==================== design 1
**Design 1: logic cells by family**

Scale: 4 px per µm.
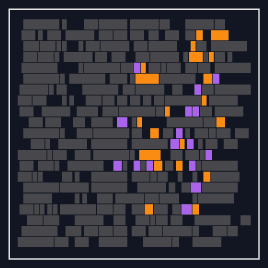
### src/rtl/oam_dma_engine.sv
// oam_dma_engine: CPU-stalling block-copy engine between the CPU bus and the
// hardware decoder. A CPU write of page byte P to TRIGGER_ADDR copies XFER_LEN
// bytes from {P, 8'h00} onward to DEST_ADDR, one READ/WRITE pair per byte.
// Idle: transparent combinational pass-through of CPU address/strobes/data.
// Optional macro OAM_DMA_ABORT_EN adds the abort input and aborted pulse.
module oam_dma_engine #(
  parameter int unsigned         ADDR_W       = 16,
  parameter int unsigned         DATA_W       = 8,
  parameter logic [ADDR_W-1:0]   TRIGGER_ADDR = 16'h4014,
  parameter logic [ADDR_W-1:0]   DEST_ADDR    = 16'h2004,
  parameter int unsigned         XFER_LEN     = 256,
  parameter int unsigned         ALIGN_EN     = 1
) (
  input  logic              clk,
  input  logic              rst_n,
  input  logic [ADDR_W-1:0] cpu_addr,
  input  logic              cpu_rd,
  input  logic              cpu_wr,
  input  logic [DATA_W-1:0] cpu_wdata,
  input  logic [DATA_W-1:0] bus_rdata,
  output logic [ADDR_W-1:0] bus_addr,
  output logic              bus_rd,
  output logic              bus_wr,
  output logic [DATA_W-1:0] bus_wdata,
  output logic              cpu_stall,
  output logic              busy,
  output logic              done
`ifdef OAM_DMA_ABORT_EN
  ,
  input  logic              abort,
  output logic              aborted
`endif
);

  localparam int unsigned CNT_W = (XFER_LEN > 1) ? $clog2(XFER_LEN) : 1;
  localparam logic [CNT_W-1:0] LAST = CNT_W'(XFER_LEN - 1);

  typedef enum logic [2:0] {
    S_IDLE,
    S_HALT,
    S_ALIGN,
    S_READ,
    S_WRITE
  } state_t;

  state_t            state, state_d;
  logic              parity;
  logic [7:0]        page, page_d;
  logic [CNT_W-1:0]  count, count_d;
  logic [DATA_W-1:0] latch, latch_d;
  logic              done_d;
  logic [7:0]        offset;
  logic              trigger;

  assign offset  = 8'(count);
  assign trigger = cpu_wr && (cpu_addr == TRIGGER_ADDR);

`ifdef OAM_DMA_ABORT_EN
  logic abort_go;
  // Abort takes effect in HALT/ALIGN/READ, or after any non-final WRITE.
  assign abort_go = abort && ((state == S_HALT) || (state == S_ALIGN) ||
                              (state == S_READ) ||
                              ((state == S_WRITE) && (count != LAST)));

  // Registered one-cycle aborted pulse.
  always_ff @(posedge clk or negedge rst_n) begin
    if (!rst_n) aborted <= 1'b0;
    else        aborted <= abort_go;
  end
`else
  localparam logic abort_go = 1'b0;
`endif

  // State, parity and datapath registers.
  always_ff @(posedge clk or negedge rst_n) begin
    if (!rst_n) begin
      state  <= S_IDLE;
      parity <= 1'b0;
      page   <= '0;
      count  <= '0;
      latch  <= '0;
      done   <= 1'b0;
    end else begin
      state  <= state_d;
      parity <= ~parity;
      page   <= page_d;
      count  <= count_d;
      latch  <= latch_d;
      done   <= done_d;
    end
  end

  // Next-state logic and bus ownership mux.
  always_comb begin
    state_d   = state;
    page_d    = page;
    count_d   = count;
    latch_d   = latch;
    done_d    = 1'b0;
    bus_addr  = cpu_addr;
    bus_rd    = 1'b0;
    bus_wr    = 1'b0;
    bus_wdata = cpu_wdata;
    unique case (state)
      S_IDLE: begin
        bus_rd = cpu_rd;
        bus_wr = cpu_wr;
        if (trigger) begin
          page_d  = cpu_wdata[7:0];
          count_d = '0;
          state_d = S_HALT;
        end
      end
      S_HALT: begin
        if (abort_go)                      state_d = S_IDLE;
        else if ((ALIGN_EN != 0) && parity) state_d = S_ALIGN;
        else                               state_d = S_READ;
      end
      S_ALIGN: begin
        state_d = abort_go ? S_IDLE : S_READ;
      end
      S_READ: begin
        bus_addr = ADDR_W'({page, offset});
        bus_rd   = 1'b1;
        latch_d  = bus_rdata;
        state_d  = abort_go ? S_IDLE : S_WRITE;
      end
      S_WRITE: begin
        bus_addr  = DEST_ADDR;
        bus_wr    = 1'b1;
        bus_wdata = latch;
        if (count == LAST) begin
          state_d = S_IDLE;
          done_d  = 1'b1;
        end else if (abort_go) begin
          state_d = S_IDLE;
        end else begin
          count_d = count + CNT_W'(1);
          state_d = S_READ;
        end
      end
      default: state_d = S_IDLE;
    endcase
  end

  // Stall and busy cover every non-idle state.
  assign cpu_stall = (state != S_IDLE);
  assign busy      = (state != S_IDLE);

endmodule

### config.mk
export PLATFORM = sky130hd
export DESIGN_NAME = oam_dma_engine
export DESIGN_NICKNAME = d
export VERILOG_FILES = /design/src/rtl/oam_dma_engine.sv
export SDC_FILE = /design/constraint.sdc
export NUM_CORES = 1
export LEC_CHECK = 0
export CAP_MARGIN = 30
export CORE_MARGIN = 1.5
export CORE_UTILIZATION = 47
export CTS_CLUSTER_DIAMETER = 80
export CTS_CLUSTER_SIZE = 16
export DETAILED_ROUTE_END_ITERATION = 10
export PLACE_DENSITY_LB_ADDON = 0.05
export SYNTH_ARGS = -nofsm -noshare
export SYNTH_HDL_FRONTEND = slang
export SYNTH_SLANG_ARGS = --single-unit
export TNS_END_PERCENT = 1
### constraint.sdc
create_clock -name clk -period 2.9 [get_ports clk]
set_input_delay 0.435 -clock clk [delete_from_list [all_inputs] [get_ports clk]]
set_output_delay 0.435 -clock clk [all_outputs]
set_load 0.1 [all_outputs]
==> flow_metrics.py <==
# Physical implementation metrics
metrics = {
    "placement": {
        "dp_cells": 272,
        "place_area_um2": 2550,
    },
    "drt": {
        "met2_length_mm": 2.46,
        "dr.pass1.iters": 4,
    },
    "sta": {
        "hold_slack_ps": 441,
        "setup_ws_ps": 404,
        "finalClockSkew_ps": 2.55,
        "final_max_slew_viol_count": 0,
    },
    "final_layout": {
        "nonClockInverterCount": 3,
        "synthToLayoutAreaGrowth_pct": 59.0,
        "clk_share_pct": 2.11,
        "seq_share_pct": 27.8,
        "register_area_um2": 726,
        "top_area_cell_class": "non-clock buffers",
        "buffer_area_share_pct": 35.5,
    },
    "logic_synthesis": {
        "yosys.area_share.adder_pct": 0.763,
        "netlist_area_um2": 1640,
        "edf_count": 0,
        "syn_avg_cell_area_um2": 9.82,
    },
    "global_routing": {
        "grt_pass1_vias": 1525,
        "grt_pass1_wl_mm": 7.09,
    },
    "clock_network": {
        "clock-root-buffer": "clkbuf_4",
        "htree_levels": 2,
        "cts_buffer_depth": 2,
        "clk_pin_slew_ps": 90,
    },
    "run_status": {
        "status": "completed",
    },
    "worst_hold_path": {
        "min-delay-path-class": "reg -> reg",
    },
    "critical_path": {
        "crit_type": "reg -> out",
        "r2r-end": "state[0]",
        "path_depth": 5,
    },
    "floorplan": {
        "die_area_um2": 3850,
        "pin_count": 65,
        "fp_util_pct": 49.2,
    },
}
## Picture notes: 'logic cells by family' of design 1
[nor cells] orange | cells: 20 | most used: nor2_1
[aoi and oai cells] purple | cells: 16 | most used: o21ai_0
combinational share of cell area: 31.9%
most common logic cell in the routed design: nand2_1
non-filler instance count after layout: 279


==================== design 2
[config.mk]
export PLATFORM = sky130hd
export DESIGN_NAME = dwconv_seq_ctrl
export DESIGN_NICKNAME = d
export VERILOG_FILES = /design/src/rtl/dwconv_pkg.sv /design/src/rtl/dwconv_pos_cnt.sv /design/src/rtl/dwconv_seq_ctrl.sv
export SDC_FILE = /design/constraint.sdc
export NUM_CORES = 1
export LEC_CHECK = 0
export CORE_UTILIZATION = 49
export CTS_CLUSTER_SIZE = 30
export DETAILED_ROUTE_END_ITERATION = 10
export PLACE_DENSITY = 0.77
export SLEW_MARGIN = 20
export SYNTH_ARGS = -nofsm -noshare
export SYNTH_HDL_FRONTEND = slang
export SYNTH_SLANG_ARGS = --single-unit
[constraint.sdc]
create_clock -name clk -period 2.5 [get_ports clk]
set_input_delay 0.25 -clock clk [delete_from_list [all_inputs] [get_ports clk]]
set_output_delay 0.25 -clock clk [all_outputs]
set_load 0.005 [all_outputs]
[src/rtl/dwconv_pkg.sv]
// Shared types and sizing for the depthwise 3x3 sequencer.
// Holds the FSM encoding and the fixed counter and tag widths.
package dwconv_pkg;

    localparam int CNT_W       = 5;
    localparam int POS_W       = 4;
    localparam int NUM_CH_DEF  = 32;
    localparam int NUM_POS_DEF = 9;
    localparam int FM_AW_DEF   = 9;

    typedef enum logic [2:0] {
        ST_IDLE  = 3'd0,
        ST_WLOAD = 3'd1,
        ST_RUN   = 3'd2,
        ST_DRAIN = 3'd3,
        ST_DONE  = 3'd4
    } state_t;

endpackage

[src/rtl/dwconv_pos_cnt.sv]
// Nested channel/position counter for the sequencer.
// It freezes on hold, clears on clr, advances on adv, and exports the window address.
module dwconv_pos_cnt
    import dwconv_pkg::*;
#(
    parameter int NUM_CH  = NUM_CH_DEF,
    parameter int NUM_POS = NUM_POS_DEF,
    parameter int FM_AW   = FM_AW_DEF
) (
    input  logic             clk,
    input  logic             rst,
    input  logic             hold,
    input  logic             clr,
    input  logic             adv,
    output logic [CNT_W-1:0] cnt,
    output logic [POS_W-1:0] pos,
    output logic             pos_wrap,
    output logic             cnt_last,
    output logic [FM_AW-1:0] addr
);

    assign pos_wrap = (pos == POS_W'(NUM_POS - 1));
    assign cnt_last = (cnt == CNT_W'(NUM_CH - 1));
    assign addr     = FM_AW'(cnt) * FM_AW'(NUM_POS) + FM_AW'(pos);

    // Counter update: hold has priority over clear and advance.
    always_ff @(posedge clk) begin
        if (rst) begin
            cnt <= '0;
            pos <= '0;
        end else if (hold) begin
            cnt <= cnt;
            pos <= pos;
        end else if (clr) begin
            cnt <= '0;
            pos <= '0;
        end else if (adv) begin
            if (pos_wrap) begin
                pos <= '0;
                cnt <= cnt_last ? CNT_W'(0) : cnt + CNT_W'(1);
            end else begin
                pos <= pos + POS_W'(1);
            end
        end else begin
            cnt <= cnt;
            pos <= pos;
        end
    end

endmodule

[src/rtl/dwconv_seq_ctrl.sv]
// Layer sequencer for the depthwise 3x3 MAC array: weight/window fetch,
// MAC enable with tags, and a stall-frozen valid/ready result stage.
module dwconv_seq_ctrl
    import dwconv_pkg::*;
#(
    parameter int NUM_CH  = NUM_CH_DEF,
    parameter int NUM_POS = NUM_POS_DEF,
    parameter int FM_AW   = FM_AW_DEF
) (
    input  logic             clk,
    input  logic             rst,
    input  logic             start,
    output logic             busy,
    output logic             done,
    output logic             wt_rd_en,
    output logic [CNT_W-1:0] wt_addr,
    output logic             wt_load,
    output logic             fm_rd_en,
    output logic [FM_AW-1:0] fm_addr,
    output logic             mac_en,
    output logic [CNT_W-1:0] cnt_in,
    output logic [POS_W-1:0] pos_in,
    output logic             out_valid,
    input  logic             out_ready,
    output logic [CNT_W-1:0] out_cnt,
    output logic [POS_W-1:0] out_pos
);

    state_t           state;
    state_t           state_nxt;
    logic             stall;
    logic             cnt_clr;
    logic             issue;
    logic             pos_wrap;
    logic             cnt_last;
    logic [CNT_W-1:0] cnt;
    logic [POS_W-1:0] pos;
    logic             mac_v;
    logic             wt_load_r;

    assign stall = out_valid & ~out_ready;

    dwconv_pos_cnt #(
        .NUM_CH  (NUM_CH),
        .NUM_POS (NUM_POS),
        .FM_AW   (FM_AW)
    ) u_pos_cnt (
        .clk      (clk),
        .rst      (rst),
        .hold     (stall),
        .clr      (cnt_clr),
        .adv      (issue),
        .cnt      (cnt),
        .pos      (pos),
        .pos_wrap (pos_wrap),
        .cnt_last (cnt_last),
        .addr     (fm_addr)
    );

    // State register; a stalled cycle leaves the FSM where it is.
    always_ff @(posedge clk) begin
        if (rst) begin
            state <= ST_IDLE;
        end else if (!stall) begin
            state <= state_nxt;
        end else begin
            state <= state;
        end
    end

    // Next state and fetch strobes; strobes are suppressed whenever the output stalls.
    always_comb begin
        state_nxt = state;
        cnt_clr   = 1'b0;
        issue     = 1'b0;
        wt_rd_en  = 1'b0;
        fm_rd_en  = 1'b0;
        case (state)
            ST_IDLE: begin
                if (start) begin
                    state_nxt = ST_WLOAD;
                    cnt_clr   = 1'b1;
                end else begin
                    state_nxt = ST_IDLE;
                end
            end
            ST_WLOAD: begin
                wt_rd_en  = ~stall;
                state_nxt = ST_RUN;
            end
            ST_RUN: begin
                issue    = ~stall;
                fm_rd_en = ~stall;
                if (pos_wrap) begin
                    state_nxt = cnt_last ? ST_DRAIN : ST_WLOAD;
                end else begin
                    state_nxt = ST_RUN;
                end
            end
            ST_DRAIN: begin
                if (!mac_v && (!out_valid || out_ready)) begin
                    state_nxt = ST_DONE;
                end else begin
                    state_nxt = ST_DRAIN;
                end
            end
            ST_DONE: begin
                state_nxt = ST_IDLE;
            end
            default: begin
                state_nxt = ST_IDLE;
            end
        endcase
    end

    // Issue -> MAC -> output pipeline; the whole chain freezes together on stall.
    always_ff @(posedge clk) begin
        if (rst) begin
            wt_load_r <= 1'b0;
            mac_v     <= 1'b0;
            cnt_in    <= '0;
            pos_in    <= '0;
            out_valid <= 1'b0;
            out_cnt   <= '0;
            out_pos   <= '0;
        end else if (!stall) begin
            wt_load_r <= wt_rd_en;
            mac_v     <= fm_rd_en;
            cnt_in    <= cnt;
            pos_in    <= pos;
            out_valid <= mac_v;
            out_cnt   <= cnt_in;
            out_pos   <= pos_in;
        end else begin
            wt_load_r <= wt_load_r;
            mac_v     <= mac_v;
            cnt_in    <= cnt_in;
            pos_in    <= pos_in;
            out_valid <= out_valid;
            out_cnt   <= out_cnt;
            out_pos   <= out_pos;
        end
    end

    assign busy    = (state != ST_IDLE);
    assign done    = (state == ST_DONE);
    assign wt_addr = cnt;
    assign wt_load = wt_load_r & ~stall;
    assign mac_en  = mac_v & ~stall;

endmodule

==> flow_metrics.py <==
# Physical implementation metrics
metrics = {
    "global_routing": {
        "antenna_found_initial": 0,
        "grt_util_met1_pct": 28.1,
    },
    "run_status": {
        "status": "finished, violations left",
        "violations": "negative setup slack",
    },
    "floorplan": {
        "core_area_um2": 3440,
        "fp.dieH_um": 62.8,
    },
    "drt": {
        "wl_met3_um": 150,
        "wl_met1_mm": 2.12,
    },
    "critical_path": {
        "critical_path.slowest_cell": "or4_1",
        "r2r_setup_slack_ps": 680,
        "path_depth": 8,
    },
    "final_layout": {
        "final_core_util_pct": 77.8,
        "drive_above_1_share_pct": 21.4,
    },
    "sta": {
        "tightest_slew_ps": 549,
        "setup_ws_ps": -94.2,
        "finalSetupViolCount": 3,
        "fmax_mhz": 385,
    },
    "clock_network": {
        "clk_latency_ps": 280,
        "cts_buffer_depth": 2,
    },
    "worst_hold_path": {
        "hp-start": "out_cnt[0]",
        "min-delay-path-class": "reg -> reg",
    },
    "power": {
        "irDropWorstVdd_mv": 0.384,
    },
    "logic_synthesis": {
        "yosys.area_share.aoi_pct": 18.6,
        "synth_cell_types": 42,
        "syn_nets": 247,
    },
}
**Design 2: supply network**

Scale: 6 px per µm. Pins as bars on the die edge.
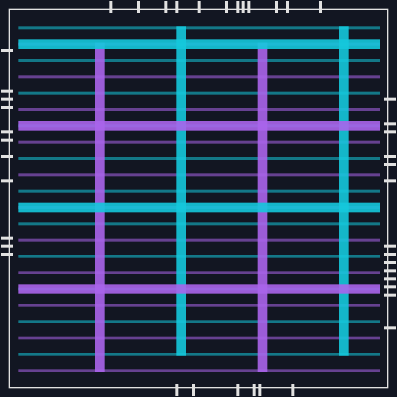
[VDD] cyan
[VSS] purple
met4 straps: 4
signal pins: 43
met1 rails: 22
rows: 21

**Design 2: clock network drawn from the DEF**

Scale: 4 px per µm.
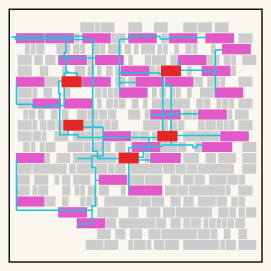
[clock-net drivers] red | count: 5
[flip-flops] magenta | count: 33
[clock wires] cyan | length: 433 µm
routed clock nets: 6

**Design 2: logic cells by family**

Scale: 4 px per µm.
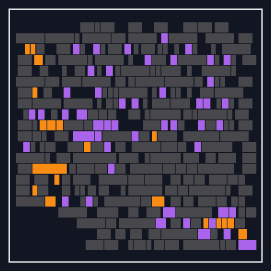
[aoi and oai cells] purple | cells: 49 | most used: a21oi_1 | where: widely spread
[nor cells] orange | cells: 19 | most used: nor2_1 | where: widely spread
combinational share of cell area: 44.3%
most common logic cell in the routed design: nand2_1


==================== design 3
**Design 3: clock network drawn from the DEF**

Scale: 2 px per µm.
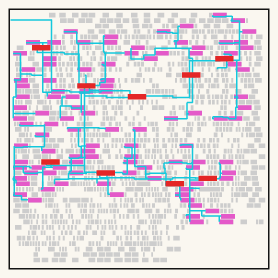
**Design 3: supply network**

Scale: 3 px per µm. Pins as bars on the die edge.
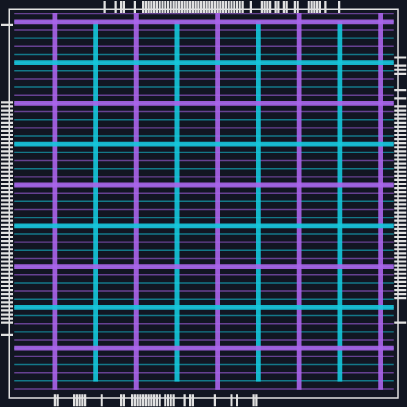
--- src/rtl/lsu_pkg.sv ---
// lsu_pkg: funct3 codes, FSM state type and access-size helper shared by the load/store unit files
package lsu_pkg;
  localparam logic [2:0] F3_B  = 3'b000;
  localparam logic [2:0] F3_H  = 3'b001;
  localparam logic [2:0] F3_W  = 3'b010;
  localparam logic [2:0] F3_BU = 3'b100;
  localparam logic [2:0] F3_HU = 3'b101;
  typedef enum logic [2:0] {IDLE, LOAD, RMW_READ, RMW_WRITE, STORE, RESP} state_t;
  function automatic logic [2:0] access_size(input logic [2:0] funct3);
    return funct3[1:0] == 2'b00 ? 3'd1 : funct3[1:0] == 2'b01 ? 3'd2 : 3'd4;
  endfunction
endpackage

--- src/rtl/lsu_if.sv ---
// lsu_if: request/response handshake plus word-wide data-memory bus; master = load/store unit, slave = CPU stage and memory
interface lsu_if;
  logic        req_valid;
  logic        req_ready;
  logic        req_is_store;
  logic [2:0]  req_funct3;
  logic [31:0] req_addr;
  logic [31:0] req_wdata;
  logic        resp_valid;
  logic [31:0] resp_rdata;
  logic        resp_error;
  logic [31:0] mem_address;
  logic [31:0] mem_write_data;
  logic        mem_load;
  logic        mem_store;
  logic        mem_pulse;
  logic [31:0] mem_read_data;
  modport master (
    input  req_valid, req_is_store, req_funct3, req_addr, req_wdata, mem_read_data,
    output req_ready, resp_valid, resp_rdata, resp_error,
           mem_address, mem_write_data, mem_load, mem_store, mem_pulse
  );
  modport slave (
    output req_valid, req_is_store, req_funct3, req_addr, req_wdata, mem_read_data,
    input  req_ready, resp_valid, resp_rdata, resp_error,
           mem_address, mem_write_data, mem_load, mem_store, mem_pulse
  );
endinterface

--- src/rtl/lsu_byte_lane.sv ---
// lsu_byte_lane: load lane extract/extend and SB/SH lane merge; in word/addr/funct3/wdata, out load_val/merged
module lsu_byte_lane
  import lsu_pkg::*;
(
  input  logic [31:0] word,
  input  logic [1:0]  addr,
  input  logic [2:0]  funct3,
  input  logic [15:0] wdata,
  output logic [31:0] load_val,
  output logic [31:0] merged
);
  logic [4:0]  sh;
  logic [7:0]  b;
  logic [15:0] h;
  assign sh = {addr, 3'b000};
  assign b = 8'(word >> sh);
  assign h = addr[1] ? word[31:16] : word[15:0];
  assign load_val = funct3 == F3_B  ? {{24{b[7]}}, b}  :
                    funct3 == F3_H  ? {{16{h[15]}}, h} :
                    funct3 == F3_BU ? {24'd0, b}       :
                    funct3 == F3_HU ? {16'd0, h}       : word;
  assign merged = funct3[0] ? (addr[1] ? {wdata, word[15:0]} : {word[31:16], wdata})
                            : (word & ~(32'hFF << sh)) | ({24'd0, wdata[7:0]} << sh);
endmodule

--- src/rtl/load_store_unit.sv ---
// load_store_unit: RV32I data-memory initiator with SB/SH read-modify-write; ports clk, reset, lsu_if.master bus
module load_store_unit
  import lsu_pkg::*;
#(
  parameter int MEM_BYTES = 32
) (
  input logic   clk,
  input logic   reset,
  lsu_if.master bus
);
  state_t      state, next_state;
  logic        is_store_q, err_q, accept, legal, req_err;
  logic [2:0]  f3_q, size;
  logic [1:0]  lane_q;
  logic [31:0] wdata_q, word_q, addr_q, load_val, merged;
  assign accept = bus.req_valid && state == IDLE;
  assign size = access_size(bus.req_funct3);
  assign legal = bus.req_is_store ? bus.req_funct3 inside {F3_B, F3_H, F3_W}
                                  : bus.req_funct3 inside {F3_B, F3_H, F3_W, F3_BU, F3_HU};
  // range test in 33 bits so addresses near 2^32 cannot wrap into range
  assign req_err = !legal || (size == 3'd2 && bus.req_addr[0]) ||
                   (size == 3'd4 && bus.req_addr[1:0] != 2'b00) ||
                   ({1'b0, bus.req_addr} + 33'(size) > 33'(MEM_BYTES));
  always_ff @(posedge clk) state <= reset ? IDLE : next_state;
  always_comb begin
    next_state = state;
    case (state)
      IDLE:                   if (accept) next_state = req_err ? RESP : !bus.req_is_store ? LOAD :
                                                       bus.req_funct3 == F3_W ? STORE : RMW_READ;
      LOAD, STORE, RMW_WRITE: next_state = RESP;
      RMW_READ:               next_state = RMW_WRITE;
      default:                next_state = IDLE;
    endcase
  end
  always_comb begin
    bus.req_ready      = state == IDLE;
    bus.mem_load       = state inside {LOAD, RMW_READ};
    bus.mem_store      = state inside {RMW_WRITE, STORE};
    bus.mem_pulse      = state inside {LOAD, RMW_READ, RMW_WRITE, STORE};
    bus.mem_write_data = state == STORE ? wdata_q : state == RMW_WRITE ? merged : '0;
    bus.mem_address    = addr_q;
    bus.resp_valid     = state == RESP;
    bus.resp_error     = state == RESP && err_q;
    bus.resp_rdata     = state == RESP && !err_q && !is_store_q ? load_val : '0;
  end
  // mem_address only moves for accesses that will actually pulse the memory
  always_ff @(posedge clk)
    if (reset) begin
      is_store_q <= 1'b0;
      err_q      <= 1'b0;
      f3_q       <= '0;
      lane_q     <= '0;
      wdata_q    <= '0;
      word_q     <= '0;
      addr_q     <= '0;
    end else if (accept) begin
      is_store_q <= bus.req_is_store;
      err_q      <= req_err;
      f3_q       <= bus.req_funct3;
      lane_q     <= bus.req_addr[1:0];
      wdata_q    <= bus.req_wdata;
      if (!req_err) addr_q <= {bus.req_addr[31:2], 2'b00};
    end else if (state inside {LOAD, RMW_READ}) word_q <= bus.mem_read_data;
  lsu_byte_lane u_lane (
    .word     (word_q),
    .addr     (lane_q),
    .funct3   (f3_q),
    .wdata    (wdata_q[15:0]),
    .load_val (load_val),
    .merged   (merged)
  );
endmodule
--- src/flat_wrapper.sv ---
// flat-port wrapper written by rule: the top's interface ports become plain ports
module load_store_unit_flat import lsu_pkg::*;
#(
  parameter int MEM_BYTES = 32
)
  (clk, reset, bus_req_valid, bus_req_is_store, bus_req_funct3, bus_req_addr, bus_req_wdata, bus_mem_read_data, bus_req_ready, bus_resp_valid, bus_resp_rdata, bus_resp_error, bus_mem_address, bus_mem_write_data, bus_mem_load, bus_mem_store, bus_mem_pulse);
  lsu_if bus_i ();
  input logic clk;
  input logic reset;
  input wire logic [$bits(bus_i.req_valid)-1:0] bus_req_valid;
  input wire logic [$bits(bus_i.req_is_store)-1:0] bus_req_is_store;
  input wire logic [$bits(bus_i.req_funct3)-1:0] bus_req_funct3;
  input wire logic [$bits(bus_i.req_addr)-1:0] bus_req_addr;
  input wire logic [$bits(bus_i.req_wdata)-1:0] bus_req_wdata;
  input wire logic [$bits(bus_i.mem_read_data)-1:0] bus_mem_read_data;
  output wire logic [$bits(bus_i.req_ready)-1:0] bus_req_ready;
  output wire logic [$bits(bus_i.resp_valid)-1:0] bus_resp_valid;
  output wire logic [$bits(bus_i.resp_rdata)-1:0] bus_resp_rdata;
  output wire logic [$bits(bus_i.resp_error)-1:0] bus_resp_error;
  output wire logic [$bits(bus_i.mem_address)-1:0] bus_mem_address;
  output wire logic [$bits(bus_i.mem_write_data)-1:0] bus_mem_write_data;
  output wire logic [$bits(bus_i.mem_load)-1:0] bus_mem_load;
  output wire logic [$bits(bus_i.mem_store)-1:0] bus_mem_store;
  output wire logic [$bits(bus_i.mem_pulse)-1:0] bus_mem_pulse;
  assign bus_i.req_valid = bus_req_valid;
  assign bus_i.req_is_store = bus_req_is_store;
  assign bus_i.req_funct3 = bus_req_funct3;
  assign bus_i.req_addr = bus_req_addr;
  assign bus_i.req_wdata = bus_req_wdata;
  assign bus_i.mem_read_data = bus_mem_read_data;
  assign bus_req_ready = bus_i.req_ready;
  assign bus_resp_valid = bus_i.resp_valid;
  assign bus_resp_rdata = bus_i.resp_rdata;
  assign bus_resp_error = bus_i.resp_error;
  assign bus_mem_address = bus_i.mem_address;
  assign bus_mem_write_data = bus_i.mem_write_data;
  assign bus_mem_load = bus_i.mem_load;
  assign bus_mem_store = bus_i.mem_store;
  assign bus_mem_pulse = bus_i.mem_pulse;
  load_store_unit #(.MEM_BYTES(MEM_BYTES)) u_core (.clk(clk), .reset(reset), .bus(bus_i));
endmodule
--- config.mk ---
export PLATFORM = sky130hd
export DESIGN_NAME = load_store_unit_flat
export DESIGN_NICKNAME = d
export VERILOG_FILES = /design/src/rtl/lsu_pkg.sv /design/src/rtl/lsu_if.sv /design/src/rtl/lsu_byte_lane.sv /design/src/rtl/load_store_unit.sv /design/src/flat_wrapper.sv
export SDC_FILE = /design/constraint.sdc
export NUM_CORES = 1
export LEC_CHECK = 0
export ABC_AREA = 1
export CAP_MARGIN = 20
export CORE_UTILIZATION = 42
export CTS_CLUSTER_DIAMETER = 40
export DETAILED_ROUTE_END_ITERATION = 10
export GPL_TIMING_DRIVEN = 0
export PLACE_DENSITY = 0.76
export SYNTH_ARGS = -nofsm -noshare
export SYNTH_HDL_FRONTEND = slang
export SYNTH_SLANG_ARGS = --single-unit
export TNS_END_PERCENT = 100
--- constraint.sdc ---
create_clock -name clk -period 3.92 [get_ports clk]
set_clock_uncertainty 0.15 [all_clocks]
set_input_delay 0.784 -clock clk [delete_from_list [all_inputs] [get_ports clk]]
set_output_delay 0.784 -clock clk [all_outputs]
set_load 0.02 [all_outputs]
==> flow_metrics.py <==
# Physical implementation metrics
metrics = {
    "logic_synthesis": {
        "synthCells": 1120,
        "yosys.area_share.aoi_pct": 27.6,
        "area_leaders": "dfxtp_1, o21ai_0, nand2_1",
    },
    "global_routing": {
        "grt_remaining_overflow": 0,
        "busiest_layer": "met2",
    },
    "sta": {
        "setup_tns_ps": 0,
        "setup_ws_ps": 131,
    },
    "power": {
        "p_leak_nw": 3.75,
        "seq_power_share_pct": 32.4,
    },
    "clock_network": {
        "cts_buffers": 9,
        "ctsHoldBuffers": 0,
    },
    "final_layout": {
        "layout_top_cells": "nand2_1, clkdlybuf4s50_1, o21ai_0",
        "comb_area_share_pct": 42.5,
        "signal_buffers": 272,
        "final_core_util_pct": 59.5,
        "top_area_cell_class": "multi-input combinational cells",
    },
    "run_status": {
        "status": "completed",
    },
    "floorplan": {
        "placementRows": 46,
    },
    "job": {
        "tool_warnings": 26,
    },
    "worst_hold_path": {
        "min-delay-path-class": "reg -> reg",
    },
}
Notes on 'clock network drawn from the DEF' of design 3 above:
[clock-net drivers] red | count: 9
[flip-flops] magenta | count: 104
[clock wires] cyan | length: 1,340 µm
routed clock nets: 10

Notes on 'supply network' of design 3 above:
[VDD] cyan
[VSS] purple
met5 straps: 9
rows: 46


==================== design 4
`src/rtl/truth_table_sweeper.sv`:
```
// Programmable N-input boolean function held as a minterm mask; sweeps all input combinations on request.
// Latency: first result one enabled cycle after start is accepted; last result and done at 2^N enabled cycles.
// Backpressure: step_en low pauses the sweep (valid drops, index/outputs hold); load/start ignored while sweeping.
module truth_table_sweeper #(
   parameter int                  N          = 3,
   parameter logic [(2**N)-1:0]   RESET_MASK = 8'h20
) (
   input  logic                 clk,
   input  logic                 rst,
   input  logic                 load,
   input  logic [(2**N)-1:0]    mask_in,
   input  logic                 start,
   input  logic                 step_en,
   output logic [N-1:0]         x_out,
   output logic                 s_out,
   output logic                 valid,
   output logic                 busy,
   output logic                 done,
   output logic [N:0]           ones_count,
   output logic [(2**N)-1:0]    mask
);

   localparam int             M        = 2**N;
   localparam logic [N-1:0]   IDX_ONE  = N'(1);
   localparam logic [N-1:0]   IDX_LAST = {N{1'b1}};

   typedef enum logic [1:0] {
      IDLE  = 2'd0,
      SWEEP = 2'd1,
      DONE  = 2'd2
   } state_t;

   state_t          state_q, state_d;
   logic [M-1:0]    mask_q, mask_d;
   logic [N-1:0]    idx_q, idx_d;
   logic [N-1:0]    x_q, x_d;
   logic            s_q, s_d;
   logic            valid_q, valid_d;
   logic            done_q, done_d;
   logic [N:0]      cnt_q, cnt_d;

   // State and datapath registers; synchronous reset restores the power-on function and clears the sweep.
   always_ff @(posedge clk) begin
      if (rst) begin
         state_q <= IDLE;
         mask_q  <= RESET_MASK;
         idx_q   <= '0;
         x_q     <= '0;
         s_q     <= 1'b0;
         valid_q <= 1'b0;
         done_q  <= 1'b0;
         cnt_q   <= '0;
      end else begin
         state_q <= state_d;
         mask_q  <= mask_d;
         idx_q   <= idx_d;
         x_q     <= x_d;
         s_q     <= s_d;
         valid_q <= valid_d;
         done_q  <= done_d;
         cnt_q   <= cnt_d;
      end
   end

   // Next-state logic: mask writes and sweep launch only outside SWEEP; one minterm per enabled cycle in SWEEP.
   always_comb begin
      state_d = state_q;
      mask_d  = mask_q;
      idx_d   = idx_q;
      x_d     = x_q;
      s_d     = s_q;
      valid_d = 1'b0;
      done_d  = done_q;
      cnt_d   = cnt_q;
      case (state_q)
         IDLE, DONE: begin
            if (load) begin
               mask_d = mask_in;
            end
            if (start) begin
               state_d = SWEEP;
               idx_d   = '0;
               cnt_d   = '0;
               done_d  = 1'b0;
            end
         end
         SWEEP: begin
            if (step_en) begin
               x_d     = idx_q;
               s_d     = mask_q[idx_q];
               valid_d = 1'b1;
               cnt_d   = cnt_q + (N+1)'(mask_q[idx_q]);
               idx_d   = idx_q + IDX_ONE;
               if (idx_q == IDX_LAST) begin
                  state_d = DONE;
                  done_d  = 1'b1;
               end
            end
         end
         default: begin
            state_d = IDLE;
         end
      endcase
   end

   assign x_out      = x_q;
   assign s_out      = s_q;
   assign valid      = valid_q;
   assign busy       = (state_q == SWEEP);
   assign done       = done_q;
   assign ones_count = cnt_q;
   assign mask       = mask_q;

endmodule
```
`config.mk`:
```
export PLATFORM = sky130hd
export DESIGN_NAME = truth_table_sweeper
export DESIGN_NICKNAME = d
export VERILOG_FILES = /design/src/rtl/truth_table_sweeper.sv
export SDC_FILE = /design/constraint.sdc
export NUM_CORES = 1
export LEC_CHECK = 0
export ABC_AREA = 1
export CORE_MARGIN = 1
export CORE_UTILIZATION = 44
export DETAILED_ROUTE_END_ITERATION = 8
export PLACE_DENSITY_LB_ADDON = 0.15
export SLEW_MARGIN = 25
export SYNTH_ARGS = -nofsm -noshare
export SYNTH_HDL_FRONTEND = slang
export SYNTH_SLANG_ARGS = --single-unit
```
`constraint.sdc`:
```
create_clock -name clk -period 1.7 [get_ports clk]
set_clock_uncertainty 0.05 [all_clocks]
set_input_delay 0.255 -clock clk [delete_from_list [all_inputs] [get_ports clk]]
set_output_delay 0.255 -clock clk [all_outputs]
set_load 0.02 [all_outputs]
```
**Design 4: the clock network**

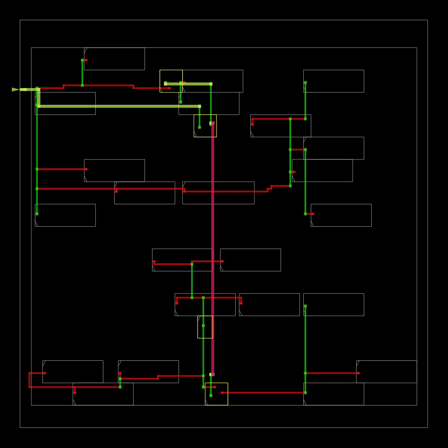
CLK BUF: 3
clk pwr: 255 µW
Flops: 23
CTS Buf Count: 3

**Design 4: clock network drawn from the DEF**

Scale: 6 px per µm.
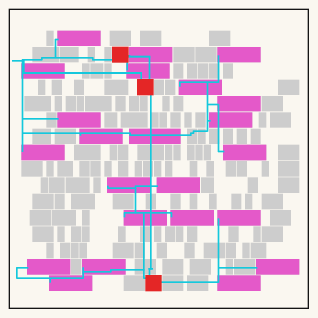
[clock-net drivers] red | count: 3
[flip-flops] magenta | count: 23
[clock wires] cyan | length: 267 µm
routed clock nets: 4
clock share of power: 23.9%
worst skew pair latency: 320 ps

**Design 4: supply network**

Scale: 8 px per µm. Pins as bars on the die edge.
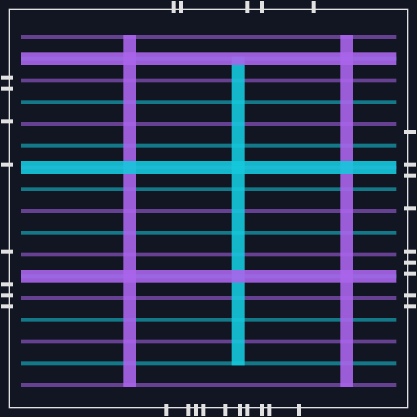
[VSS] purple
[VDD] cyan
rows: 16
met5 straps: 3
met4 straps: 3
signal pins: 32
met1 rails: 17
Vert. Die Dim: 49.6 µm
core area: 2040 µm²

==> flow_metrics.py <==
# Physical implementation metrics
metrics = {
    "global_routing": {
        "grt_max_degree": 17,
        "busiest_layer": "met2",
    },
    "logic_synthesis": {
        "async_flop_share_pct": 0,
        "ys_cells": 129,
        "syn_avg_cell_area_um2": 7.73,
        "area_leaders": "dfxtp_1, a21oi_1, nand2_1",
        "yosys-stat-area_um2": 997,
        "yosys.area_share.adder_pct": 5.02,
    },
    "clock_network": {
        "ctsHoldBuffers": 0,
        "cts_buffer_depth": 2,
        "clock-root-buffer": "clkbuf_4",
    },
    "final_layout": {
        "drive_above_1_share_pct": 11.0,
        "register_area_um2": 464,
        "signal_buffers": 33,
        "seq_share_pct": 33.6,
        "comb_cells": 84,
        "comb_area_share_pct": 32.9,
    },
    "drt": {
        "drcViolationCount": 0,
        "ant_nets": 0,
        "wl_met1_um": 945,
        "wl_met3_um": 98,
        "avgRoutedWirePerCell_um": 11.6,
    },
    "worst_hold_path": {
        "min-delay-path-class": "reg -> reg",
        "hold_path_depth": 2,
        "hold_end": "mask[7]",
    },
    "run_status": {
        "status": "completed",
    },
    "power": {
        "switching_share_pct": 29.1,
        "power_leader": "sequential cells",
        "p_total_mw": 1.07,
        "p_leak_nw": 0.644,
    },
    "floorplan": {
        "die_area_um2": 2460,
        "die_w_um": 49.6,
        "placementRows": 16,
    },
    "sta": {
        "fmax_mhz": 617,
        "hold_slack_ps": 435,
        "rsz0062_at_grt": "false",
        "setup_tns_ps": 0,
    },
    "placement": {
        "dp_hpwl_mm": 1.66,
        "place_area_um2": 1340,
        "pre_cts_ws_ps": 45.3,
    },
    "critical_path": {
        "worstPathMaxFanout": 3,
        "cp.required_ps": 1390,
        "cp_cell_sequence": "clkdlybuf4s50_1",
        "critical_path.slowest_cell": "clkdlybuf4s50_1",
    },
}

==================== design 5
**Design 5: supply network**

Scale: 6 px per µm. Pins as bars on the die edge.
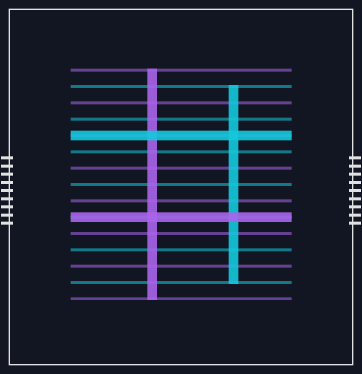
==> src/rtl/voq_pick_pkg.sv <==
// rtl/voq_pick_pkg.sv - shared VOQ sizing and index type for sched, ingress and voq_pick
package voq_pick_pkg;

  localparam int NUM_VOQ_DEFAULT = 4;
  localparam int IDX_W_DEFAULT   = $clog2(NUM_VOQ_DEFAULT);

  typedef logic [IDX_W_DEFAULT-1:0] voq_idx_t;

endpackage

==> src/rtl/voq_pick_rr_prio_enc.sv <==
// rtl/voq_pick_rr_prio_enc.sv - rotate-right by start, lowest-index-first encode, add start back
module rr_prio_enc #(
  parameter int WIDTH = 4,
  localparam int IDX_W = $clog2(WIDTH)
) (
  input  logic [WIDTH-1:0] req,
  input  logic [IDX_W-1:0] start,
  output logic             found,
  output logic [IDX_W-1:0] idx
);

  logic [2*WIDTH-1:0] req_dbl;
  logic [2*WIDTH-1:0] req_shifted;
  logic [WIDTH-1:0]   req_rot;
  logic [IDX_W-1:0]   enc;

  // Shifting a doubled copy gives a rotate without a variable-width left shift.
  assign req_dbl     = {req, req};
  assign req_shifted = req_dbl >> start;
  assign req_rot     = req_shifted[WIDTH-1:0];

  always_comb begin
    enc = '0;
    for (int i = WIDTH - 1; i >= 0; i--) begin
      if (req_rot[i]) enc = IDX_W'(i);
    end
  end

  assign found = |req;
  // Power-of-two width makes natural overflow the modulo; enc=0 leaves idx=start when nothing is found.
  assign idx   = start + enc;

endmodule

==> src/rtl/voq_pick.sv <==
// rtl/voq_pick.sv - round-robin VOQ selector for one ingress, combinational pick plus registered copy
module voq_pick
  import voq_pick_pkg::*;
#(
  parameter int NUM_VOQ = NUM_VOQ_DEFAULT,
  localparam int IDX_W = $clog2(NUM_VOQ)
) (
  input  logic               clk,
  input  logic               reset,
  input  logic [IDX_W-1:0]   start_voq_num,
  input  logic [NUM_VOQ-1:0] voq_empty,
  input  logic [NUM_VOQ-1:0] voq_picked,
  output logic               no_available_voq,
  output logic [IDX_W-1:0]   voq_to_pick,
  output logic               pick_valid_q,
  output logic [IDX_W-1:0]   voq_to_pick_q
);

  logic [NUM_VOQ-1:0] eligible;
  logic               found;
  logic               pick_valid_d;
  logic [IDX_W-1:0]   voq_to_pick_d;

  assign eligible = ~voq_empty & ~voq_picked;

  rr_prio_enc #(.WIDTH(NUM_VOQ)) u_enc (
    .req   (eligible),
    .start (start_voq_num),
    .found (found),
    .idx   (voq_to_pick)
  );

  assign no_available_voq = ~found;
  assign pick_valid_d     = found;
  assign voq_to_pick_d    = voq_to_pick;

  always_ff @(posedge clk or posedge reset) begin
    if (reset) begin
      pick_valid_q  <= 1'b0;
      voq_to_pick_q <= '0;
    end else begin
      pick_valid_q  <= pick_valid_d;
      voq_to_pick_q <= voq_to_pick_d;
    end
  end

endmodule

==> config.mk <==
export PLATFORM = sky130hd
export DESIGN_NAME = voq_pick
export DESIGN_NICKNAME = d
export VERILOG_FILES = /design/src/rtl/voq_pick_pkg.sv /design/src/rtl/voq_pick_rr_prio_enc.sv /design/src/rtl/voq_pick.sv
export SDC_FILE = /design/constraint.sdc
export NUM_CORES = 1
export LEC_CHECK = 0
export ABC_CLOCK_PERIOD_IN_PS = 2400
export CAP_MARGIN = 20
export CORE_AREA = 10 10 47 49
export CTS_CLUSTER_DIAMETER = 200
export DETAILED_ROUTE_END_ITERATION = 6
export DIE_AREA = 0 0 57 59
export GPL_TIMING_DRIVEN = 1
export PLACE_DENSITY = 0.51
export RECOVER_POWER = 50
export SLEW_MARGIN = 10
export SYNTH_ARGS = -nofsm -noshare
export SYNTH_HDL_FRONTEND = slang
export SYNTH_SLANG_ARGS = --single-unit
==> constraint.sdc <==
create_clock -name clk -period 2.4 [get_ports clk]
set_clock_uncertainty 0.1 [all_clocks]
set_input_delay 0.6 -clock clk [delete_from_list [all_inputs] [get_ports clk]]
set_output_delay 0.6 -clock clk [all_outputs]
set_load 0.05 [all_outputs]
==> flow_metrics.py <==
# Physical implementation metrics
metrics = {
    "sta": {
        "layout_min_cycle_time_ps": 2700,
        "finalSetupViolCount": 2,
        "setup_ws_ps": -299,
    },
    "final_layout": {
        "final_core_util_pct": 45.4,
        "nets": 73,
        "buffer_area_share_pct": 44.3,
        "layout_top_cells": "buf_4, buf_2, nor2_2",
        "top_area_cell_class": "non-clock buffers",
        "diodes": 0,
    },
    "logic_synthesis": {
        "synthMuxAreaShare_pct": 10.4,
        "syn_nets": 39,
        "ys_cells": 26,
        "ys_seq_share_pct": 29.9,
    },
    "placement": {
        "place_area_um2": 598,
        "numPortBuffers": 17,
    },
    "clock_network": {
        "cts_buffers": 3,
    },
    "global_routing": {
        "grtUsageMet2_pct": 9.30,
        "grt_use_met3_pct": 4.08,
        "grt_remaining_overflow": 0,
    },
    "run_status": {
        "status": "finished, violations left",
        "violations": "negative setup slack",
    },
    "floorplan": {
        "pin_count": 18,
    },
}
About 'supply network' of design 5:
[VSS] purple
[VDD] cyan
rows: 14
met4 straps: 2
met1 rails: 15


==================== design 6
**Design 6: metal layers overlaid**

Scale: 6 px per µm.
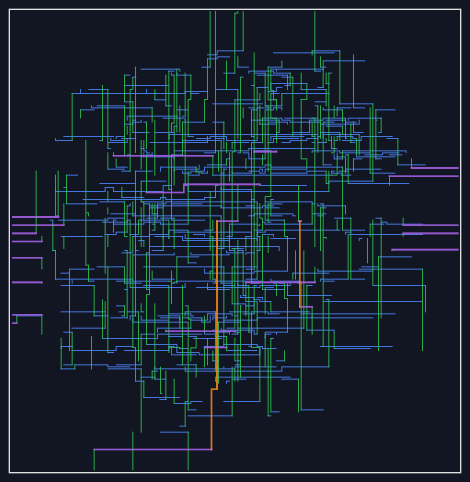
===== src/rtl/uart_pkg.sv =====
// Shared constants for the UART baud generator: oversampling ratios,
// RX bit-phase state encoding and the default fractional-divisor width.
package uart_pkg;

    localparam int FRAC_W_DEF = 4;

    localparam logic [4:0] OVS16 = 5'd16;
    localparam logic [4:0] OVS8  = 5'd8;

    localparam logic [1:0] RX_IDLE = 2'b00;
    localparam logic [1:0] RX_HALF = 2'b01;
    localparam logic [1:0] RX_FULL = 2'b10;

    // Last oversample index of a full bit (OVS-1).
    function automatic logic [3:0] ovs_last(input logic sel);
        logic [4:0] v_ovs;
        v_ovs = sel ? OVS8 : OVS16;
        v_ovs = v_ovs - 5'd1;
        return v_ovs[3:0];
    endfunction

    // Last oversample index of a half bit (OVS/2-1), i.e. the mid-bit point.
    function automatic logic [3:0] ovs_mid_last(input logic sel);
        logic [4:0] v_ovs;
        v_ovs = sel ? OVS8 : OVS16;
        v_ovs = (v_ovs >> 3'd1) - 5'd1;
        return v_ovs[3:0];
    endfunction

endpackage


===== src/rtl/uart_rx_phase.sv =====
// RX bit-phase tracker: after a start-bit restart it strobes mid-bit once
// half a bit has elapsed, then once per full bit until the next restart.
module uart_rx_phase
    import uart_pkg::*;
(
    input  logic PCLK,
    input  logic PRESETN,
    input  logic clr,
    input  logic tick,
    input  logic ovs_sel,
    input  logic rx_restart,
    output logic rx_bit_pulse
);

    logic [1:0] r_state;
    logic [3:0] r_rx_cnt;
    logic       w_mid;
    logic       w_last;
    logic       w_hit;
    logic       w_pulse;

    assign w_mid  = (r_rx_cnt == ovs_mid_last(ovs_sel));
    assign w_last = (r_rx_cnt == ovs_last(ovs_sel));

    // Strobe decode; a restart or clear in the same cycle suppresses it.
    always_comb begin
        w_hit   = 1'b0;
        w_pulse = 1'b0;
        case (r_state)
            RX_HALF: w_hit = w_mid;
            RX_FULL: w_hit = w_last;
            default: w_hit = 1'b0;
        endcase
        if (clr || rx_restart) begin
            w_pulse = 1'b0;
        end else begin
            w_pulse = tick && w_hit;
        end
    end

    assign rx_bit_pulse = w_pulse;

    // Phase state and oversample counter; clear beats restart beats ticks.
    always_ff @(posedge PCLK or negedge PRESETN) begin
        if (!PRESETN) begin
            r_state  <= RX_IDLE;
            r_rx_cnt <= 4'd0;
        end else if (clr) begin
            r_state  <= RX_IDLE;
            r_rx_cnt <= 4'd0;
        end else if (rx_restart) begin
            r_state  <= RX_HALF;
            r_rx_cnt <= 4'd0;
        end else begin
            case (r_state)
                RX_IDLE: begin
                    r_state  <= RX_IDLE;
                    r_rx_cnt <= 4'd0;
                end
                RX_HALF: begin
                    if (tick && w_mid) begin
                        r_state  <= RX_FULL;
                        r_rx_cnt <= 4'd0;
                    end else if (tick) begin
                        r_rx_cnt <= r_rx_cnt + 4'd1;
                    end else begin
                        r_rx_cnt <= r_rx_cnt;
                    end
                end
                RX_FULL: begin
                    if (tick && w_last) begin
                        r_rx_cnt <= 4'd0;
                    end else if (tick) begin
                        r_rx_cnt <= r_rx_cnt + 4'd1;
                    end else begin
                        r_rx_cnt <= r_rx_cnt;
                    end
                end
                default: begin
                    r_state  <= RX_IDLE;
                    r_rx_cnt <= 4'd0;
                end
            endcase
        end
    end

endmodule


===== src/rtl/uart_baud_gen.sv =====
// UART baud generator: prescaler, TX bit counter and RX bit-phase tracker.
// Define UART_BAUD_FRAC_EN to enable the fractional-divisor accumulator.
module uart_baud_gen
    import uart_pkg::*;
#(
    parameter int CNT_W  = 13,
    parameter int FRAC_W = FRAC_W_DEF
) (
    input  logic              PCLK,
    input  logic              PRESETN,
    input  logic              en,
    input  logic [CNT_W-1:0]  baud_int,
    input  logic [FRAC_W-1:0] baud_frac,
    input  logic              ovs_sel,
    input  logic              rx_restart,
    output logic              rx_sample_pulse,
    output logic              tx_baud_pulse,
    output logic              rx_bit_pulse
);

    logic [CNT_W-1:0] r_baud_int;
    logic             r_ovs_sel;
    logic [CNT_W:0]   r_cnt;
    logic [3:0]       r_tx_cnt;
    logic [CNT_W:0]   w_term;
    logic             w_cfg_chg;
    logic             w_clr;
    logic             w_tick;

`ifdef UART_BAUD_FRAC_EN
    logic [FRAC_W-1:0] r_baud_frac;
    logic [FRAC_W-1:0] r_acc;
    logic              r_stretch;
    logic [FRAC_W:0]   w_sum;
    logic [FRAC_W:0]   w_sum_next;

    assign w_cfg_chg = (baud_int != r_baud_int) || (baud_frac != r_baud_frac)
                    || (ovs_sel != r_ovs_sel);
    assign w_term    = {1'b0, r_baud_int} + {{CNT_W{1'b0}}, r_stretch};

    // stretch holds the carry of the accumulation that the coming period
    // completes, so a period is lengthened in the same period the carry occurs.
    assign w_sum      = {1'b0, r_acc} + {1'b0, r_baud_frac};
    assign w_sum_next = {1'b0, w_sum[FRAC_W-1:0]} + {1'b0, r_baud_frac};

    // Fractional shadow, accumulator and period stretch.
    always_ff @(posedge PCLK or negedge PRESETN) begin
        if (!PRESETN) begin
            r_baud_frac <= {FRAC_W{1'b0}};
            r_acc       <= {FRAC_W{1'b0}};
            r_stretch   <= 1'b0;
        end else begin
            r_baud_frac <= baud_frac;
            if (w_clr) begin
                r_acc     <= {FRAC_W{1'b0}};
                r_stretch <= 1'b0;
            end else if (w_tick) begin
                r_acc     <= w_sum[FRAC_W-1:0];
                r_stretch <= w_sum_next[FRAC_W];
            end else begin
                r_acc     <= r_acc;
                r_stretch <= r_stretch;
            end
        end
    end
`else
    logic w_unused_frac;

    assign w_unused_frac = ^baud_frac;
    assign w_cfg_chg     = (baud_int != r_baud_int) || (ovs_sel != r_ovs_sel);
    assign w_term        = {1'b0, r_baud_int};
`endif

    assign w_clr  = !en || w_cfg_chg;
    assign w_tick = PRESETN && en && !w_cfg_chg && (r_cnt == w_term);

    assign rx_sample_pulse = w_tick;
    assign tx_baud_pulse   = w_tick && (r_tx_cnt == ovs_last(r_ovs_sel));

    // Configuration shadows sampled every cycle for change detection.
    always_ff @(posedge PCLK or negedge PRESETN) begin
        if (!PRESETN) begin
            r_baud_int <= {CNT_W{1'b0}};
            r_ovs_sel  <= 1'b0;
        end else begin
            r_baud_int <= baud_int;
            r_ovs_sel  <= ovs_sel;
        end
    end

    // Prescaler: counts 0..term then wraps.
    always_ff @(posedge PCLK or negedge PRESETN) begin
        if (!PRESETN) begin
            r_cnt <= {(CNT_W+1){1'b0}};
        end else if (w_clr || w_tick) begin
            r_cnt <= {(CNT_W+1){1'b0}};
        end else begin
            r_cnt <= r_cnt + {{CNT_W{1'b0}}, 1'b1};
        end
    end

    // TX oversample counter, wraps after OVS ticks.
    always_ff @(posedge PCLK or negedge PRESETN) begin
        if (!PRESETN) begin
            r_tx_cnt <= 4'd0;
        end else if (w_clr) begin
            r_tx_cnt <= 4'd0;
        end else if (w_tick && (r_tx_cnt == ovs_last(r_ovs_sel))) begin
            r_tx_cnt <= 4'd0;
        end else if (w_tick) begin
            r_tx_cnt <= r_tx_cnt + 4'd1;
        end else begin
            r_tx_cnt <= r_tx_cnt;
        end
    end

    uart_rx_phase u_rx_phase (
        .PCLK         (PCLK),
        .PRESETN      (PRESETN),
        .clr          (w_clr),
        .tick         (w_tick),
        .ovs_sel      (r_ovs_sel),
        .rx_restart   (rx_restart),
        .rx_bit_pulse (rx_bit_pulse)
    );

endmodule


===== config.mk =====
export PLATFORM = sky130hd
export DESIGN_NAME = uart_baud_gen
export DESIGN_NICKNAME = d
export VERILOG_FILES = /design/src/rtl/uart_pkg.sv /design/src/rtl/uart_rx_phase.sv /design/src/rtl/uart_baud_gen.sv
export SDC_FILE = /design/constraint.sdc
export NUM_CORES = 1
export LEC_CHECK = 0
export CAP_MARGIN = 10
export CORE_AREA = 4 4 71 73
export DETAILED_ROUTE_END_ITERATION = 8
export DIE_AREA = 0 0 75 77
export GPL_TIMING_DRIVEN = 0
export HOLD_SLACK_MARGIN = 0.05
export PLACE_DENSITY = 0.76
export SYNTH_ARGS = -nofsm -noshare
export SYNTH_HDL_FRONTEND = slang
export SYNTH_SLANG_ARGS = --single-unit

===== constraint.sdc =====
create_clock -name PCLK -period 5.4 [get_ports PCLK]
set_input_delay 1.62 -clock PCLK [delete_from_list [all_inputs] [get_ports PCLK]]
set_output_delay 1.62 -clock PCLK [all_outputs]
set_load 0.05 [all_outputs]

==> flow_metrics.py <==
# Physical implementation metrics
metrics = {
    "clock_network": {
        "ctsHoldBuffers": 0,
        "clock-root-buffer": "clkbuf_8",
    },
    "drt": {
        "num_vias": 1326,
        "met2_length_mm": 1.74,
        "dr.pass1.iters": 4,
    },
    "final_layout": {
        "seq_share_pct": 41.5,
        "diodes": 0,
        "largest_reg_flops": 14,
    },
    "placement": {
        "dp_hpwl_mm": 2.73,
        "dp_cells": 247,
    },
    "global_routing": {
        "antenna_found_initial": 0,
        "grt_pass1_wl_mm": 6.35,
    },
    "logic_synthesis": {
        "netlist_area_um2": 1920,
        "synthMuxAreaShare_pct": 1.57,
        "syn_avg_cell_area_um2": 11.0,
        "synth_cell_types": 32,
        "ys_seq_share_pct": 49.6,
        "ys.flop_type": "dfrtp_1",
    },
    "sta": {
        "final_max_slew_viol_count": 0,
        "hold_slack_ps": 538,
        "fin_crit_sh_pct": 97.9,
    },
    "critical_path": {
        "critPathTopFamily": "buffers and inverters",
        "cp.required_ps": 3780,
        "crit_path_end": "rx_sample_pulse",
        "r2r-end": "u_rx_phase.r_rx_cnt[2]",
        "critPathCaptureType": "output pin",
    },
    "floorplan": {
        "core_area_um2": 4350,
        "fp.dieH_um": 77,
        "pin_count": 25,
    },
    "run_status": {
        "status": "completed",
    },
    "power": {
        "irDropWorstVdd_mv": 0.117,
    },
}
Notes on 'metal layers overlaid' of design 6 above:
[M2] green | wire length: 1,740 µm
[M3] purple | wire length: 181 µm
[M4] orange | wire length: 53.3 µm
[M1] blue | wire length: 1,820 µm


==================== design 7
File: src/rtl/instr_fetch_queue.sv
// Instruction fetch queue: sequential PC generation, single-outstanding
// instruction memory reads, and a small FIFO of {pc, word} for decode.
//
// Ports:
//   clk, reset          clock, asynchronous active-low reset
//   redirect_valid/_pc  reload fetch PC, flush FIFO, drop in-flight response
//   mem_req/mem_addr    read request, held until mem_ack
//   mem_ack/mem_rdata   read response
//   inst_valid/_data/_pc/inst_ready  FIFO head handshake towards decode
module instr_fetch_queue #(
    parameter int          DEPTH    = 4,
    parameter logic [31:0] RESET_PC = 32'd0
) (
    input  logic        clk,
    input  logic        reset,
    input  logic        redirect_valid,
    input  logic [31:0] redirect_pc,
    output logic        mem_req,
    output logic [31:0] mem_addr,
    input  logic        mem_ack,
    input  logic [31:0] mem_rdata,
    output logic        inst_valid,
    output logic [31:0] inst_data,
    output logic [31:0] inst_pc,
    input  logic        inst_ready
);

    localparam int AW = $clog2(DEPTH);
    localparam int CW = AW + 1;

    typedef enum logic [1:0] {
        IDLE = 2'd0,
        REQ  = 2'd1,
        DROP = 2'd2
    } state_t;

    state_t        state_q, state_d;
    logic [31:0]   fetch_pc_q, fetch_pc_d;
    logic [31:0]   addr_q, addr_d;
    logic [CW-1:0] count_q, count_d;
    logic [AW-1:0] wptr_q, wptr_d;
    logic [AW-1:0] rptr_q, rptr_d;

    logic [31:0]   data_mem [DEPTH];
    logic [31:0]   pc_mem   [DEPTH];

    logic          push;
    logic          pop;
    logic          room;
    logic [CW-1:0] cnt_push;
    logic          unused_pc_lsb;

    assign unused_pc_lsb = ^redirect_pc[1:0];

    assign push = (state_q == REQ) && mem_ack && !redirect_valid;
    assign pop  = inst_valid && inst_ready && !redirect_valid;

    // Occupancy after this cycle's push; a new request needs a free slot.
    assign cnt_push = count_q + CW'(1) - CW'(pop);
    assign room     = cnt_push < CW'(DEPTH);

    // State register
    always_ff @(posedge clk or negedge reset) begin
        if (!reset) begin
            state_q <= IDLE;
        end else begin
            state_q <= state_d;
        end
    end

    // Next-state logic
    always_comb begin
        state_d = state_q;
        unique case (state_q)
            IDLE: begin
                if (!redirect_valid && count_q < CW'(DEPTH)) begin
                    state_d = REQ;
                end
            end
            REQ: begin
                if (redirect_valid) begin
                    state_d = mem_ack ? IDLE : DROP;
                end else if (mem_ack && !room) begin
                    state_d = IDLE;
                end
            end
            DROP: begin
                if (mem_ack) begin
                    state_d = IDLE;
                end
            end
            default: state_d = IDLE;
        endcase
    end

    // FSM outputs
    always_comb begin
        mem_req  = (state_q != IDLE);
        mem_addr = addr_q;
    end

    // Fetch PC, request address and FIFO bookkeeping
    always_comb begin
        fetch_pc_d = fetch_pc_q;
        addr_d     = addr_q;
        count_d    = count_q;
        wptr_d     = wptr_q;
        rptr_d     = rptr_q;

        if (redirect_valid) begin
            fetch_pc_d = {redirect_pc[31:2], 2'b00};
        end else if (push) begin
            fetch_pc_d = fetch_pc_q + 32'd4;
        end

        // A fresh request starts from IDLE or right after an accepted ack.
        if (state_d == REQ && (state_q == IDLE || mem_ack)) begin
            addr_d = fetch_pc_d;
        end

        if (redirect_valid) begin
            count_d = '0;
            wptr_d  = '0;
            rptr_d  = '0;
        end else begin
            count_d = count_q + CW'(push) - CW'(pop);
            wptr_d  = wptr_q + AW'(push);
            rptr_d  = rptr_q + AW'(pop);
        end
    end

    always_ff @(posedge clk or negedge reset) begin
        if (!reset) begin
            fetch_pc_q <= RESET_PC;
            addr_q     <= '0;
            count_q    <= '0;
            wptr_q     <= '0;
            rptr_q     <= '0;
        end else begin
            fetch_pc_q <= fetch_pc_d;
            addr_q     <= addr_d;
            count_q    <= count_d;
            wptr_q     <= wptr_d;
            rptr_q     <= rptr_d;
        end
    end

    // Storage needs no reset; the head is masked while the FIFO is empty.
    always_ff @(posedge clk) begin
        if (push) begin
            data_mem[wptr_q] <= mem_rdata;
            pc_mem[wptr_q]   <= fetch_pc_q;
        end
    end

    always_comb begin
        inst_valid = (count_q != '0);
        inst_data  = inst_valid ? data_mem[rptr_q] : '0;
        inst_pc    = inst_valid ? pc_mem[rptr_q] : '0;
    end

endmodule

File: config.mk
export PLATFORM = sky130hd
export DESIGN_NAME = instr_fetch_queue
export DESIGN_NICKNAME = d
export VERILOG_FILES = /design/src/rtl/instr_fetch_queue.sv
export SDC_FILE = /design/constraint.sdc
export NUM_CORES = 1
export LEC_CHECK = 0
export ABC_AREA = 0
export CORE_UTILIZATION = 35
export DETAILED_ROUTE_END_ITERATION = 8
export PLACE_DENSITY = 0.51
export SETUP_SLACK_MARGIN = 0.05
export SYNTH_ARGS = -nofsm -noshare
export SYNTH_HDL_FRONTEND = slang
export SYNTH_SLANG_ARGS = --single-unit
File: constraint.sdc
create_clock -name clk -period 12.4 [get_ports clk]
set_clock_uncertainty 0.15 [all_clocks]
set_input_delay 2.48 -clock clk [delete_from_list [all_inputs] [get_ports clk]]
set_output_delay 2.48 -clock clk [all_outputs]
set_load 0.02 [all_outputs]
==> flow_metrics.py <==
# Physical implementation metrics
metrics = {
    "final_layout": {
        "layout_top_cell": "edfxtp_1",
        "buffer_area_share_pct": 10.4,
        "seq_cells": 329,
        "synthToLayoutAreaGrowth_pct": 25.6,
        "top_area_cell_class": "sequential cells",
        "diodes": 0,
        "nonClockInverterCount": 10,
        "nets": 967,
    },
    "drt": {
        "avgRoutedWirePerCell_um": 20.9,
        "ant_nets": 0,
        "dr.pass1.iters": 6,
        "wl_mm": 29.0,
    },
    "run_status": {
        "status": "completed",
    },
    "critical_path": {
        "critPathCaptureType": "output pin",
        "crit_type": "reg -> out",
        "reg2reg_depth": 5,
        "arrival_ps": 3510,
        "r2r-end": "data_mem[2][16]",
        "max_stage_delay_ps": 800,
    },
    "clock_network": {
        "cts_tree": "yes",
        "clk_latency_ps": 510,
        "clk_pin_slew_ps": 50,
        "cts_resized": 0,
    },
    "sta": {
        "final_max_slew_viol_count": 0,
        "fmax_mhz": 163,
    },
    "placement": {
        "gp_congestion": 0.683,
        "dp_cells": 1320,
    },
    "logic_synthesis": {
        "yosysTopAreaCell": "edfxtp_1",
        "ys_ff": 329,
        "syn_avg_cell_area_um2": 18.5,
        "synth-xor-area-share_pct": 1.94,
        "yosys.area_share.aoi_pct": 1.28,
        "edf_count": 256,
    },
    "floorplan": {
        "die_w_um": 196,
    },
    "global_routing": {
        "grt_util_met1_pct": 21.9,
    },
    "job": {
        "tool_warnings": 28,
    },
    "power": {
        "p_comb_share_pct": 27.9,
    },
}
**Design 7: logic cells by family**

Scale: 1.5 px per µm.
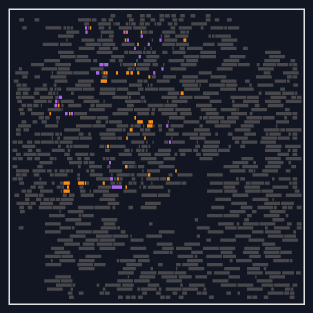
[aoi and oai cells] purple | cells: 24 | most used: a21oi_1
[nor cells] orange | cells: 39 | most used: nor2_1


==================== design 8
**Design 8: metal layers overlaid**

Scale: 4 px per µm.
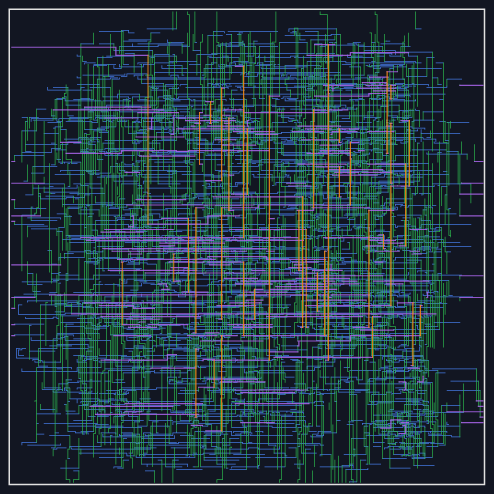
**Design 8: logic cells by family**

Scale: 2 px per µm.
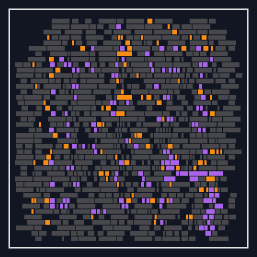
**Design 8: clock network drawn from the DEF**

Scale: 2 px per µm.
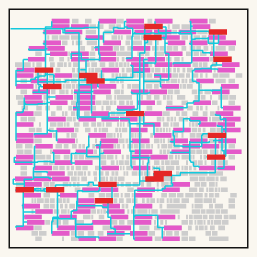
$ cat config.mk
export PLATFORM = sky130hd
export DESIGN_NAME = inc_counter_bank
export DESIGN_NICKNAME = d
export VERILOG_FILES = /design/src/rtl/inc_counter_bank_pkg.sv /design/src/rtl/inc_counter_bank_fast_inc.sv /design/src/rtl/inc_counter_bank.sv
export SDC_FILE = /design/constraint.sdc
export NUM_CORES = 1
export LEC_CHECK = 0
export CAP_MARGIN = 20
export CORE_MARGIN = 2
export CORE_UTILIZATION = 64
export CTS_CLUSTER_DIAMETER = 60
export CTS_CLUSTER_SIZE = 14
export DETAILED_ROUTE_END_ITERATION = 10
export GPL_TIMING_DRIVEN = 0
export PLACE_DENSITY = 0.84
export SYNTH_ARGS = -nofsm -noshare
export SYNTH_HDL_FRONTEND = slang
export SYNTH_HIERARCHICAL = 1
export SYNTH_SLANG_ARGS = --single-unit
$ cat constraint.sdc
create_clock -name clk -period 13.9 [get_ports clk]
set_clock_uncertainty 0.1 [all_clocks]
set_input_delay 1.39 -clock clk [delete_from_list [all_inputs] [get_ports clk]]
set_output_delay 1.39 -clock clk [all_outputs]
set_load 0.02 [all_outputs]
$ cat src/rtl/inc_counter_bank_pkg.sv
// Shared helpers for the counter bank: rightmost-zero incrementer pieces and
// the round-robin picker. Widths are fixed maxima; callers extend/truncate.
package inc_pkg;

  localparam int MAX_W = 64;
  localparam int MAX_N = 16;

  typedef logic [MAX_W-1:0] word_t;
  typedef logic [MAX_N-1:0] req_vec_t;
  typedef logic [3:0]       ptr_t;

  // One-hot of the lowest zero bit; zero when x is all-ones.
  function automatic word_t ffs0(input word_t x);
    word_t oh;
    logic  found;
    oh    = '0;
    found = 1'b0;
    for (int i = 0; i < MAX_W; i++) begin
      if (!found && !x[i]) begin
        oh[i] = 1'b1;
        found = 1'b1;
      end
    end
    return oh;
  endfunction

  // Sets every bit at and below the one-hot position; all-ones for oh == 0.
  function automatic word_t inclusive_mask(input word_t oh);
    word_t m;
    logic  run;
    m   = '0;
    run = 1'b0;
    for (int i = MAX_W - 1; i >= 0; i--) begin
      run  = run | oh[i];
      m[i] = run;
    end
    if (oh == '0) m = '1;
    return m;
  endfunction

  // First set bit of v at or after ptr, wrapping modulo n; one-hot result.
  function automatic req_vec_t rr_pick(input req_vec_t v, input ptr_t ptr, input int n);
    req_vec_t pick;
    logic     found;
    ptr_t     idx;
    pick  = '0;
    found = 1'b0;
    for (int k = 0; k < MAX_N; k++) begin
      idx = ptr_t'((int'(ptr) + k) % n);
      if (k < n && !found && v[idx]) begin
        pick[idx] = 1'b1;
        found     = 1'b1;
      end
    end
    return pick;
  endfunction

endpackage

$ cat src/rtl/inc_counter_bank_fast_inc.sv
// Adder-free incrementer: flip the run of trailing ones plus the first zero.
// Works for W up to inc_pkg::MAX_W; the zero-extended top bit absorbs the wrap.
module fast_inc
  import inc_pkg::*;
#(
  parameter int W = 32
) (
  input  logic [W-1:0] x,
  output logic [W-1:0] y,
  output logic         wrap
);

  typedef logic [W-1:0] cnt_t;

  word_t x_ext;
  word_t res;

  always_comb begin
    x_ext = word_t'(x);
    res   = x_ext ^ inclusive_mask(ffs0(x_ext));
  end

  assign y    = cnt_t'(res);
  assign wrap = &x;

endmodule

$ cat src/rtl/inc_counter_bank.sv
// Bank of N counters sharing one incrementer; a round-robin arbiter grants one
// increment per cycle and a registered response reports the new value.
module inc_counter_bank
  import inc_pkg::*;
#(
  parameter int N = 4,
  parameter int W = 32
) (
  input  logic                 clk,
  input  logic                 rst,
  input  logic [N-1:0]         req,
  output logic [N-1:0]         ack,
  input  logic                 clr_vld,
  input  logic [$clog2(N)-1:0] clr_id,
  output logic                 rsp_vld,
  output logic [$clog2(N)-1:0] rsp_id,
  output logic [W-1:0]         rsp_cnt,
  output logic                 rsp_wrap,
  output logic                 busy
);

  localparam int IW = $clog2(N);

  typedef logic [N-1:0]  vec_t;
  typedef logic [IW-1:0] id_t;

  logic [W-1:0] cnt [N];
  id_t          rr_ptr;
  id_t          gnt_id;
  vec_t         elig;
  vec_t         pick;
  logic         gnt;
  logic [W-1:0] inc_val;
  logic         inc_wrap;

  // A counter being cleared this cycle cannot also be incremented.
  always_comb begin
    elig = '0;
    for (int i = 0; i < N; i++)
      elig[i] = req[i] & ~(clr_vld & (clr_id == id_t'(i)));
  end

  assign pick = vec_t'(rr_pick(req_vec_t'(elig), ptr_t'(rr_ptr), N));
  assign ack  = rst ? '0 : pick;
  assign gnt  = |ack;
  assign busy = |req;

  always_comb begin
    gnt_id = '0;
    for (int i = 0; i < N; i++)
      if (pick[i]) gnt_id = id_t'(i);
  end

  fast_inc #(.W(W)) u_inc (
    .x    (cnt[gnt_id]),
    .y    (inc_val),
    .wrap (inc_wrap)
  );

  always_ff @(posedge clk or posedge rst) begin
    if (rst) begin
      for (int i = 0; i < N; i++) cnt[i] <= '0;
    end else begin
      for (int i = 0; i < N; i++) begin
        if (clr_vld && clr_id == id_t'(i)) cnt[i] <= '0;
        else if (ack[i])                   cnt[i] <= inc_val;
      end
    end
  end

  always_ff @(posedge clk or posedge rst) begin
    if (rst) begin
      rr_ptr   <= '0;
      rsp_vld  <= 1'b0;
      rsp_id   <= '0;
      rsp_cnt  <= '0;
      rsp_wrap <= 1'b0;
    end else if (gnt) begin
      rr_ptr   <= (gnt_id == id_t'(N - 1)) ? '0 : gnt_id + id_t'(1);
      rsp_vld  <= 1'b1;
      rsp_id   <= gnt_id;
      rsp_cnt  <= inc_val;
      rsp_wrap <= inc_wrap;
    end else begin
      rsp_vld  <= 1'b0;
    end
  end

endmodule

==> flow_metrics.py <==
# Physical implementation metrics
metrics = {
    "final_layout": {
        "layout_top_cells": "dfrtp_1, a22o_1, o21ai_0",
        "comb_cells": 512,
        "top_area_cell_class": "sequential cells",
        "design_area_um2": 9700,
    },
    "logic_synthesis": {
        "ys_seq_share_pct": 49.5,
        "ys.warnings.count": 6,
        "post-synth-top-count-cell": "dfrtp_1",
        "yosysTopAreaCellShare_pct": 49.5,
    },
    "sta": {
        "setup_tns_ps": 0,
        "final_max_slew_viol_count": 0,
        "slew_headroom_pct": 47.0,
    },
    "critical_path": {
        "rr_startpoint": "rr_ptr[0]",
    },
    "worst_hold_path": {
        "hold_end": "cnt[57]",
    },
    "clock_network": {
        "cts_buffers": 17,
        "cts_resized": 0,
    },
    "floorplan": {
        "placementRows": 41,
    },
    "run_status": {
        "status": "completed",
    },
}
## Picture notes: 'metal layers overlaid' of design 8
[M2] green | wire length: 10,900 µm
[M3] purple | wire length: 2,230 µm
[M4] orange | wire length: 809 µm
[M1] blue | wire length: 9,320 µm

## Picture notes: 'logic cells by family' of design 8
[aoi and oai cells] purple | cells: 124 | most used: o21ai_0
[nor cells] orange | cells: 90 | most used: nor2_1 | where: widely spread

## Picture notes: 'clock network drawn from the DEF' of design 8
[flip-flops] magenta | count: 166
[clock-net drivers] red | count: 17
[clock wires] cyan | length: 1,920 µm
flops lie: widely spread
worst skew pair latency: 430 ps


==================== design 9
**Design 9: logic cells by family**

Scale: 3 px per µm.
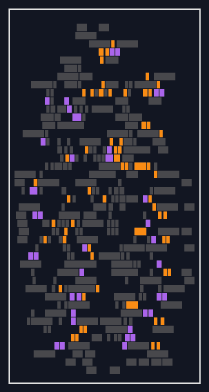
**Design 9: clock network drawn from the DEF**

Scale: 3 px per µm.
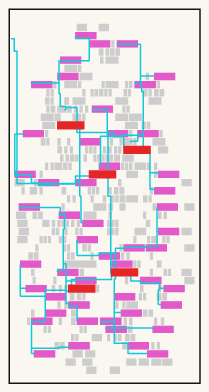
**Design 9: the clock network**

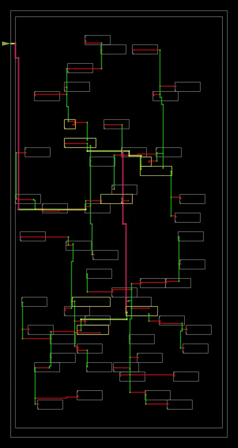
## src/rtl/serial_paralelo_lanes_pkg.sv

```systemverilog
// Shared definitions for the multi-lane serial-to-parallel converter.
//   sp_state_e      : per-lane alignment FSM state (2'd3 is illegal, recovers to search)
//   Default*        : default word width, comma/idle word and lock threshold
//   cnt_bits()      : counter width helper that never returns zero
package serial_paralelo_lanes_pkg;

    typedef enum logic [1:0] {
        StSearch = 2'd0,
        StCount  = 2'd1,
        StLocked = 2'd2
    } sp_state_e;

    localparam int unsigned DefaultWidth   = 8;
    localparam logic [7:0]  DefaultComma   = 8'hBC;
    localparam int unsigned DefaultLockCnt = 4;

    // Bits needed to hold values 0..n-1, at least 1.
    function automatic int unsigned cnt_bits(input int unsigned n);
        return (n < 2) ? 1 : $clog2(n);
    endfunction

endpackage

```

## src/rtl/serial_paralelo_lanes_lane.sv

```systemverilog
// One deserialiser lane: MSB-first shift register, comma search, alignment
// counting and registered word output.
//   clk_i    : bit clock
//   rst_ni   : synchronous active-low reset
//   data_i   : serial input bit
//   word_o   : last aligned word captured while locked
//   valid_o  : word_o is data (not the comma word)
//   stb_o    : one-cycle pulse when word_o updates
//   locked_o : lane aligned and locked
module serial_paralelo_lanes_lane
    import serial_paralelo_lanes_pkg::*;
#(
    parameter int unsigned      WIDTH    = DefaultWidth,
    parameter logic [WIDTH-1:0] COMMA    = WIDTH'(DefaultComma),
    parameter int unsigned      LOCK_CNT = DefaultLockCnt
) (
    input  logic             clk_i,
    input  logic             rst_ni,
    input  logic             data_i,
    output logic [WIDTH-1:0] word_o,
    output logic             valid_o,
    output logic             stb_o,
    output logic             locked_o
);

    localparam int unsigned BitCntW   = cnt_bits(WIDTH);
    localparam int unsigned CommaCntW = cnt_bits(LOCK_CNT + 1);
    localparam logic [BitCntW-1:0]   LastBit    = BitCntW'(WIDTH - 1);
    localparam logic [CommaCntW-1:0] LockThresh = CommaCntW'(LOCK_CNT);
    localparam logic [CommaCntW-1:0] OneComma   = CommaCntW'(1);

    sp_state_e            state_q, state_d;
    logic [WIDTH-1:0]     sr_q, sr_d;
    logic [BitCntW-1:0]   bit_cnt_q, bit_cnt_d;
    logic [CommaCntW-1:0] comma_cnt_q, comma_cnt_d;
    logic [WIDTH-1:0]     word_q, word_d;
    logic                 valid_q, valid_d;
    logic                 stb_q, stb_d;

    logic [WIDTH-1:0] sr_nxt;
    logic             is_comma;
    logic             boundary;

    always_comb begin
        sr_nxt   = {sr_q[WIDTH-2:0], data_i};
        is_comma = (sr_nxt == COMMA);
        boundary = (bit_cnt_q == LastBit);

        state_d     = state_q;
        sr_d        = sr_nxt;
        bit_cnt_d   = bit_cnt_q;
        comma_cnt_d = comma_cnt_q;
        word_d      = word_q;
        valid_d     = valid_q;
        stb_d       = 1'b0;

        // Word phase only runs once a comma has fixed the alignment.
        if (state_q != StSearch) begin
            bit_cnt_d = boundary ? '0 : bit_cnt_q + 1'b1;
        end

        case (state_q)
            StSearch: begin
                if (is_comma) begin
                    bit_cnt_d   = '0;
                    comma_cnt_d = OneComma;
                    state_d     = (LOCK_CNT <= 1) ? StLocked : StCount;
                end
            end
            StCount: begin
                if (boundary) begin
                    if (is_comma) begin
                        comma_cnt_d = comma_cnt_q + 1'b1;
                        if (comma_cnt_q + 1'b1 == LockThresh) begin
                            state_d = StLocked;
                        end
                    end else begin
                        // Search resumes on the next bit, not at this word's offset.
                        comma_cnt_d = '0;
                        state_d     = StSearch;
                    end
                end
            end
            StLocked: begin
                if (boundary) begin
                    word_d  = sr_nxt;
                    valid_d = !is_comma;
                    stb_d   = 1'b1;
                end
            end
            default: begin
                state_d     = StSearch;
                bit_cnt_d   = '0;
                comma_cnt_d = '0;
            end
        endcase
    end

    always_ff @(posedge clk_i) begin
        if (!rst_ni) begin
            state_q     <= StSearch;
            sr_q        <= '0;
            bit_cnt_q   <= '0;
            comma_cnt_q <= '0;
            word_q      <= '0;
            valid_q     <= 1'b0;
            stb_q       <= 1'b0;
        end else begin
            state_q     <= state_d;
            sr_q        <= sr_d;
            bit_cnt_q   <= bit_cnt_d;
            comma_cnt_q <= comma_cnt_d;
            word_q      <= word_d;
            valid_q     <= valid_d;
            stb_q       <= stb_d;
        end
    end

    assign word_o   = word_q;
    assign valid_o  = valid_q;
    assign stb_o    = stb_q;
    assign locked_o = (state_q == StLocked);

endmodule

```

## src/rtl/serial_paralelo_lanes.sv

```systemverilog
// Multi-lane serial-to-parallel converter for the PHY RX path. Each lane
// aligns independently on a comma word and emits strobed parallel words.
//   clk_32f      : bit clock
//   reset_L      : synchronous active-low reset
//   data_in      : one serial bit per lane, MSB of each word first
//   sp_out       : parallel words, lane i at [i*WIDTH +: WIDTH]
//   valid_out_sp : lane word is data (not comma)
//   word_stb     : one-cycle pulse when the lane word updates
//   locked       : lane aligned and locked
module serial_paralelo_lanes
    import serial_paralelo_lanes_pkg::*;
#(
    parameter int unsigned      WIDTH    = DefaultWidth,
    parameter int unsigned      LANES    = 2,
    parameter logic [WIDTH-1:0] COMMA    = WIDTH'(DefaultComma),
    parameter int unsigned      LOCK_CNT = DefaultLockCnt
) (
    input  logic                   clk_32f,
    input  logic                   reset_L,
    input  logic [LANES-1:0]       data_in,
    output logic [LANES*WIDTH-1:0] sp_out,
    output logic [LANES-1:0]       valid_out_sp,
    output logic [LANES-1:0]       word_stb,
    output logic [LANES-1:0]       locked
);

    for (genvar i = 0; i < LANES; i++) begin : g_lane
        serial_paralelo_lanes_lane #(
            .WIDTH   (WIDTH),
            .COMMA   (COMMA),
            .LOCK_CNT(LOCK_CNT)
        ) u_lane (
            .clk_i   (clk_32f),
            .rst_ni  (reset_L),
            .data_i  (data_in[i]),
            .word_o  (sp_out[i*WIDTH +: WIDTH]),
            .valid_o (valid_out_sp[i]),
            .stb_o   (word_stb[i]),
            .locked_o(locked[i])
        );
    end

endmodule
```

## config.mk

```make
export PLATFORM = sky130hd
export DESIGN_NAME = serial_paralelo_lanes
export DESIGN_NICKNAME = d
export VERILOG_FILES = /design/src/rtl/serial_paralelo_lanes_pkg.sv /design/src/rtl/serial_paralelo_lanes_lane.sv /design/src/rtl/serial_paralelo_lanes.sv
export SDC_FILE = /design/constraint.sdc
export NUM_CORES = 1
export LEC_CHECK = 0
export ABC_AREA = 1
export CORE_ASPECT_RATIO = 2
export CORE_UTILIZATION = 30
export CTS_CLUSTER_DIAMETER = 40
export DETAILED_ROUTE_END_ITERATION = 8
export GPL_TIMING_DRIVEN = 1
export PLACE_DENSITY = 0.48
export SLEW_MARGIN = 15
export SYNTH_ARGS = -nofsm -noshare
export SYNTH_HDL_FRONTEND = slang
export SYNTH_SLANG_ARGS = --single-unit
```

## constraint.sdc

```tcl
create_clock -name clk_32f -period 3.73 [get_ports clk_32f]
set_input_delay 0.746 -clock clk_32f [delete_from_list [all_inputs] [get_ports clk_32f]]
set_output_delay 0.746 -clock clk_32f [all_outputs]
set_load 0.02 [all_outputs]
```

==> flow_metrics.py <==
# Physical implementation metrics
metrics = {
    "run_status": {
        "status": "completed",
    },
    "power": {
        "switching_share_pct": 25.1,
        "irDropWorstVdd_mv": 0.266,
        "p_total_mw": 1.23,
        "pg_seq_uw": 566,
        "p_comb_uw": 130,
    },
    "logic_synthesis": {
        "yosys.area_share.adder_pct": 8.94,
        "yosysTopAreaCellShare_pct": 44.7,
        "synth-xor-area-share_pct": 0,
        "ys_cells": 300,
        "synthMuxAreaShare_pct": 0,
        "ys_sh_simple_pct": 25.9,
        "async_flop_share_pct": 0,
        "ys_ff": 50,
    },
    "drt": {
        "dr.pass1.iters": 4,
        "topRoutingLayerUsed": "met4",
        "met2_length_mm": 2.60,
    },
    "sta": {
        "finalSetupViolCount": 0,
        "hold_viol": 0,
    },
    "global_routing": {
        "antenna_found_initial": 0,
        "track_usage_pct": 12.9,
        "grt_util_met1_pct": 11.7,
        "busiest_layer": "met2",
    },
    "clock_network": {
        "cts_buffer_depth": 2,
        "clock-root-buffer": "clkbuf_16",
        "cts_resized": 0,
        "cts_tree": "yes",
        "post-cts-setup-buffer-count": 0,
    },
    "final_layout": {
        "comb_area_share_pct": 36.2,
        "diodes": 0,
        "nets": 341,
        "logic_area_um2": 981,
    },
    "critical_path": {
        "cp.required_ps": 2980,
        "critPathTopFamily": "buffers and inverters",
    },
    "floorplan": {
        "fp.dieH_um": 124,
        "core_area_um2": 7210,
        "die_w_um": 63.1,
    },
    "worst_hold_path": {
        "min-delay-path-class": "reg -> reg",
    },
    "placement": {
        "dp_cells": 406,
    },
}
About 'logic cells by family' of design 9:
[nor cells] orange | cells: 61 | most used: nor2_1
[aoi and oai cells] purple | cells: 37 | most used: o21ai_0 | where: widely spread

About 'clock network drawn from the DEF' of design 9:
[clock wires] cyan | length: 713 µm
[clock-net drivers] red | count: 5
[flip-flops] magenta | count: 50
routed clock nets: 6
clk pwr: 533 µW
clock share of power: 43.4%
worst skew pair latency: 290 ps
Final Skew: 5.52 ps

About 'the clock network' of design 9:
Flops: 50
CTS Sinks: 50


==================== design 10
===== config.mk =====
export PLATFORM = sky130hd
export DESIGN_NAME = id_exe_pipeline_reg
export DESIGN_NICKNAME = d
export VERILOG_FILES = /design/src/rtl/id_exe_pipeline_reg_pkg.sv /design/src/rtl/id_exe_pipeline_reg_load_use_detect.sv /design/src/rtl/id_exe_pipeline_reg.sv
export SDC_FILE = /design/constraint.sdc
export NUM_CORES = 1
export LEC_CHECK = 0
export CAP_MARGIN = 0
export CORE_MARGIN = 2
export CORE_UTILIZATION = 44
export CTS_BUF_LIST = sky130_fd_sc_hd__clkbuf_4
export DETAILED_ROUTE_END_ITERATION = 7
export GPL_ROUTABILITY_DRIVEN = 0
export GPL_TIMING_DRIVEN = 0
export PLACE_DENSITY = 0.87
export SLEW_MARGIN = 20
export SYNTH_ARGS = -nofsm -noshare
export SYNTH_HDL_FRONTEND = slang
export SYNTH_HIERARCHICAL = 1
export SYNTH_SLANG_ARGS = --single-unit

===== constraint.sdc =====
create_clock -name clk -period 8.82 [get_ports clk]
set_input_delay 1.764 -clock clk [delete_from_list [all_inputs] [get_ports clk]]
set_output_delay 1.764 -clock clk [all_outputs]
set_load 0.02 [all_outputs]

===== src/rtl/id_exe_pipeline_reg_pkg.sv =====
// ---------------------------------------------------------------------------
// id_exe_pipeline_reg_pkg
// Types and constants shared by the ID/EXE boundary, the ALU and the control
// unit of the five-stage MIPS core.
//   ctrl_t  : decoded control word carried from ID into EXE
//   BUBBLE  : all-zero control word (a NOP that writes nothing)
//   ALU_*   : ALU operation codes driven on aluc
// ---------------------------------------------------------------------------
package id_exe_pipeline_reg_pkg;

    typedef struct packed {
        logic       valid;
        logic       wreg;
        logic       m2reg;
        logic       wmem;
        logic       aluimm;
        logic [3:0] aluc;
    } ctrl_t;

    localparam ctrl_t BUBBLE = '0;

    localparam logic [3:0] ALU_ADD = 4'b0000;
    localparam logic [3:0] ALU_AND = 4'b0001;
    localparam logic [3:0] ALU_XOR = 4'b0010;
    localparam logic [3:0] ALU_SLL = 4'b0011;
    localparam logic [3:0] ALU_SUB = 4'b0100;
    localparam logic [3:0] ALU_OR  = 4'b0101;
    localparam logic [3:0] ALU_LUI = 4'b0110;
    localparam logic [3:0] ALU_SRL = 4'b0111;
    localparam logic [3:0] ALU_SRA = 4'b1111;

endpackage : id_exe_pipeline_reg_pkg


===== src/rtl/id_exe_pipeline_reg_load_use_detect.sv =====
// ---------------------------------------------------------------------------
// load_use_detect
// Combinational load-use hazard detector. Flags the instruction in ID when it
// reads the register that the load currently in EXE will write.
//   exe_valid/exe_wreg/exe_m2reg/exe_dest : state of the instruction in EXE
//   id_valid/id_rs/id_rt/id_use_rt        : source usage of the ID instruction
//   stall                                 : freeze PC and IF/ID, bubble EXE
// ---------------------------------------------------------------------------
module load_use_detect #(
    parameter int REG_W = 5
) (
    input  logic             exe_valid,
    input  logic             exe_wreg,
    input  logic             exe_m2reg,
    input  logic [REG_W-1:0] exe_dest,
    input  logic             id_valid,
    input  logic [REG_W-1:0] id_rs,
    input  logic [REG_W-1:0] id_rt,
    input  logic             id_use_rt,
    output logic             stall
);

    logic exe_is_load;
    logic src_hit;

    always_comb begin
        // NOTE: every signal driven here gets a value on every path, so no
        // latch can be inferred.
        exe_is_load = 1'b0;
        src_hit     = 1'b0;
        stall       = 1'b0;

        // $0 is hardwired to zero, so a load targeting it is never a hazard.
        exe_is_load = exe_valid & exe_wreg & exe_m2reg & (exe_dest != '0);
        src_hit     = (exe_dest == id_rs) | (id_use_rt & (exe_dest == id_rt));
        stall       = id_valid & exe_is_load & src_hit;
    end

endmodule : load_use_detect


===== src/rtl/id_exe_pipeline_reg.sv =====
// ---------------------------------------------------------------------------
// id_exe_pipeline_reg
// ID/EXE pipeline register with load-use bubble insertion and a saturating
// bubble counter for debug.
//   clk, rst            : rising-edge clock, asynchronous active-high reset
//   id_*                : decoded instruction from ID
//   flush               : squash the instruction entering EXE
//   stall               : combinational load-use stall to PC and IF/ID
//   exe_*               : registered instruction presented to EXE
//   bubble_cnt          : load-use bubbles inserted since reset (saturating)
// ---------------------------------------------------------------------------
module id_exe_pipeline_reg
    import id_exe_pipeline_reg_pkg::*;
#(
    parameter int DATA_W = 32,
    parameter int REG_W  = 5,
    parameter int CNT_W  = 16
) (
    input  logic              clk,
    input  logic              rst,
    input  logic              id_valid,
    input  logic              id_wreg,
    input  logic              id_m2reg,
    input  logic              id_wmem,
    input  logic              id_aluimm,
    input  logic [3:0]        id_aluc,
    input  logic [REG_W-1:0]  id_rs,
    input  logic [REG_W-1:0]  id_rt,
    input  logic              id_use_rt,
    input  logic [REG_W-1:0]  id_dest,
    input  logic [DATA_W-1:0] id_qa,
    input  logic [DATA_W-1:0] id_qb,
    input  logic [DATA_W-1:0] id_imm32,
    input  logic              flush,
    output logic              stall,
    output logic              exe_valid,
    output logic              exe_wreg,
    output logic              exe_m2reg,
    output logic              exe_wmem,
    output logic              exe_aluimm,
    output logic [3:0]        exe_aluc,
    output logic [REG_W-1:0]  exe_dest,
    output logic [DATA_W-1:0] exe_qa,
    output logic [DATA_W-1:0] exe_qb,
    output logic [DATA_W-1:0] exe_imm32,
    output logic [CNT_W-1:0]  bubble_cnt
);

    ctrl_t             ctrl_d,  ctrl_q;
    logic [REG_W-1:0]  dest_d,  dest_q;
    logic [DATA_W-1:0] qa_d,    qa_q;
    logic [DATA_W-1:0] qb_d,    qb_q;
    logic [DATA_W-1:0] imm_d,   imm_q;
    logic [CNT_W-1:0]  cnt_d,   cnt_q;
    ctrl_t             id_ctrl;

    assign id_ctrl = '{valid:  id_valid,
                       wreg:   id_wreg,
                       m2reg:  id_m2reg,
                       wmem:   id_wmem,
                       aluimm: id_aluimm,
                       aluc:   id_aluc};

    // stall depends only on id_* inputs and registered EXE state, so there
    // is no combinational loop through it.
    load_use_detect #(.REG_W(REG_W)) u_load_use_detect (
        .exe_valid (ctrl_q.valid),
        .exe_wreg  (ctrl_q.wreg),
        .exe_m2reg (ctrl_q.m2reg),
        .exe_dest  (dest_q),
        .id_valid  (id_valid),
        .id_rs     (id_rs),
        .id_rt     (id_rt),
        .id_use_rt (id_use_rt),
        .stall     (stall)
    );

    always_comb begin
        ctrl_d = id_ctrl;
        dest_d = id_dest;
        qa_d   = id_qa;
        qb_d   = id_qb;
        imm_d  = id_imm32;
        cnt_d  = cnt_q;

        if (flush || stall) begin
            // Bubble: control zeroed, data fields simply hold (don't-care).
            ctrl_d = BUBBLE;
            dest_d = '0;
            qa_d   = qa_q;
            qb_d   = qb_q;
            imm_d  = imm_q;
        end

        // A flushed slot is squashed for control-flow reasons, not counted
        // as a load-use bubble.
        if (stall && !flush && (cnt_q != '1)) begin
            cnt_d = cnt_q + CNT_W'(1);
        end
    end

    always_ff @(posedge clk or posedge rst) begin
        if (rst) begin
            ctrl_q <= BUBBLE;
            dest_q <= '0;
            qa_q   <= '0;
            qb_q   <= '0;
            imm_q  <= '0;
            cnt_q  <= '0;
        end else begin
            // NOTE: non-blocking assignments keep every flop sampling the
            // pre-edge values regardless of statement order.
            ctrl_q <= ctrl_d;
            dest_q <= dest_d;
            qa_q   <= qa_d;
            qb_q   <= qb_d;
            imm_q  <= imm_d;
            cnt_q  <= cnt_d;
        end
    end

    assign exe_valid  = ctrl_q.valid;
    assign exe_wreg   = ctrl_q.wreg;
    assign exe_m2reg  = ctrl_q.m2reg;
    assign exe_wmem   = ctrl_q.wmem;
    assign exe_aluimm = ctrl_q.aluimm;
    assign exe_aluc   = ctrl_q.aluc;
    assign exe_dest   = dest_q;
    assign exe_qa     = qa_q;
    assign exe_qb     = qb_q;
    assign exe_imm32  = imm_q;
    assign bubble_cnt = cnt_q;

endmodule : id_exe_pipeline_reg


==> flow_metrics.py <==
# Physical implementation metrics
metrics = {
    "sta": {
        "setup_tns_ps": 0,
        "tightest_slew_ps": 654,
        "hold_viol": 0,
        "finalClockSkew_ps": 16.2,
    },
    "logic_synthesis": {
        "async_flop_share_pct": 100,
        "yosysTopAreaCell": "dfrtp_1",
        "ys.warnings.count": 6,
    },
    "clock_network": {
        "cts_buffers": 17,
    },
    "global_routing": {
        "grt_use_met3_pct": 9.99,
    },
    "worst_hold_path": {
        "hold_path_depth": 1,
    },
    "power": {
        "switching_share_pct": 27.3,
        "irDropWorstVdd_mv": 0.112,
        "power_leader": "sequential cells",
    },
    "final_layout": {
        "seq_cells": 126,
        "register_area_um2": 3150,
    },
    "run_status": {
        "status": "completed",
    },
}
**Design 10: clock network drawn from the DEF**

Scale: 2 px per µm.
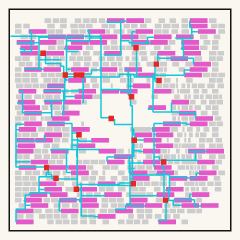
[flip-flops] magenta | count: 126
[clock wires] cyan | length: 1,450 µm
[clock-net drivers] red | count: 17
routed clock nets: 18
clk pwr: 332 µW
worst skew pair latency: 500 ps

**Design 10: supply network**

Scale: 3 px per µm. Pins as bars on the die edge.
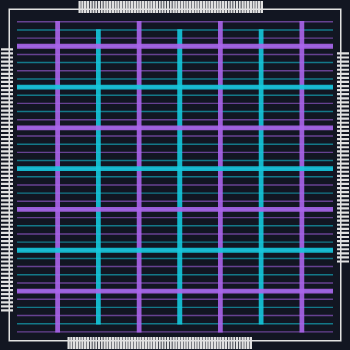
[VDD] cyan
[VSS] purple
signal pins: 251
met5 straps: 7
met4 straps: 7
met1 rails: 39


==================== design 11
`src/rtl/latch_load_sequencer.sv`:
```
// Debounced push-button to D-latch load sequencer: synchronises BTN/DIN and emits one
// D-setup / EN-pulse / D-hold sequence per debounced press, counting accepted loads.
module latch_load_sequencer #(
    parameter int unsigned DEBOUNCE_CYCLES = 4,
    parameter int unsigned PULSE_CYCLES    = 2
) (
    input  logic       CLK,
    input  logic       R,
    input  logic       BTN,
    input  logic       DIN,
    output logic       D,
    output logic       EN,
    output logic       BUSY,
    output logic [7:0] COUNT
);

    typedef enum logic [2:0] {
        StIdle,
        StPressDb,
        StSetup,
        StPulse,
        StHold,
        StWaitRel,
        StRelDb
    } state_e;

    localparam logic [15:0] DbLast    = 16'(DEBOUNCE_CYCLES - 1);
    localparam logic [7:0]  PulseLast = 8'(PULSE_CYCLES - 1);

    logic [1:0]  btn_sync_q;
    logic [1:0]  din_sync_q;
    logic        btn_s;
    logic        din_s;

    state_e      state_q, state_d;
    logic [15:0] db_cnt_q, db_cnt_d;
    logic [7:0]  pulse_cnt_q, pulse_cnt_d;
    logic        d_q, d_d;
    logic        en_q, en_d;
    logic        busy_q, busy_d;
    logic [7:0]  count_q, count_d;

    assign btn_s = btn_sync_q[1];
    assign din_s = din_sync_q[1];

    always_ff @(posedge CLK or negedge R) begin
        if (!R) begin
            btn_sync_q <= 2'b00;
            din_sync_q <= 2'b00;
        end else begin
            btn_sync_q <= {btn_sync_q[0], BTN};
            din_sync_q <= {din_sync_q[0], DIN};
        end
    end

    always_comb begin
        state_d     = state_q;
        db_cnt_d    = db_cnt_q;
        pulse_cnt_d = pulse_cnt_q;
        d_d         = d_q;
        en_d        = en_q;
        count_d     = count_q;

        unique case (state_q)
            StIdle: begin
                en_d = 1'b0;
                if (btn_s) begin
                    state_d  = StPressDb;
                    db_cnt_d = '0;
                end
            end
            StPressDb: begin
                if (!btn_s) begin
                    state_d  = StIdle;
                    db_cnt_d = '0;
                end else if (db_cnt_q == DbLast) begin
                    state_d = StSetup;
                    d_d     = din_s;
                end else begin
                    db_cnt_d = db_cnt_q + 16'd1;
                end
            end
            StSetup: begin
                state_d     = StPulse;
                en_d        = 1'b1;
                count_d     = count_q + 8'd1;
                pulse_cnt_d = '0;
            end
            StPulse: begin
                if (pulse_cnt_q == PulseLast) begin
                    state_d = StHold;
                    en_d    = 1'b0;
                end else begin
                    pulse_cnt_d = pulse_cnt_q + 8'd1;
                end
            end
            StHold: begin
                en_d    = 1'b0;
                state_d = StWaitRel;
            end
            StWaitRel: begin
                if (!btn_s) begin
                    state_d  = StRelDb;
                    db_cnt_d = '0;
                end
            end
            StRelDb: begin
                if (btn_s) begin
                    state_d  = StWaitRel;
                    db_cnt_d = '0;
                end else if (db_cnt_q == DbLast) begin
                    state_d = StIdle;
                end else begin
                    db_cnt_d = db_cnt_q + 16'd1;
                end
            end
            default: begin
                state_d = StIdle;
                en_d    = 1'b0;
            end
        endcase

        // Registered so BUSY is a clean flop output tracking the state register.
        busy_d = (state_d != StIdle);
    end

    always_ff @(posedge CLK or negedge R) begin
        if (!R) begin
            state_q     <= StIdle;
            db_cnt_q    <= '0;
            pulse_cnt_q <= '0;
            d_q         <= 1'b0;
            en_q        <= 1'b0;
            busy_q      <= 1'b0;
            count_q     <= '0;
        end else begin
            state_q     <= state_d;
            db_cnt_q    <= db_cnt_d;
            pulse_cnt_q <= pulse_cnt_d;
            d_q         <= d_d;
            en_q        <= en_d;
            busy_q      <= busy_d;
            count_q     <= count_d;
        end
    end

    assign D     = d_q;
    assign EN    = en_q;
    assign BUSY  = busy_q;
    assign COUNT = count_q;

endmodule

```
`config.mk`:
```
export PLATFORM = sky130hd
export DESIGN_NAME = latch_load_sequencer
export DESIGN_NICKNAME = d
export VERILOG_FILES = /design/src/rtl/latch_load_sequencer.sv
export SDC_FILE = /design/constraint.sdc
export NUM_CORES = 1
export LEC_CHECK = 0
export CAP_MARGIN = 20
export CORE_MARGIN = 2
export CORE_UTILIZATION = 28
export CTS_CLUSTER_SIZE = 10
export DETAILED_ROUTE_END_ITERATION = 16
export DONT_BUFFER_PORTS = 1
export GPL_ROUTABILITY_DRIVEN = 0
export SYNTH_ARGS = -nofsm -noshare
export SYNTH_HDL_FRONTEND = slang
export SYNTH_SLANG_ARGS = --single-unit
```
`constraint.sdc`:
```
create_clock -name CLK -period 2.2 [get_ports CLK]
set_clock_uncertainty 0.1 [all_clocks]
set_input_delay 0.66 -clock CLK [delete_from_list [all_inputs] [get_ports CLK]]
set_output_delay 0.66 -clock CLK [all_outputs]
set_load 0.005 [all_outputs]
```
==> flow_metrics.py <==
# Physical implementation metrics
metrics = {
    "run_status": {
        "status": "completed",
    },
    "clock_network": {
        "cts_buffer_depth": 2,
        "post-cts-setup-buffer-count": 0,
    },
    "critical_path": {
        "max_stage_delay_ps": 510,
        "cp.required_ps": 2300,
    },
    "placement": {
        "dp_cells": 298,
        "place_area_um2": 2220,
        "numPortBuffers": 0,
    },
    "power": {
        "p_sw_uw": 746,
    },
    "job": {
        "tool_warnings": 27,
    },
    "worst_hold_path": {
        "min-delay-path-class": "in -> async",
    },
    "sta": {
        "setup_tns_ps": 0,
        "finalSetupViolCount": 0,
    },
    "logic_synthesis": {
        "yosys.area_share.aoi_pct": 11.6,
        "edf_count": 0,
        "ys.flop_type": "dfrtp_1",
    },
    "global_routing": {
        "busiest_layer": "met2",
        "grt_use_met3_pct": 2.01,
    },
    "floorplan": {
        "placementRows": 31,
        "tap_cells": 99,
    },
    "final_layout": {
        "seq_share_pct": 44.2,
    },
}
**Design 11: the clock network**

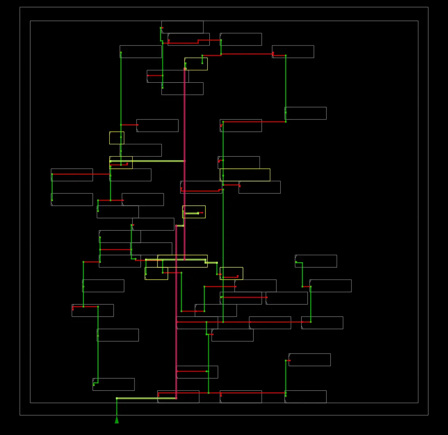
CLK BUF: 5
clk pwr: 737 µW

**Design 11: logic cells by family**

Scale: 3 px per µm.
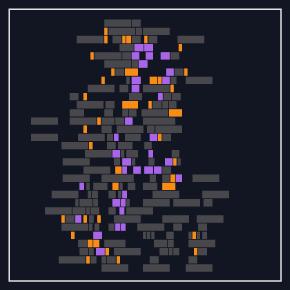
[nor cells] orange | cells: 38 | most used: nor2_1
[aoi and oai cells] purple | cells: 33 | most used: o211ai_1 | where: a vertical strip down the middle

**Design 11: metal layers overlaid**

Scale: 4 px per µm.
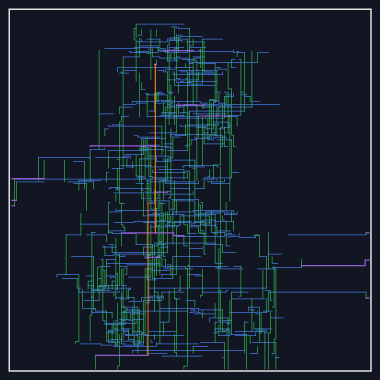
[M2] green | wire length: 1,860 µm
[M3] purple | wire length: 105 µm
[M1] blue | wire length: 1,890 µm
[M4] orange | wire length: 80.2 µm


==================== design 12
**Design 12: the clock network**

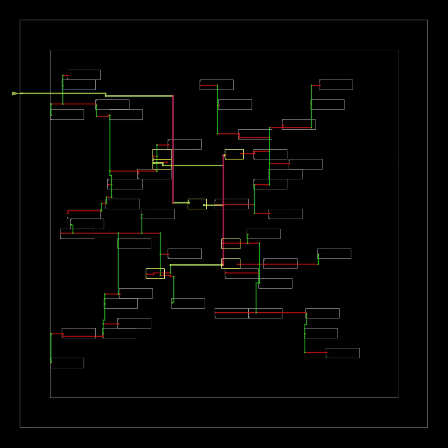
**Design 12: logic cells by family**

Scale: 2 px per µm.
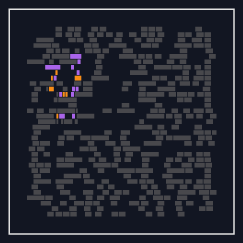
==> src/rtl/wb_port_arbiter.sv <==
// Write-back port arbiter: shares the single register-file write port between
// the MEM/WB pipeline outputs and an out-of-band multi-cycle (mul/div) result.
module wb_port_arbiter #(
   parameter int unsigned DATA_W   = 32,
   parameter int unsigned ADDR_W   = 5,
   parameter int unsigned MAX_WAIT = 4
) (
   input  logic              clk,
   input  logic              reset,
   input  logic              wb_regwrite,
   input  logic              wb_memtoreg,
   input  logic [DATA_W-1:0] wb_readdata,
   input  logic [DATA_W-1:0] wb_alu_result,
   input  logic [ADDR_W-1:0] wb_writereg,
   input  logic              mc_valid,
   output logic              mc_ready,
   input  logic [DATA_W-1:0] mc_data,
   input  logic [ADDR_W-1:0] mc_dest,
   output logic              rf_we,
   output logic [ADDR_W-1:0] rf_waddr,
   output logic [DATA_W-1:0] rf_wdata,
   output logic              pipe_stall,
   output logic              bubble_mem_wb,
   output logic              mc_pending
);

   localparam int unsigned CNT_W = $clog2(MAX_WAIT + 1);

   typedef enum logic [1:0] {
      IDLE    = 2'd0,
      PENDING = 2'd1,
      FORCE   = 2'd2,
      DRAIN   = 2'd3
   } state_t;

   state_t            state;
   logic [DATA_W-1:0] buf_data;
   logic [ADDR_W-1:0] buf_dest;
   logic [CNT_W-1:0]  wait_cnt;

   logic              slot_busy_c;
   logic              grant_c;
   logic [DATA_W-1:0] pipe_wdata_c;

   // A pipeline write to r0 is a no-op, so it leaves the slot free.
   assign slot_busy_c  = wb_regwrite && (wb_writereg != '0);
   assign pipe_wdata_c = wb_memtoreg ? wb_readdata : wb_alu_result;
   assign grant_c      = ((state == PENDING) || (state == DRAIN)) && !slot_busy_c;

   // Holding-register FSM; mc_ready/mc_pending are registered alongside state.
   always_ff @(posedge clk or posedge reset) begin
      if (reset) begin
         state      <= IDLE;
         buf_data   <= '0;
         buf_dest   <= '0;
         wait_cnt   <= '0;
         mc_ready   <= 1'b1;
         mc_pending <= 1'b0;
      end else begin
         case (state)
            IDLE: begin
               if (mc_valid && (mc_dest != '0)) begin
                  buf_data   <= mc_data;
                  buf_dest   <= mc_dest;
                  wait_cnt   <= '0;
                  state      <= PENDING;
                  mc_ready   <= 1'b0;
                  mc_pending <= 1'b1;
               end
            end
            PENDING: begin
               if (!slot_busy_c) begin
                  state      <= IDLE;
                  mc_ready   <= 1'b1;
                  mc_pending <= 1'b0;
               end else if (wait_cnt == CNT_W'(MAX_WAIT - 1)) begin
                  state <= FORCE;
               end else begin
                  wait_cnt <= wait_cnt + CNT_W'(1);
               end
            end
            FORCE: begin
               state <= DRAIN;
            end
            DRAIN: begin
               // A busy slot here means MEM/WB ignored the bubble; retry it.
               if (!slot_busy_c) begin
                  state      <= IDLE;
                  mc_ready   <= 1'b1;
                  mc_pending <= 1'b0;
               end else begin
                  state <= FORCE;
               end
            end
            default: begin
               state      <= IDLE;
               mc_ready   <= 1'b1;
               mc_pending <= 1'b0;
            end
         endcase
      end
   end

   // Write-port mux and stall controls, combinational for same-cycle use.
   always_comb begin
      rf_we         = slot_busy_c;
      rf_waddr      = wb_writereg;
      rf_wdata      = pipe_wdata_c;
      pipe_stall    = 1'b0;
      bubble_mem_wb = 1'b0;
      if (grant_c) begin
         rf_we    = (buf_dest != '0);
         rf_waddr = buf_dest;
         rf_wdata = buf_data;
      end
      if (state == FORCE) begin
         pipe_stall    = 1'b1;
         bubble_mem_wb = 1'b1;
      end
      if (reset) begin
         rf_we         = 1'b0;
         pipe_stall    = 1'b0;
         bubble_mem_wb = 1'b0;
      end
   end

endmodule

==> config.mk <==
export PLATFORM = sky130hd
export DESIGN_NAME = wb_port_arbiter
export DESIGN_NICKNAME = d
export VERILOG_FILES = /design/src/rtl/wb_port_arbiter.sv
export SDC_FILE = /design/constraint.sdc
export NUM_CORES = 1
export LEC_CHECK = 0
export CAP_MARGIN = 20
export CORE_MARGIN = 8
export CORE_UTILIZATION = 30
export DETAILED_ROUTE_END_ITERATION = 10
export PLACE_DENSITY_LB_ADDON = 0.05
export SYNTH_ARGS = -nofsm -noshare
export SYNTH_HDL_FRONTEND = slang
export SYNTH_SLANG_ARGS = --single-unit
==> constraint.sdc <==
create_clock -name clk -period 5.7 [get_ports clk]
set_input_delay 1.14 -clock clk [delete_from_list [all_inputs] [get_ports clk]]
set_output_delay 1.14 -clock clk [all_outputs]
set_load 0.01 [all_outputs]
==> flow_metrics.py <==
# Physical implementation metrics
metrics = {
    "run_status": {
        "status": "completed",
    },
    "final_layout": {
        "diodes": 0,
        "fillers": 866,
        "seq_cells": 44,
        "seq_share_pct": 24.8,
    },
    "critical_path": {
        "max_stage_delay_ps": 580,
        "rr_startpoint": "state[0]",
        "arrival_ps": 3740,
        "crit_path_end": "rf_wdata[16]",
    },
    "clock_network": {
        "cts_resized": 0,
        "post-cts-setup-buffer-count": 0,
    },
    "power": {
        "seq_power_share_pct": 35.8,
        "irDropWorstVdd_mv": 0.169,
    },
    "logic_synthesis": {
        "ys.warnings.count": 0,
        "syn_avg_cell_area_um2": 13.8,
        "yosys.area_share.adder_pct": 0.913,
    },
    "floorplan": {
        "tap_cells": 111,
        "fp_util_pct": 30.2,
        "fp.dieH_um": 112,
    },
    "global_routing": {
        "grt_remaining_overflow": 0,
        "antenna_found_initial": 0,
    },
    "drt": {
        "wl_mm": 8.12,
    },
    "worst_hold_path": {
        "hold_end": "buf_data[2]",
    },
    "sta": {
        "finalSetupViolCount": 0,
    },
}
## Picture notes: 'the clock network' of design 12
worst skew pair latency: 290 ps
Final Skew: 2.56 ps
CTS Buf Count: 5

## Picture notes: 'logic cells by family' of design 12
[aoi and oai cells] purple | cells: 12 | most used: o21ai_0
[nor cells] orange | cells: 7 | most used: nor2_1


==================== design 13
<file path="src/rtl/rv32_fetch.sv">
// Instruction fetch stage: owns the fetch PC, issues in-order word requests under
// a credit limit and buffers returned words with their PCs for the decoder.
module rv32_fetch #(
  parameter logic [31:0] RESET_PC = 32'h0000_0000,
  parameter int unsigned DEPTH    = 2
) (
  input  logic        clk,
  input  logic        rst,
  input  logic        halt,
  input  logic        redirect_valid,
  input  logic [31:0] redirect_pc,
  output logic        imem_req_valid,
  input  logic        imem_req_ready,
  output logic [31:0] imem_addr,
  input  logic        imem_resp_valid,
  input  logic [31:0] imem_resp_data,
  output logic        instr_valid,
  input  logic        instr_ready,
  output logic [31:0] instr,
  output logic [31:0] pc,
  output logic        fetch_misaligned
);

  localparam int unsigned AW = $clog2(DEPTH);
  localparam int unsigned CW = AW + 1;
  localparam logic [CW-1:0] ZERO_C  = {CW{1'b0}};
  localparam logic [CW:0]   DEPTH_C = (CW+1)'(DEPTH);

  typedef enum logic [0:0] {RUN = 1'b0, HOLD = 1'b1} state_e;

  state_e        state_q;
  logic [31:0]   fetch_pc_q, fetch_pc_d;
  logic [31:0]   resp_pc_q, resp_pc_d;
  logic [CW-1:0] inflight_q, inflight_d;
  logic [CW-1:0] drop_cnt_q, drop_cnt_d;
  logic [CW-1:0] count_q, count_d;
  logic [AW-1:0] wr_ptr_q, wr_ptr_d;
  logic [AW-1:0] rd_ptr_q, rd_ptr_d;
  logic [31:0]   fifo_instr_q [DEPTH];
  logic [31:0]   fifo_pc_q    [DEPTH];
  logic          misaligned_q, misaligned_d;
  logic [CW:0]   credit_s;
  logic          issue_s, fire_s, drop_s, push_s, pop_s;

  // Handshake qualification and next-state; a redirect overrides issue, push and pop.
  always_comb begin
    credit_s     = {1'b0, inflight_q} + {1'b0, count_q};
    issue_s      = (state_q == RUN) && !rst && !halt && !redirect_valid && (credit_s < DEPTH_C);
    fire_s       = issue_s && imem_req_ready;
    drop_s       = imem_resp_valid && (drop_cnt_q != ZERO_C);
    push_s       = imem_resp_valid && (drop_cnt_q == ZERO_C) && !redirect_valid;
    pop_s        = (count_q != ZERO_C) && instr_ready && !redirect_valid;
    misaligned_d = redirect_valid && (redirect_pc[1:0] != 2'b00);
    if (redirect_valid) begin
      fetch_pc_d = {redirect_pc[31:2], 2'b00};
      resp_pc_d  = {redirect_pc[31:2], 2'b00};
      // Every outstanding request belongs to the old path; one arriving now dies here.
      inflight_d = inflight_q - CW'(imem_resp_valid);
      drop_cnt_d = inflight_q - CW'(imem_resp_valid);
      count_d    = ZERO_C;
      wr_ptr_d   = {AW{1'b0}};
      rd_ptr_d   = {AW{1'b0}};
    end else begin
      fetch_pc_d = fire_s ? (fetch_pc_q + 32'd4) : fetch_pc_q;
      resp_pc_d  = push_s ? (resp_pc_q + 32'd4) : resp_pc_q;
      inflight_d = inflight_q + CW'(fire_s) - CW'(imem_resp_valid);
      drop_cnt_d = drop_cnt_q - CW'(drop_s);
      count_d    = count_q + CW'(push_s) - CW'(pop_s);
      wr_ptr_d   = wr_ptr_q + AW'(push_s);
      rd_ptr_d   = rd_ptr_q + AW'(pop_s);
    end
  end

  // Run/hold FSM, PCs, credit counters and FIFO storage.
  always_ff @(posedge clk) begin
    if (rst) begin
      state_q      <= RUN;
      fetch_pc_q   <= RESET_PC;
      resp_pc_q    <= RESET_PC;
      inflight_q   <= ZERO_C;
      drop_cnt_q   <= ZERO_C;
      count_q      <= ZERO_C;
      wr_ptr_q     <= {AW{1'b0}};
      rd_ptr_q     <= {AW{1'b0}};
      misaligned_q <= 1'b0;
      for (int unsigned i = 0; i < DEPTH; i++) begin
        fifo_instr_q[i] <= 32'h0000_0000;
        fifo_pc_q[i]    <= 32'h0000_0000;
      end
    end else begin
      case (state_q)
        RUN:     state_q <= halt ? HOLD : RUN;
        HOLD:    state_q <= halt ? HOLD : RUN;
        default: state_q <= RUN;
      endcase
      fetch_pc_q   <= fetch_pc_d;
      resp_pc_q    <= resp_pc_d;
      inflight_q   <= inflight_d;
      drop_cnt_q   <= drop_cnt_d;
      count_q      <= count_d;
      wr_ptr_q     <= wr_ptr_d;
      rd_ptr_q     <= rd_ptr_d;
      misaligned_q <= misaligned_d;
      if (push_s) begin
        fifo_instr_q[wr_ptr_q] <= imem_resp_data;
        fifo_pc_q[wr_ptr_q]    <= resp_pc_q;
      end
    end
  end

  assign imem_req_valid   = issue_s;
  assign imem_addr        = fetch_pc_q;
  assign instr_valid      = (count_q != ZERO_C);
  assign instr            = fifo_instr_q[rd_ptr_q];
  assign pc               = fifo_pc_q[rd_ptr_q];
  assign fetch_misaligned = misaligned_q;

endmodule

</file>
<file path="config.mk">
export PLATFORM = sky130hd
export DESIGN_NAME = rv32_fetch
export DESIGN_NICKNAME = d
export VERILOG_FILES = /design/src/rtl/rv32_fetch.sv
export SDC_FILE = /design/constraint.sdc
export NUM_CORES = 1
export LEC_CHECK = 0
export CAP_MARGIN = 20
export CELL_PAD_IN_SITES_DETAIL_PLACEMENT = 1
export CELL_PAD_IN_SITES_GLOBAL_PLACEMENT = 1
export CORE_MARGIN = 3
export CORE_UTILIZATION = 42
export DETAILED_ROUTE_END_ITERATION = 8
export PLACE_DENSITY = 0.85
export SYNTH_ARGS = -nofsm -noshare
export SYNTH_HDL_FRONTEND = slang
export SYNTH_SLANG_ARGS = --single-unit
</file>
<file path="constraint.sdc">
create_clock -name clk -period 6.4 [get_ports clk]
set_input_delay 0.64 -clock clk [delete_from_list [all_inputs] [get_ports clk]]
set_output_delay 0.64 -clock clk [all_outputs]
set_load 0.05 [all_outputs]
</file>
**Design 13: clock network drawn from the DEF**

Scale: 2 px per µm.
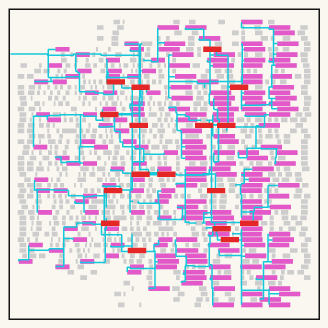
[clock wires] cyan | length: 2,180 µm
[flip-flops] magenta | count: 194
[clock-net drivers] red | count: 17
flops lie: widely spread
routed clock nets: 18

**Design 13: logic cells by family**

Scale: 2 px per µm.
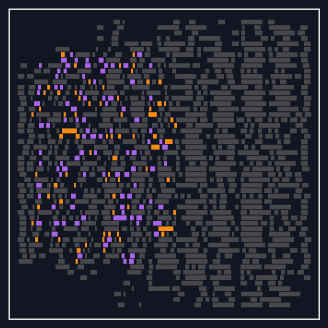
[aoi and oai cells] purple | cells: 99 | most used: a21oi_1
[nor cells] orange | cells: 71 | most used: nor2_1
non-filler instance count after layout: 1,254
most common logic cell in the routed design: clkdlybuf4s50_1
combinational share of cell area: 32.9%

==> flow_metrics.py <==
# Physical implementation metrics
metrics = {
    "sta": {
        "hold_viol": 0,
    },
    "logic_synthesis": {
        "top_cells_by_count": "and2_1, edfxtp_1, dfxtp_1, mux2_2, nand2_1",
    },
    "critical_path": {
        "critPathTopFamily": "simple AND/OR/NAND/NOR gates",
    },
    "placement": {
        "gp_congestion": 0.819,
    },
    "final_layout": {
        "final_core_util_pct": 55.0,
        "design_area_um2": 11700,
        "top_area_cell_class": "sequential cells",
    },
    "run_status": {
        "status": "completed",
    },
    "global_routing": {
        "antenna_found_initial": 0,
        "grt_remaining_overflow": 0,
        "track_usage_pct": 20.7,
    },
    "job": {
        "drv_cap": 0,
        "tool_warnings": 26,
    },
    "power": {
        "seq_power_share_pct": 48.8,
        "switching_share_pct": 29.5,
    },
}
**Design 13: supply network**

Scale: 2 px per µm. Pins as bars on the die edge.
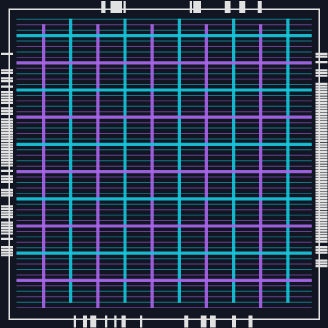
[VSS] purple
[VDD] cyan
met4 straps: 10
met1 rails: 54
met5 straps: 10
signal pins: 170
peak supply drop: 0.223 mV
Vert. Die Dim: 154 µm
core area: 21,300 µm²
Die Wd: 154 µm


==================== design 14
**Design 14: logic cells by family**

Scale: 4 px per µm.
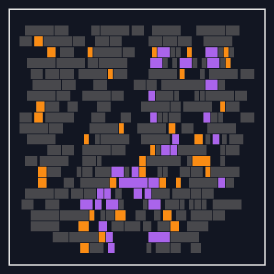
**Design 14: the clock network**

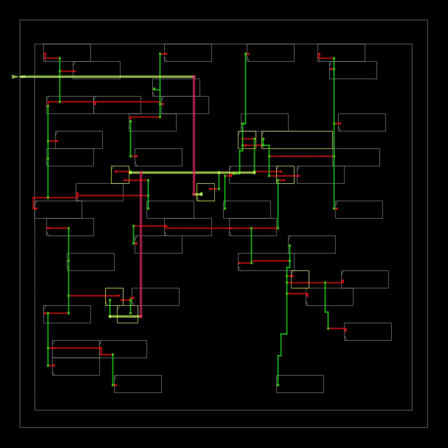
$ cat src/rtl/spi_slave_if.sv
// SPI pins plus the RAM-side word/read-data handshake of the SPI slave.
// The slave modport is the SPI front end; master is its environment.
interface spi_slave_if;
  logic       SS_n;
  logic       MOSI;
  logic       MISO;
  logic [9:0] rx_data;
  logic       rx_valid;
  logic [7:0] tx_data;
  logic       tx_valid;

  modport slave (
    input  SS_n, MOSI, tx_data, tx_valid,
    output MISO, rx_data, rx_valid
  );

  modport master (
    output SS_n, MOSI, tx_data, tx_valid,
    input  MISO, rx_data, rx_valid
  );
endinterface

$ cat src/rtl/spi_slave.sv
// SPI slave front end: 10-bit MOSI words to RAM, 8-bit read data on MISO.
// SPI bit clock is clk; one word per SS_n frame.
module spi_slave (
  input logic      clk,
  input logic      rst_n,
  spi_slave_if.slave bus
);

  typedef enum logic [2:0] {
    IDLE,
    CHK_CMD,
    WRITE,
    READ_ADD,
    READ_DATA
  } state_e;

  state_e     state_q, state_d;
  logic [3:0] bit_cnt_q, bit_cnt_d;
  logic [8:0] rx_shift_q, rx_shift_d;
  logic [9:0] rx_data_q, rx_data_d;
  logic       rx_valid_q, rx_valid_d;
  logic [7:0] tx_shift_q, tx_shift_d;
  logic [3:0] tx_cnt_q, tx_cnt_d;
  logic       rd_flag_q, rd_flag_d;
  logic       tx_wait_q, tx_wait_d;
  logic       miso_q, miso_d;

  always_comb begin
    state_d    = state_q;
    bit_cnt_d  = bit_cnt_q;
    rx_shift_d = rx_shift_q;
    rx_data_d  = rx_data_q;
    rx_valid_d = 1'b0;
    tx_shift_d = tx_shift_q;
    tx_cnt_d   = tx_cnt_q;
    rd_flag_d  = rd_flag_q;
    tx_wait_d  = tx_wait_q;
    miso_d     = 1'b0;

    // tx_cnt holds the bits still to emit after d7
    if (tx_cnt_q != 4'd0) begin
      miso_d     = tx_shift_q[7];
      tx_shift_d = {tx_shift_q[6:0], 1'b0};
      tx_cnt_d   = tx_cnt_q - 4'd1;
    end
    if (tx_wait_q && bus.tx_valid) begin
      miso_d     = bus.tx_data[7];
      tx_shift_d = {bus.tx_data[6:0], 1'b0};
      tx_cnt_d   = 4'd7;
      tx_wait_d  = 1'b0;
    end

    unique case (state_q)
      IDLE: begin
        if (!bus.SS_n) state_d = CHK_CMD;
      end
      CHK_CMD, WRITE, READ_ADD, READ_DATA: begin
        if (bus.SS_n) begin
          state_d   = IDLE;
          bit_cnt_d = 4'd0;
          tx_cnt_d  = 4'd0;
          tx_wait_d = 1'b0;
          miso_d    = 1'b0;
        end else if (state_q == CHK_CMD) begin
          rx_shift_d = {8'd0, bus.MOSI};
          bit_cnt_d  = 4'd1;
          if (!bus.MOSI)     state_d = WRITE;
          else if (rd_flag_q) state_d = READ_DATA;
          else               state_d = READ_ADD;
        end else if (bit_cnt_q != 4'd10) begin
          rx_shift_d = {rx_shift_q[7:0], bus.MOSI};
          bit_cnt_d  = bit_cnt_q + 4'd1;
          if (bit_cnt_q == 4'd9) begin
            rx_data_d  = {rx_shift_q, bus.MOSI};
            rx_valid_d = 1'b1;
            if (state_q == READ_ADD) rd_flag_d = 1'b1;
            if (state_q == READ_DATA) begin
              rd_flag_d = 1'b0;
              tx_wait_d = 1'b1;
            end
          end
        end
      end
      default: state_d = IDLE;
    endcase
  end

  always_ff @(posedge clk) begin
    if (!rst_n) begin
      state_q    <= IDLE;
      bit_cnt_q  <= 4'd0;
      rx_shift_q <= 9'd0;
      rx_data_q  <= 10'h000;
      rx_valid_q <= 1'b0;
      tx_shift_q <= 8'd0;
      tx_cnt_q   <= 4'd0;
      rd_flag_q  <= 1'b0;
      tx_wait_q  <= 1'b0;
      miso_q     <= 1'b0;
    end else begin
      state_q    <= state_d;
      bit_cnt_q  <= bit_cnt_d;
      rx_shift_q <= rx_shift_d;
      rx_data_q  <= rx_data_d;
      rx_valid_q <= rx_valid_d;
      tx_shift_q <= tx_shift_d;
      tx_cnt_q   <= tx_cnt_d;
      rd_flag_q  <= rd_flag_d;
      tx_wait_q  <= tx_wait_d;
      miso_q     <= miso_d;
    end
  end

  assign bus.MISO     = miso_q;
  assign bus.rx_data  = rx_data_q;
  assign bus.rx_valid = rx_valid_q;

endmodule

$ cat src/flat_wrapper.sv
// flat-port wrapper written by rule: the top's interface ports become plain ports
module spi_slave_flat 
  (clk, rst_n, bus_SS_n, bus_MOSI, bus_tx_data, bus_tx_valid, bus_MISO, bus_rx_data, bus_rx_valid);
  spi_slave_if bus_i ();
  input logic clk;
  input logic rst_n;
  input wire logic [$bits(bus_i.SS_n)-1:0] bus_SS_n;
  input wire logic [$bits(bus_i.MOSI)-1:0] bus_MOSI;
  input wire logic [$bits(bus_i.tx_data)-1:0] bus_tx_data;
  input wire logic [$bits(bus_i.tx_valid)-1:0] bus_tx_valid;
  output wire logic [$bits(bus_i.MISO)-1:0] bus_MISO;
  output wire logic [$bits(bus_i.rx_data)-1:0] bus_rx_data;
  output wire logic [$bits(bus_i.rx_valid)-1:0] bus_rx_valid;
  assign bus_i.SS_n = bus_SS_n;
  assign bus_i.MOSI = bus_MOSI;
  assign bus_i.tx_data = bus_tx_data;
  assign bus_i.tx_valid = bus_tx_valid;
  assign bus_MISO = bus_i.MISO;
  assign bus_rx_data = bus_i.rx_data;
  assign bus_rx_valid = bus_i.rx_valid;
  spi_slave u_core (.clk(clk), .rst_n(rst_n), .bus(bus_i));
endmodule
$ cat config.mk
export PLATFORM = sky130hd
export DESIGN_NAME = spi_slave_flat
export DESIGN_NICKNAME = d
export VERILOG_FILES = /design/src/rtl/spi_slave_if.sv /design/src/rtl/spi_slave.sv /design/src/flat_wrapper.sv
export SDC_FILE = /design/constraint.sdc
export NUM_CORES = 1
export LEC_CHECK = 0
export CAP_MARGIN = 10
export CORE_MARGIN = 2
export CORE_UTILIZATION = 50
export DETAILED_ROUTE_END_ITERATION = 8
export GPL_TIMING_DRIVEN = 0
export PLACE_DENSITY_LB_ADDON = 0.08
export SETUP_SLACK_MARGIN = 0.05
export SLEW_MARGIN = 15
export SYNTH_ARGS = -nofsm -noshare
export SYNTH_HDL_FRONTEND = slang
export SYNTH_SLANG_ARGS = --single-unit
export TNS_END_PERCENT = 1
$ cat constraint.sdc
create_clock -name clk -period 2.35 [get_ports clk]
set_clock_uncertainty 0.15 [all_clocks]
set_input_delay 0.47 -clock clk [delete_from_list [all_inputs] [get_ports clk]]
set_output_delay 0.47 -clock clk [all_outputs]
set_load 0.1 [all_outputs]
==> flow_metrics.py <==
# Physical implementation metrics
metrics = {
    "logic_synthesis": {
        "area_leaders": "dfxtp_1, mux2i_1, a32o_1",
        "yosysTopAreaCell": "dfxtp_1",
        "netlist_area_um2": 1780,
        "post-synth-top-count-cell": "dfxtp_1",
        "syn_nets": 203,
        "yosys.area_share.adder_pct": 2.82,
    },
    "final_layout": {
        "seq_share_pct": 37.7,
        "design_area_um2": 2190,
        "nets": 239,
        "seq_cells": 41,
        "largest_reg_flops": 10,
    },
    "clock_network": {
        "clk_pin_slew_ps": 130,
        "clock-root-buffer": "clkbuf_4",
    },
    "sta": {
        "setup_tns_ps": 0,
        "hold_viol": 0,
        "rsz0062_at_grt": "false",
    },
    "critical_path": {
        "r2r-end": "u_core.bus.rx_data[8]",
        "cp.required_ps": 2440,
        "max_stage_delay_ps": 580,
        "reg2reg_depth": 7,
    },
    "global_routing": {
        "track_usage_pct": 19.6,
        "grt_use_met3_pct": 4.82,
    },
    "power": {
        "p_total_mw": 1.52,
        "p_comb_share_pct": 19.8,
        "p_per_area_nw_per_um2": 693,
    },
    "floorplan": {
        "fp.dieH_um": 63.6,
        "fp_util_pct": 52.8,
    },
    "drt": {
        "drcViolationCount": 0,
        "wl_mm": 3.69,
    },
    "run_status": {
        "status": "completed",
    },
}
## Picture notes: 'logic cells by family' of design 14
[nor cells] orange | cells: 33 | most used: nor2_1 | where: widely spread
[aoi and oai cells] purple | cells: 30 | most used: a21oi_1
non-filler instance count after layout: 269
most common logic cell in the routed design: dfxtp_1
combinational share of cell area: 39.2%

## Picture notes: 'the clock network' of design 14
CTS Sinks: 41
clk pwr: 462 µW
CLK BUF: 5



==> notes/layouts.md <==
Pictures saved along the way, in no particular order.

Logic cells by family.
picture 1
Scale: 6 px per µm.
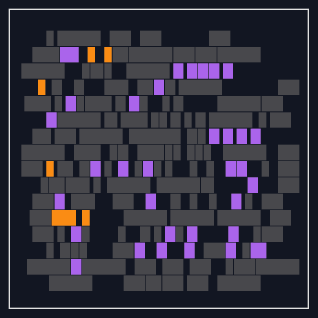
picture 2
Scale: 2 px per µm.
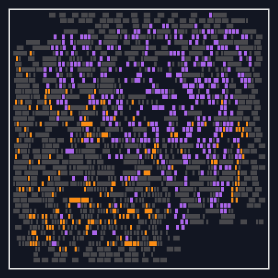
picture 3
Scale: 2 px per µm.
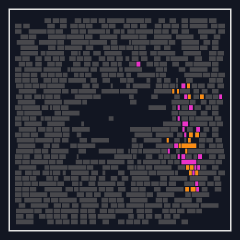
picture 4
Scale: 4 px per µm.
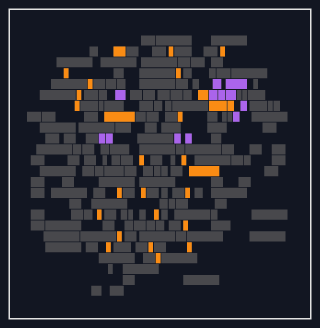
picture 5
Scale: 4 px per µm.
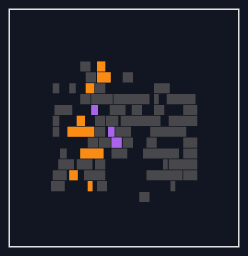
- design 6 = picture 4
- design 5 = picture 5
- design 3 = picture 2
- design 4 = picture 1
- design 10 = picture 3

Key to picture 2:
[nor cells] orange | cells: 170 | most used: nor2_1
[aoi and oai cells] purple | cells: 353 | most used: o21ai_0


==> notes/layouts.md <==
Pictures saved along the way, in no particular order.

The clock network.
shot_01.png
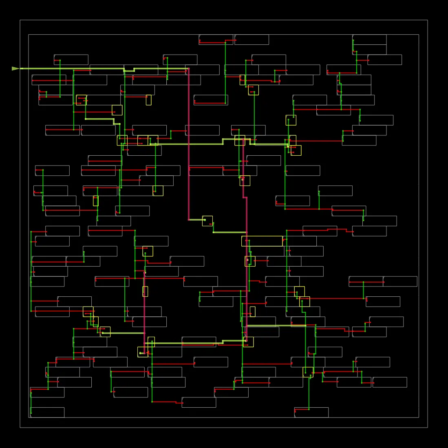
shot_02.png
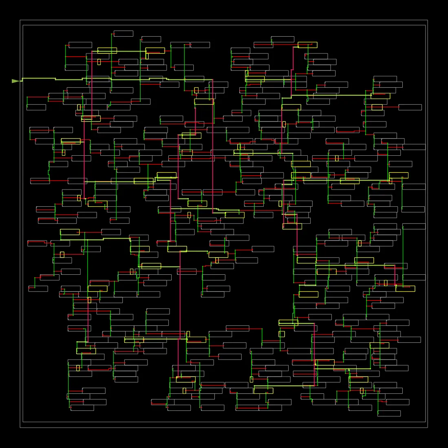
shot_03.png
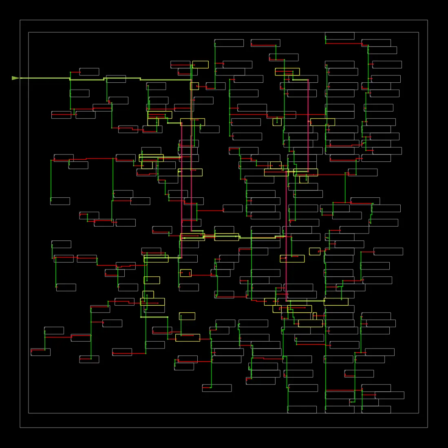
shot_04.png
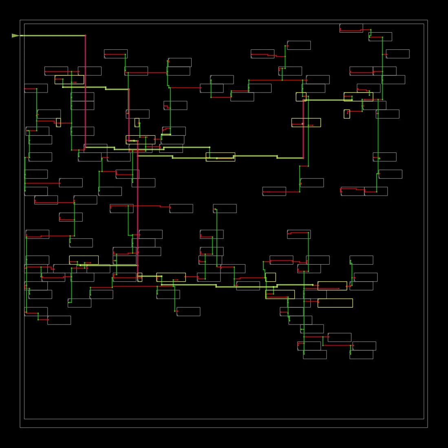
shot_05.png
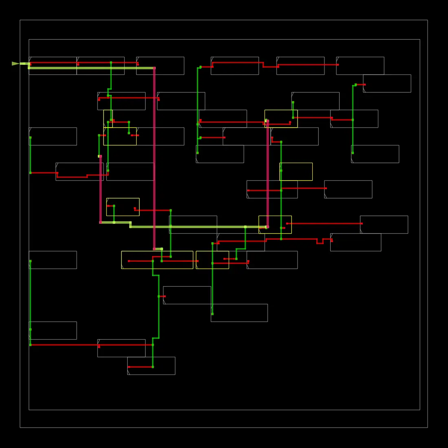
shot_06.png
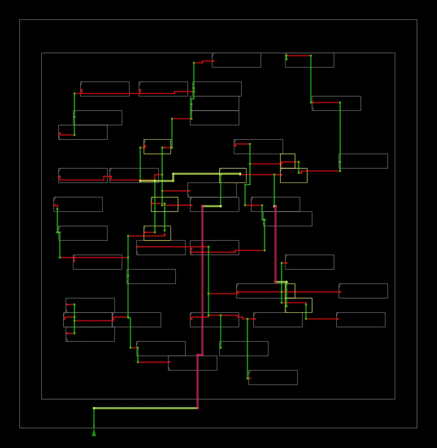
shot_06.png -> design 6
shot_02.png -> design 7
shot_03.png -> design 13
shot_04.png -> design 3
shot_01.png -> design 10
shot_05.png -> design 2
Of these, most clock buffers: shot_02.png
Of these, most sequential cells: shot_02.png

No activity file was given, so power comes from the tool's default toggle rates.
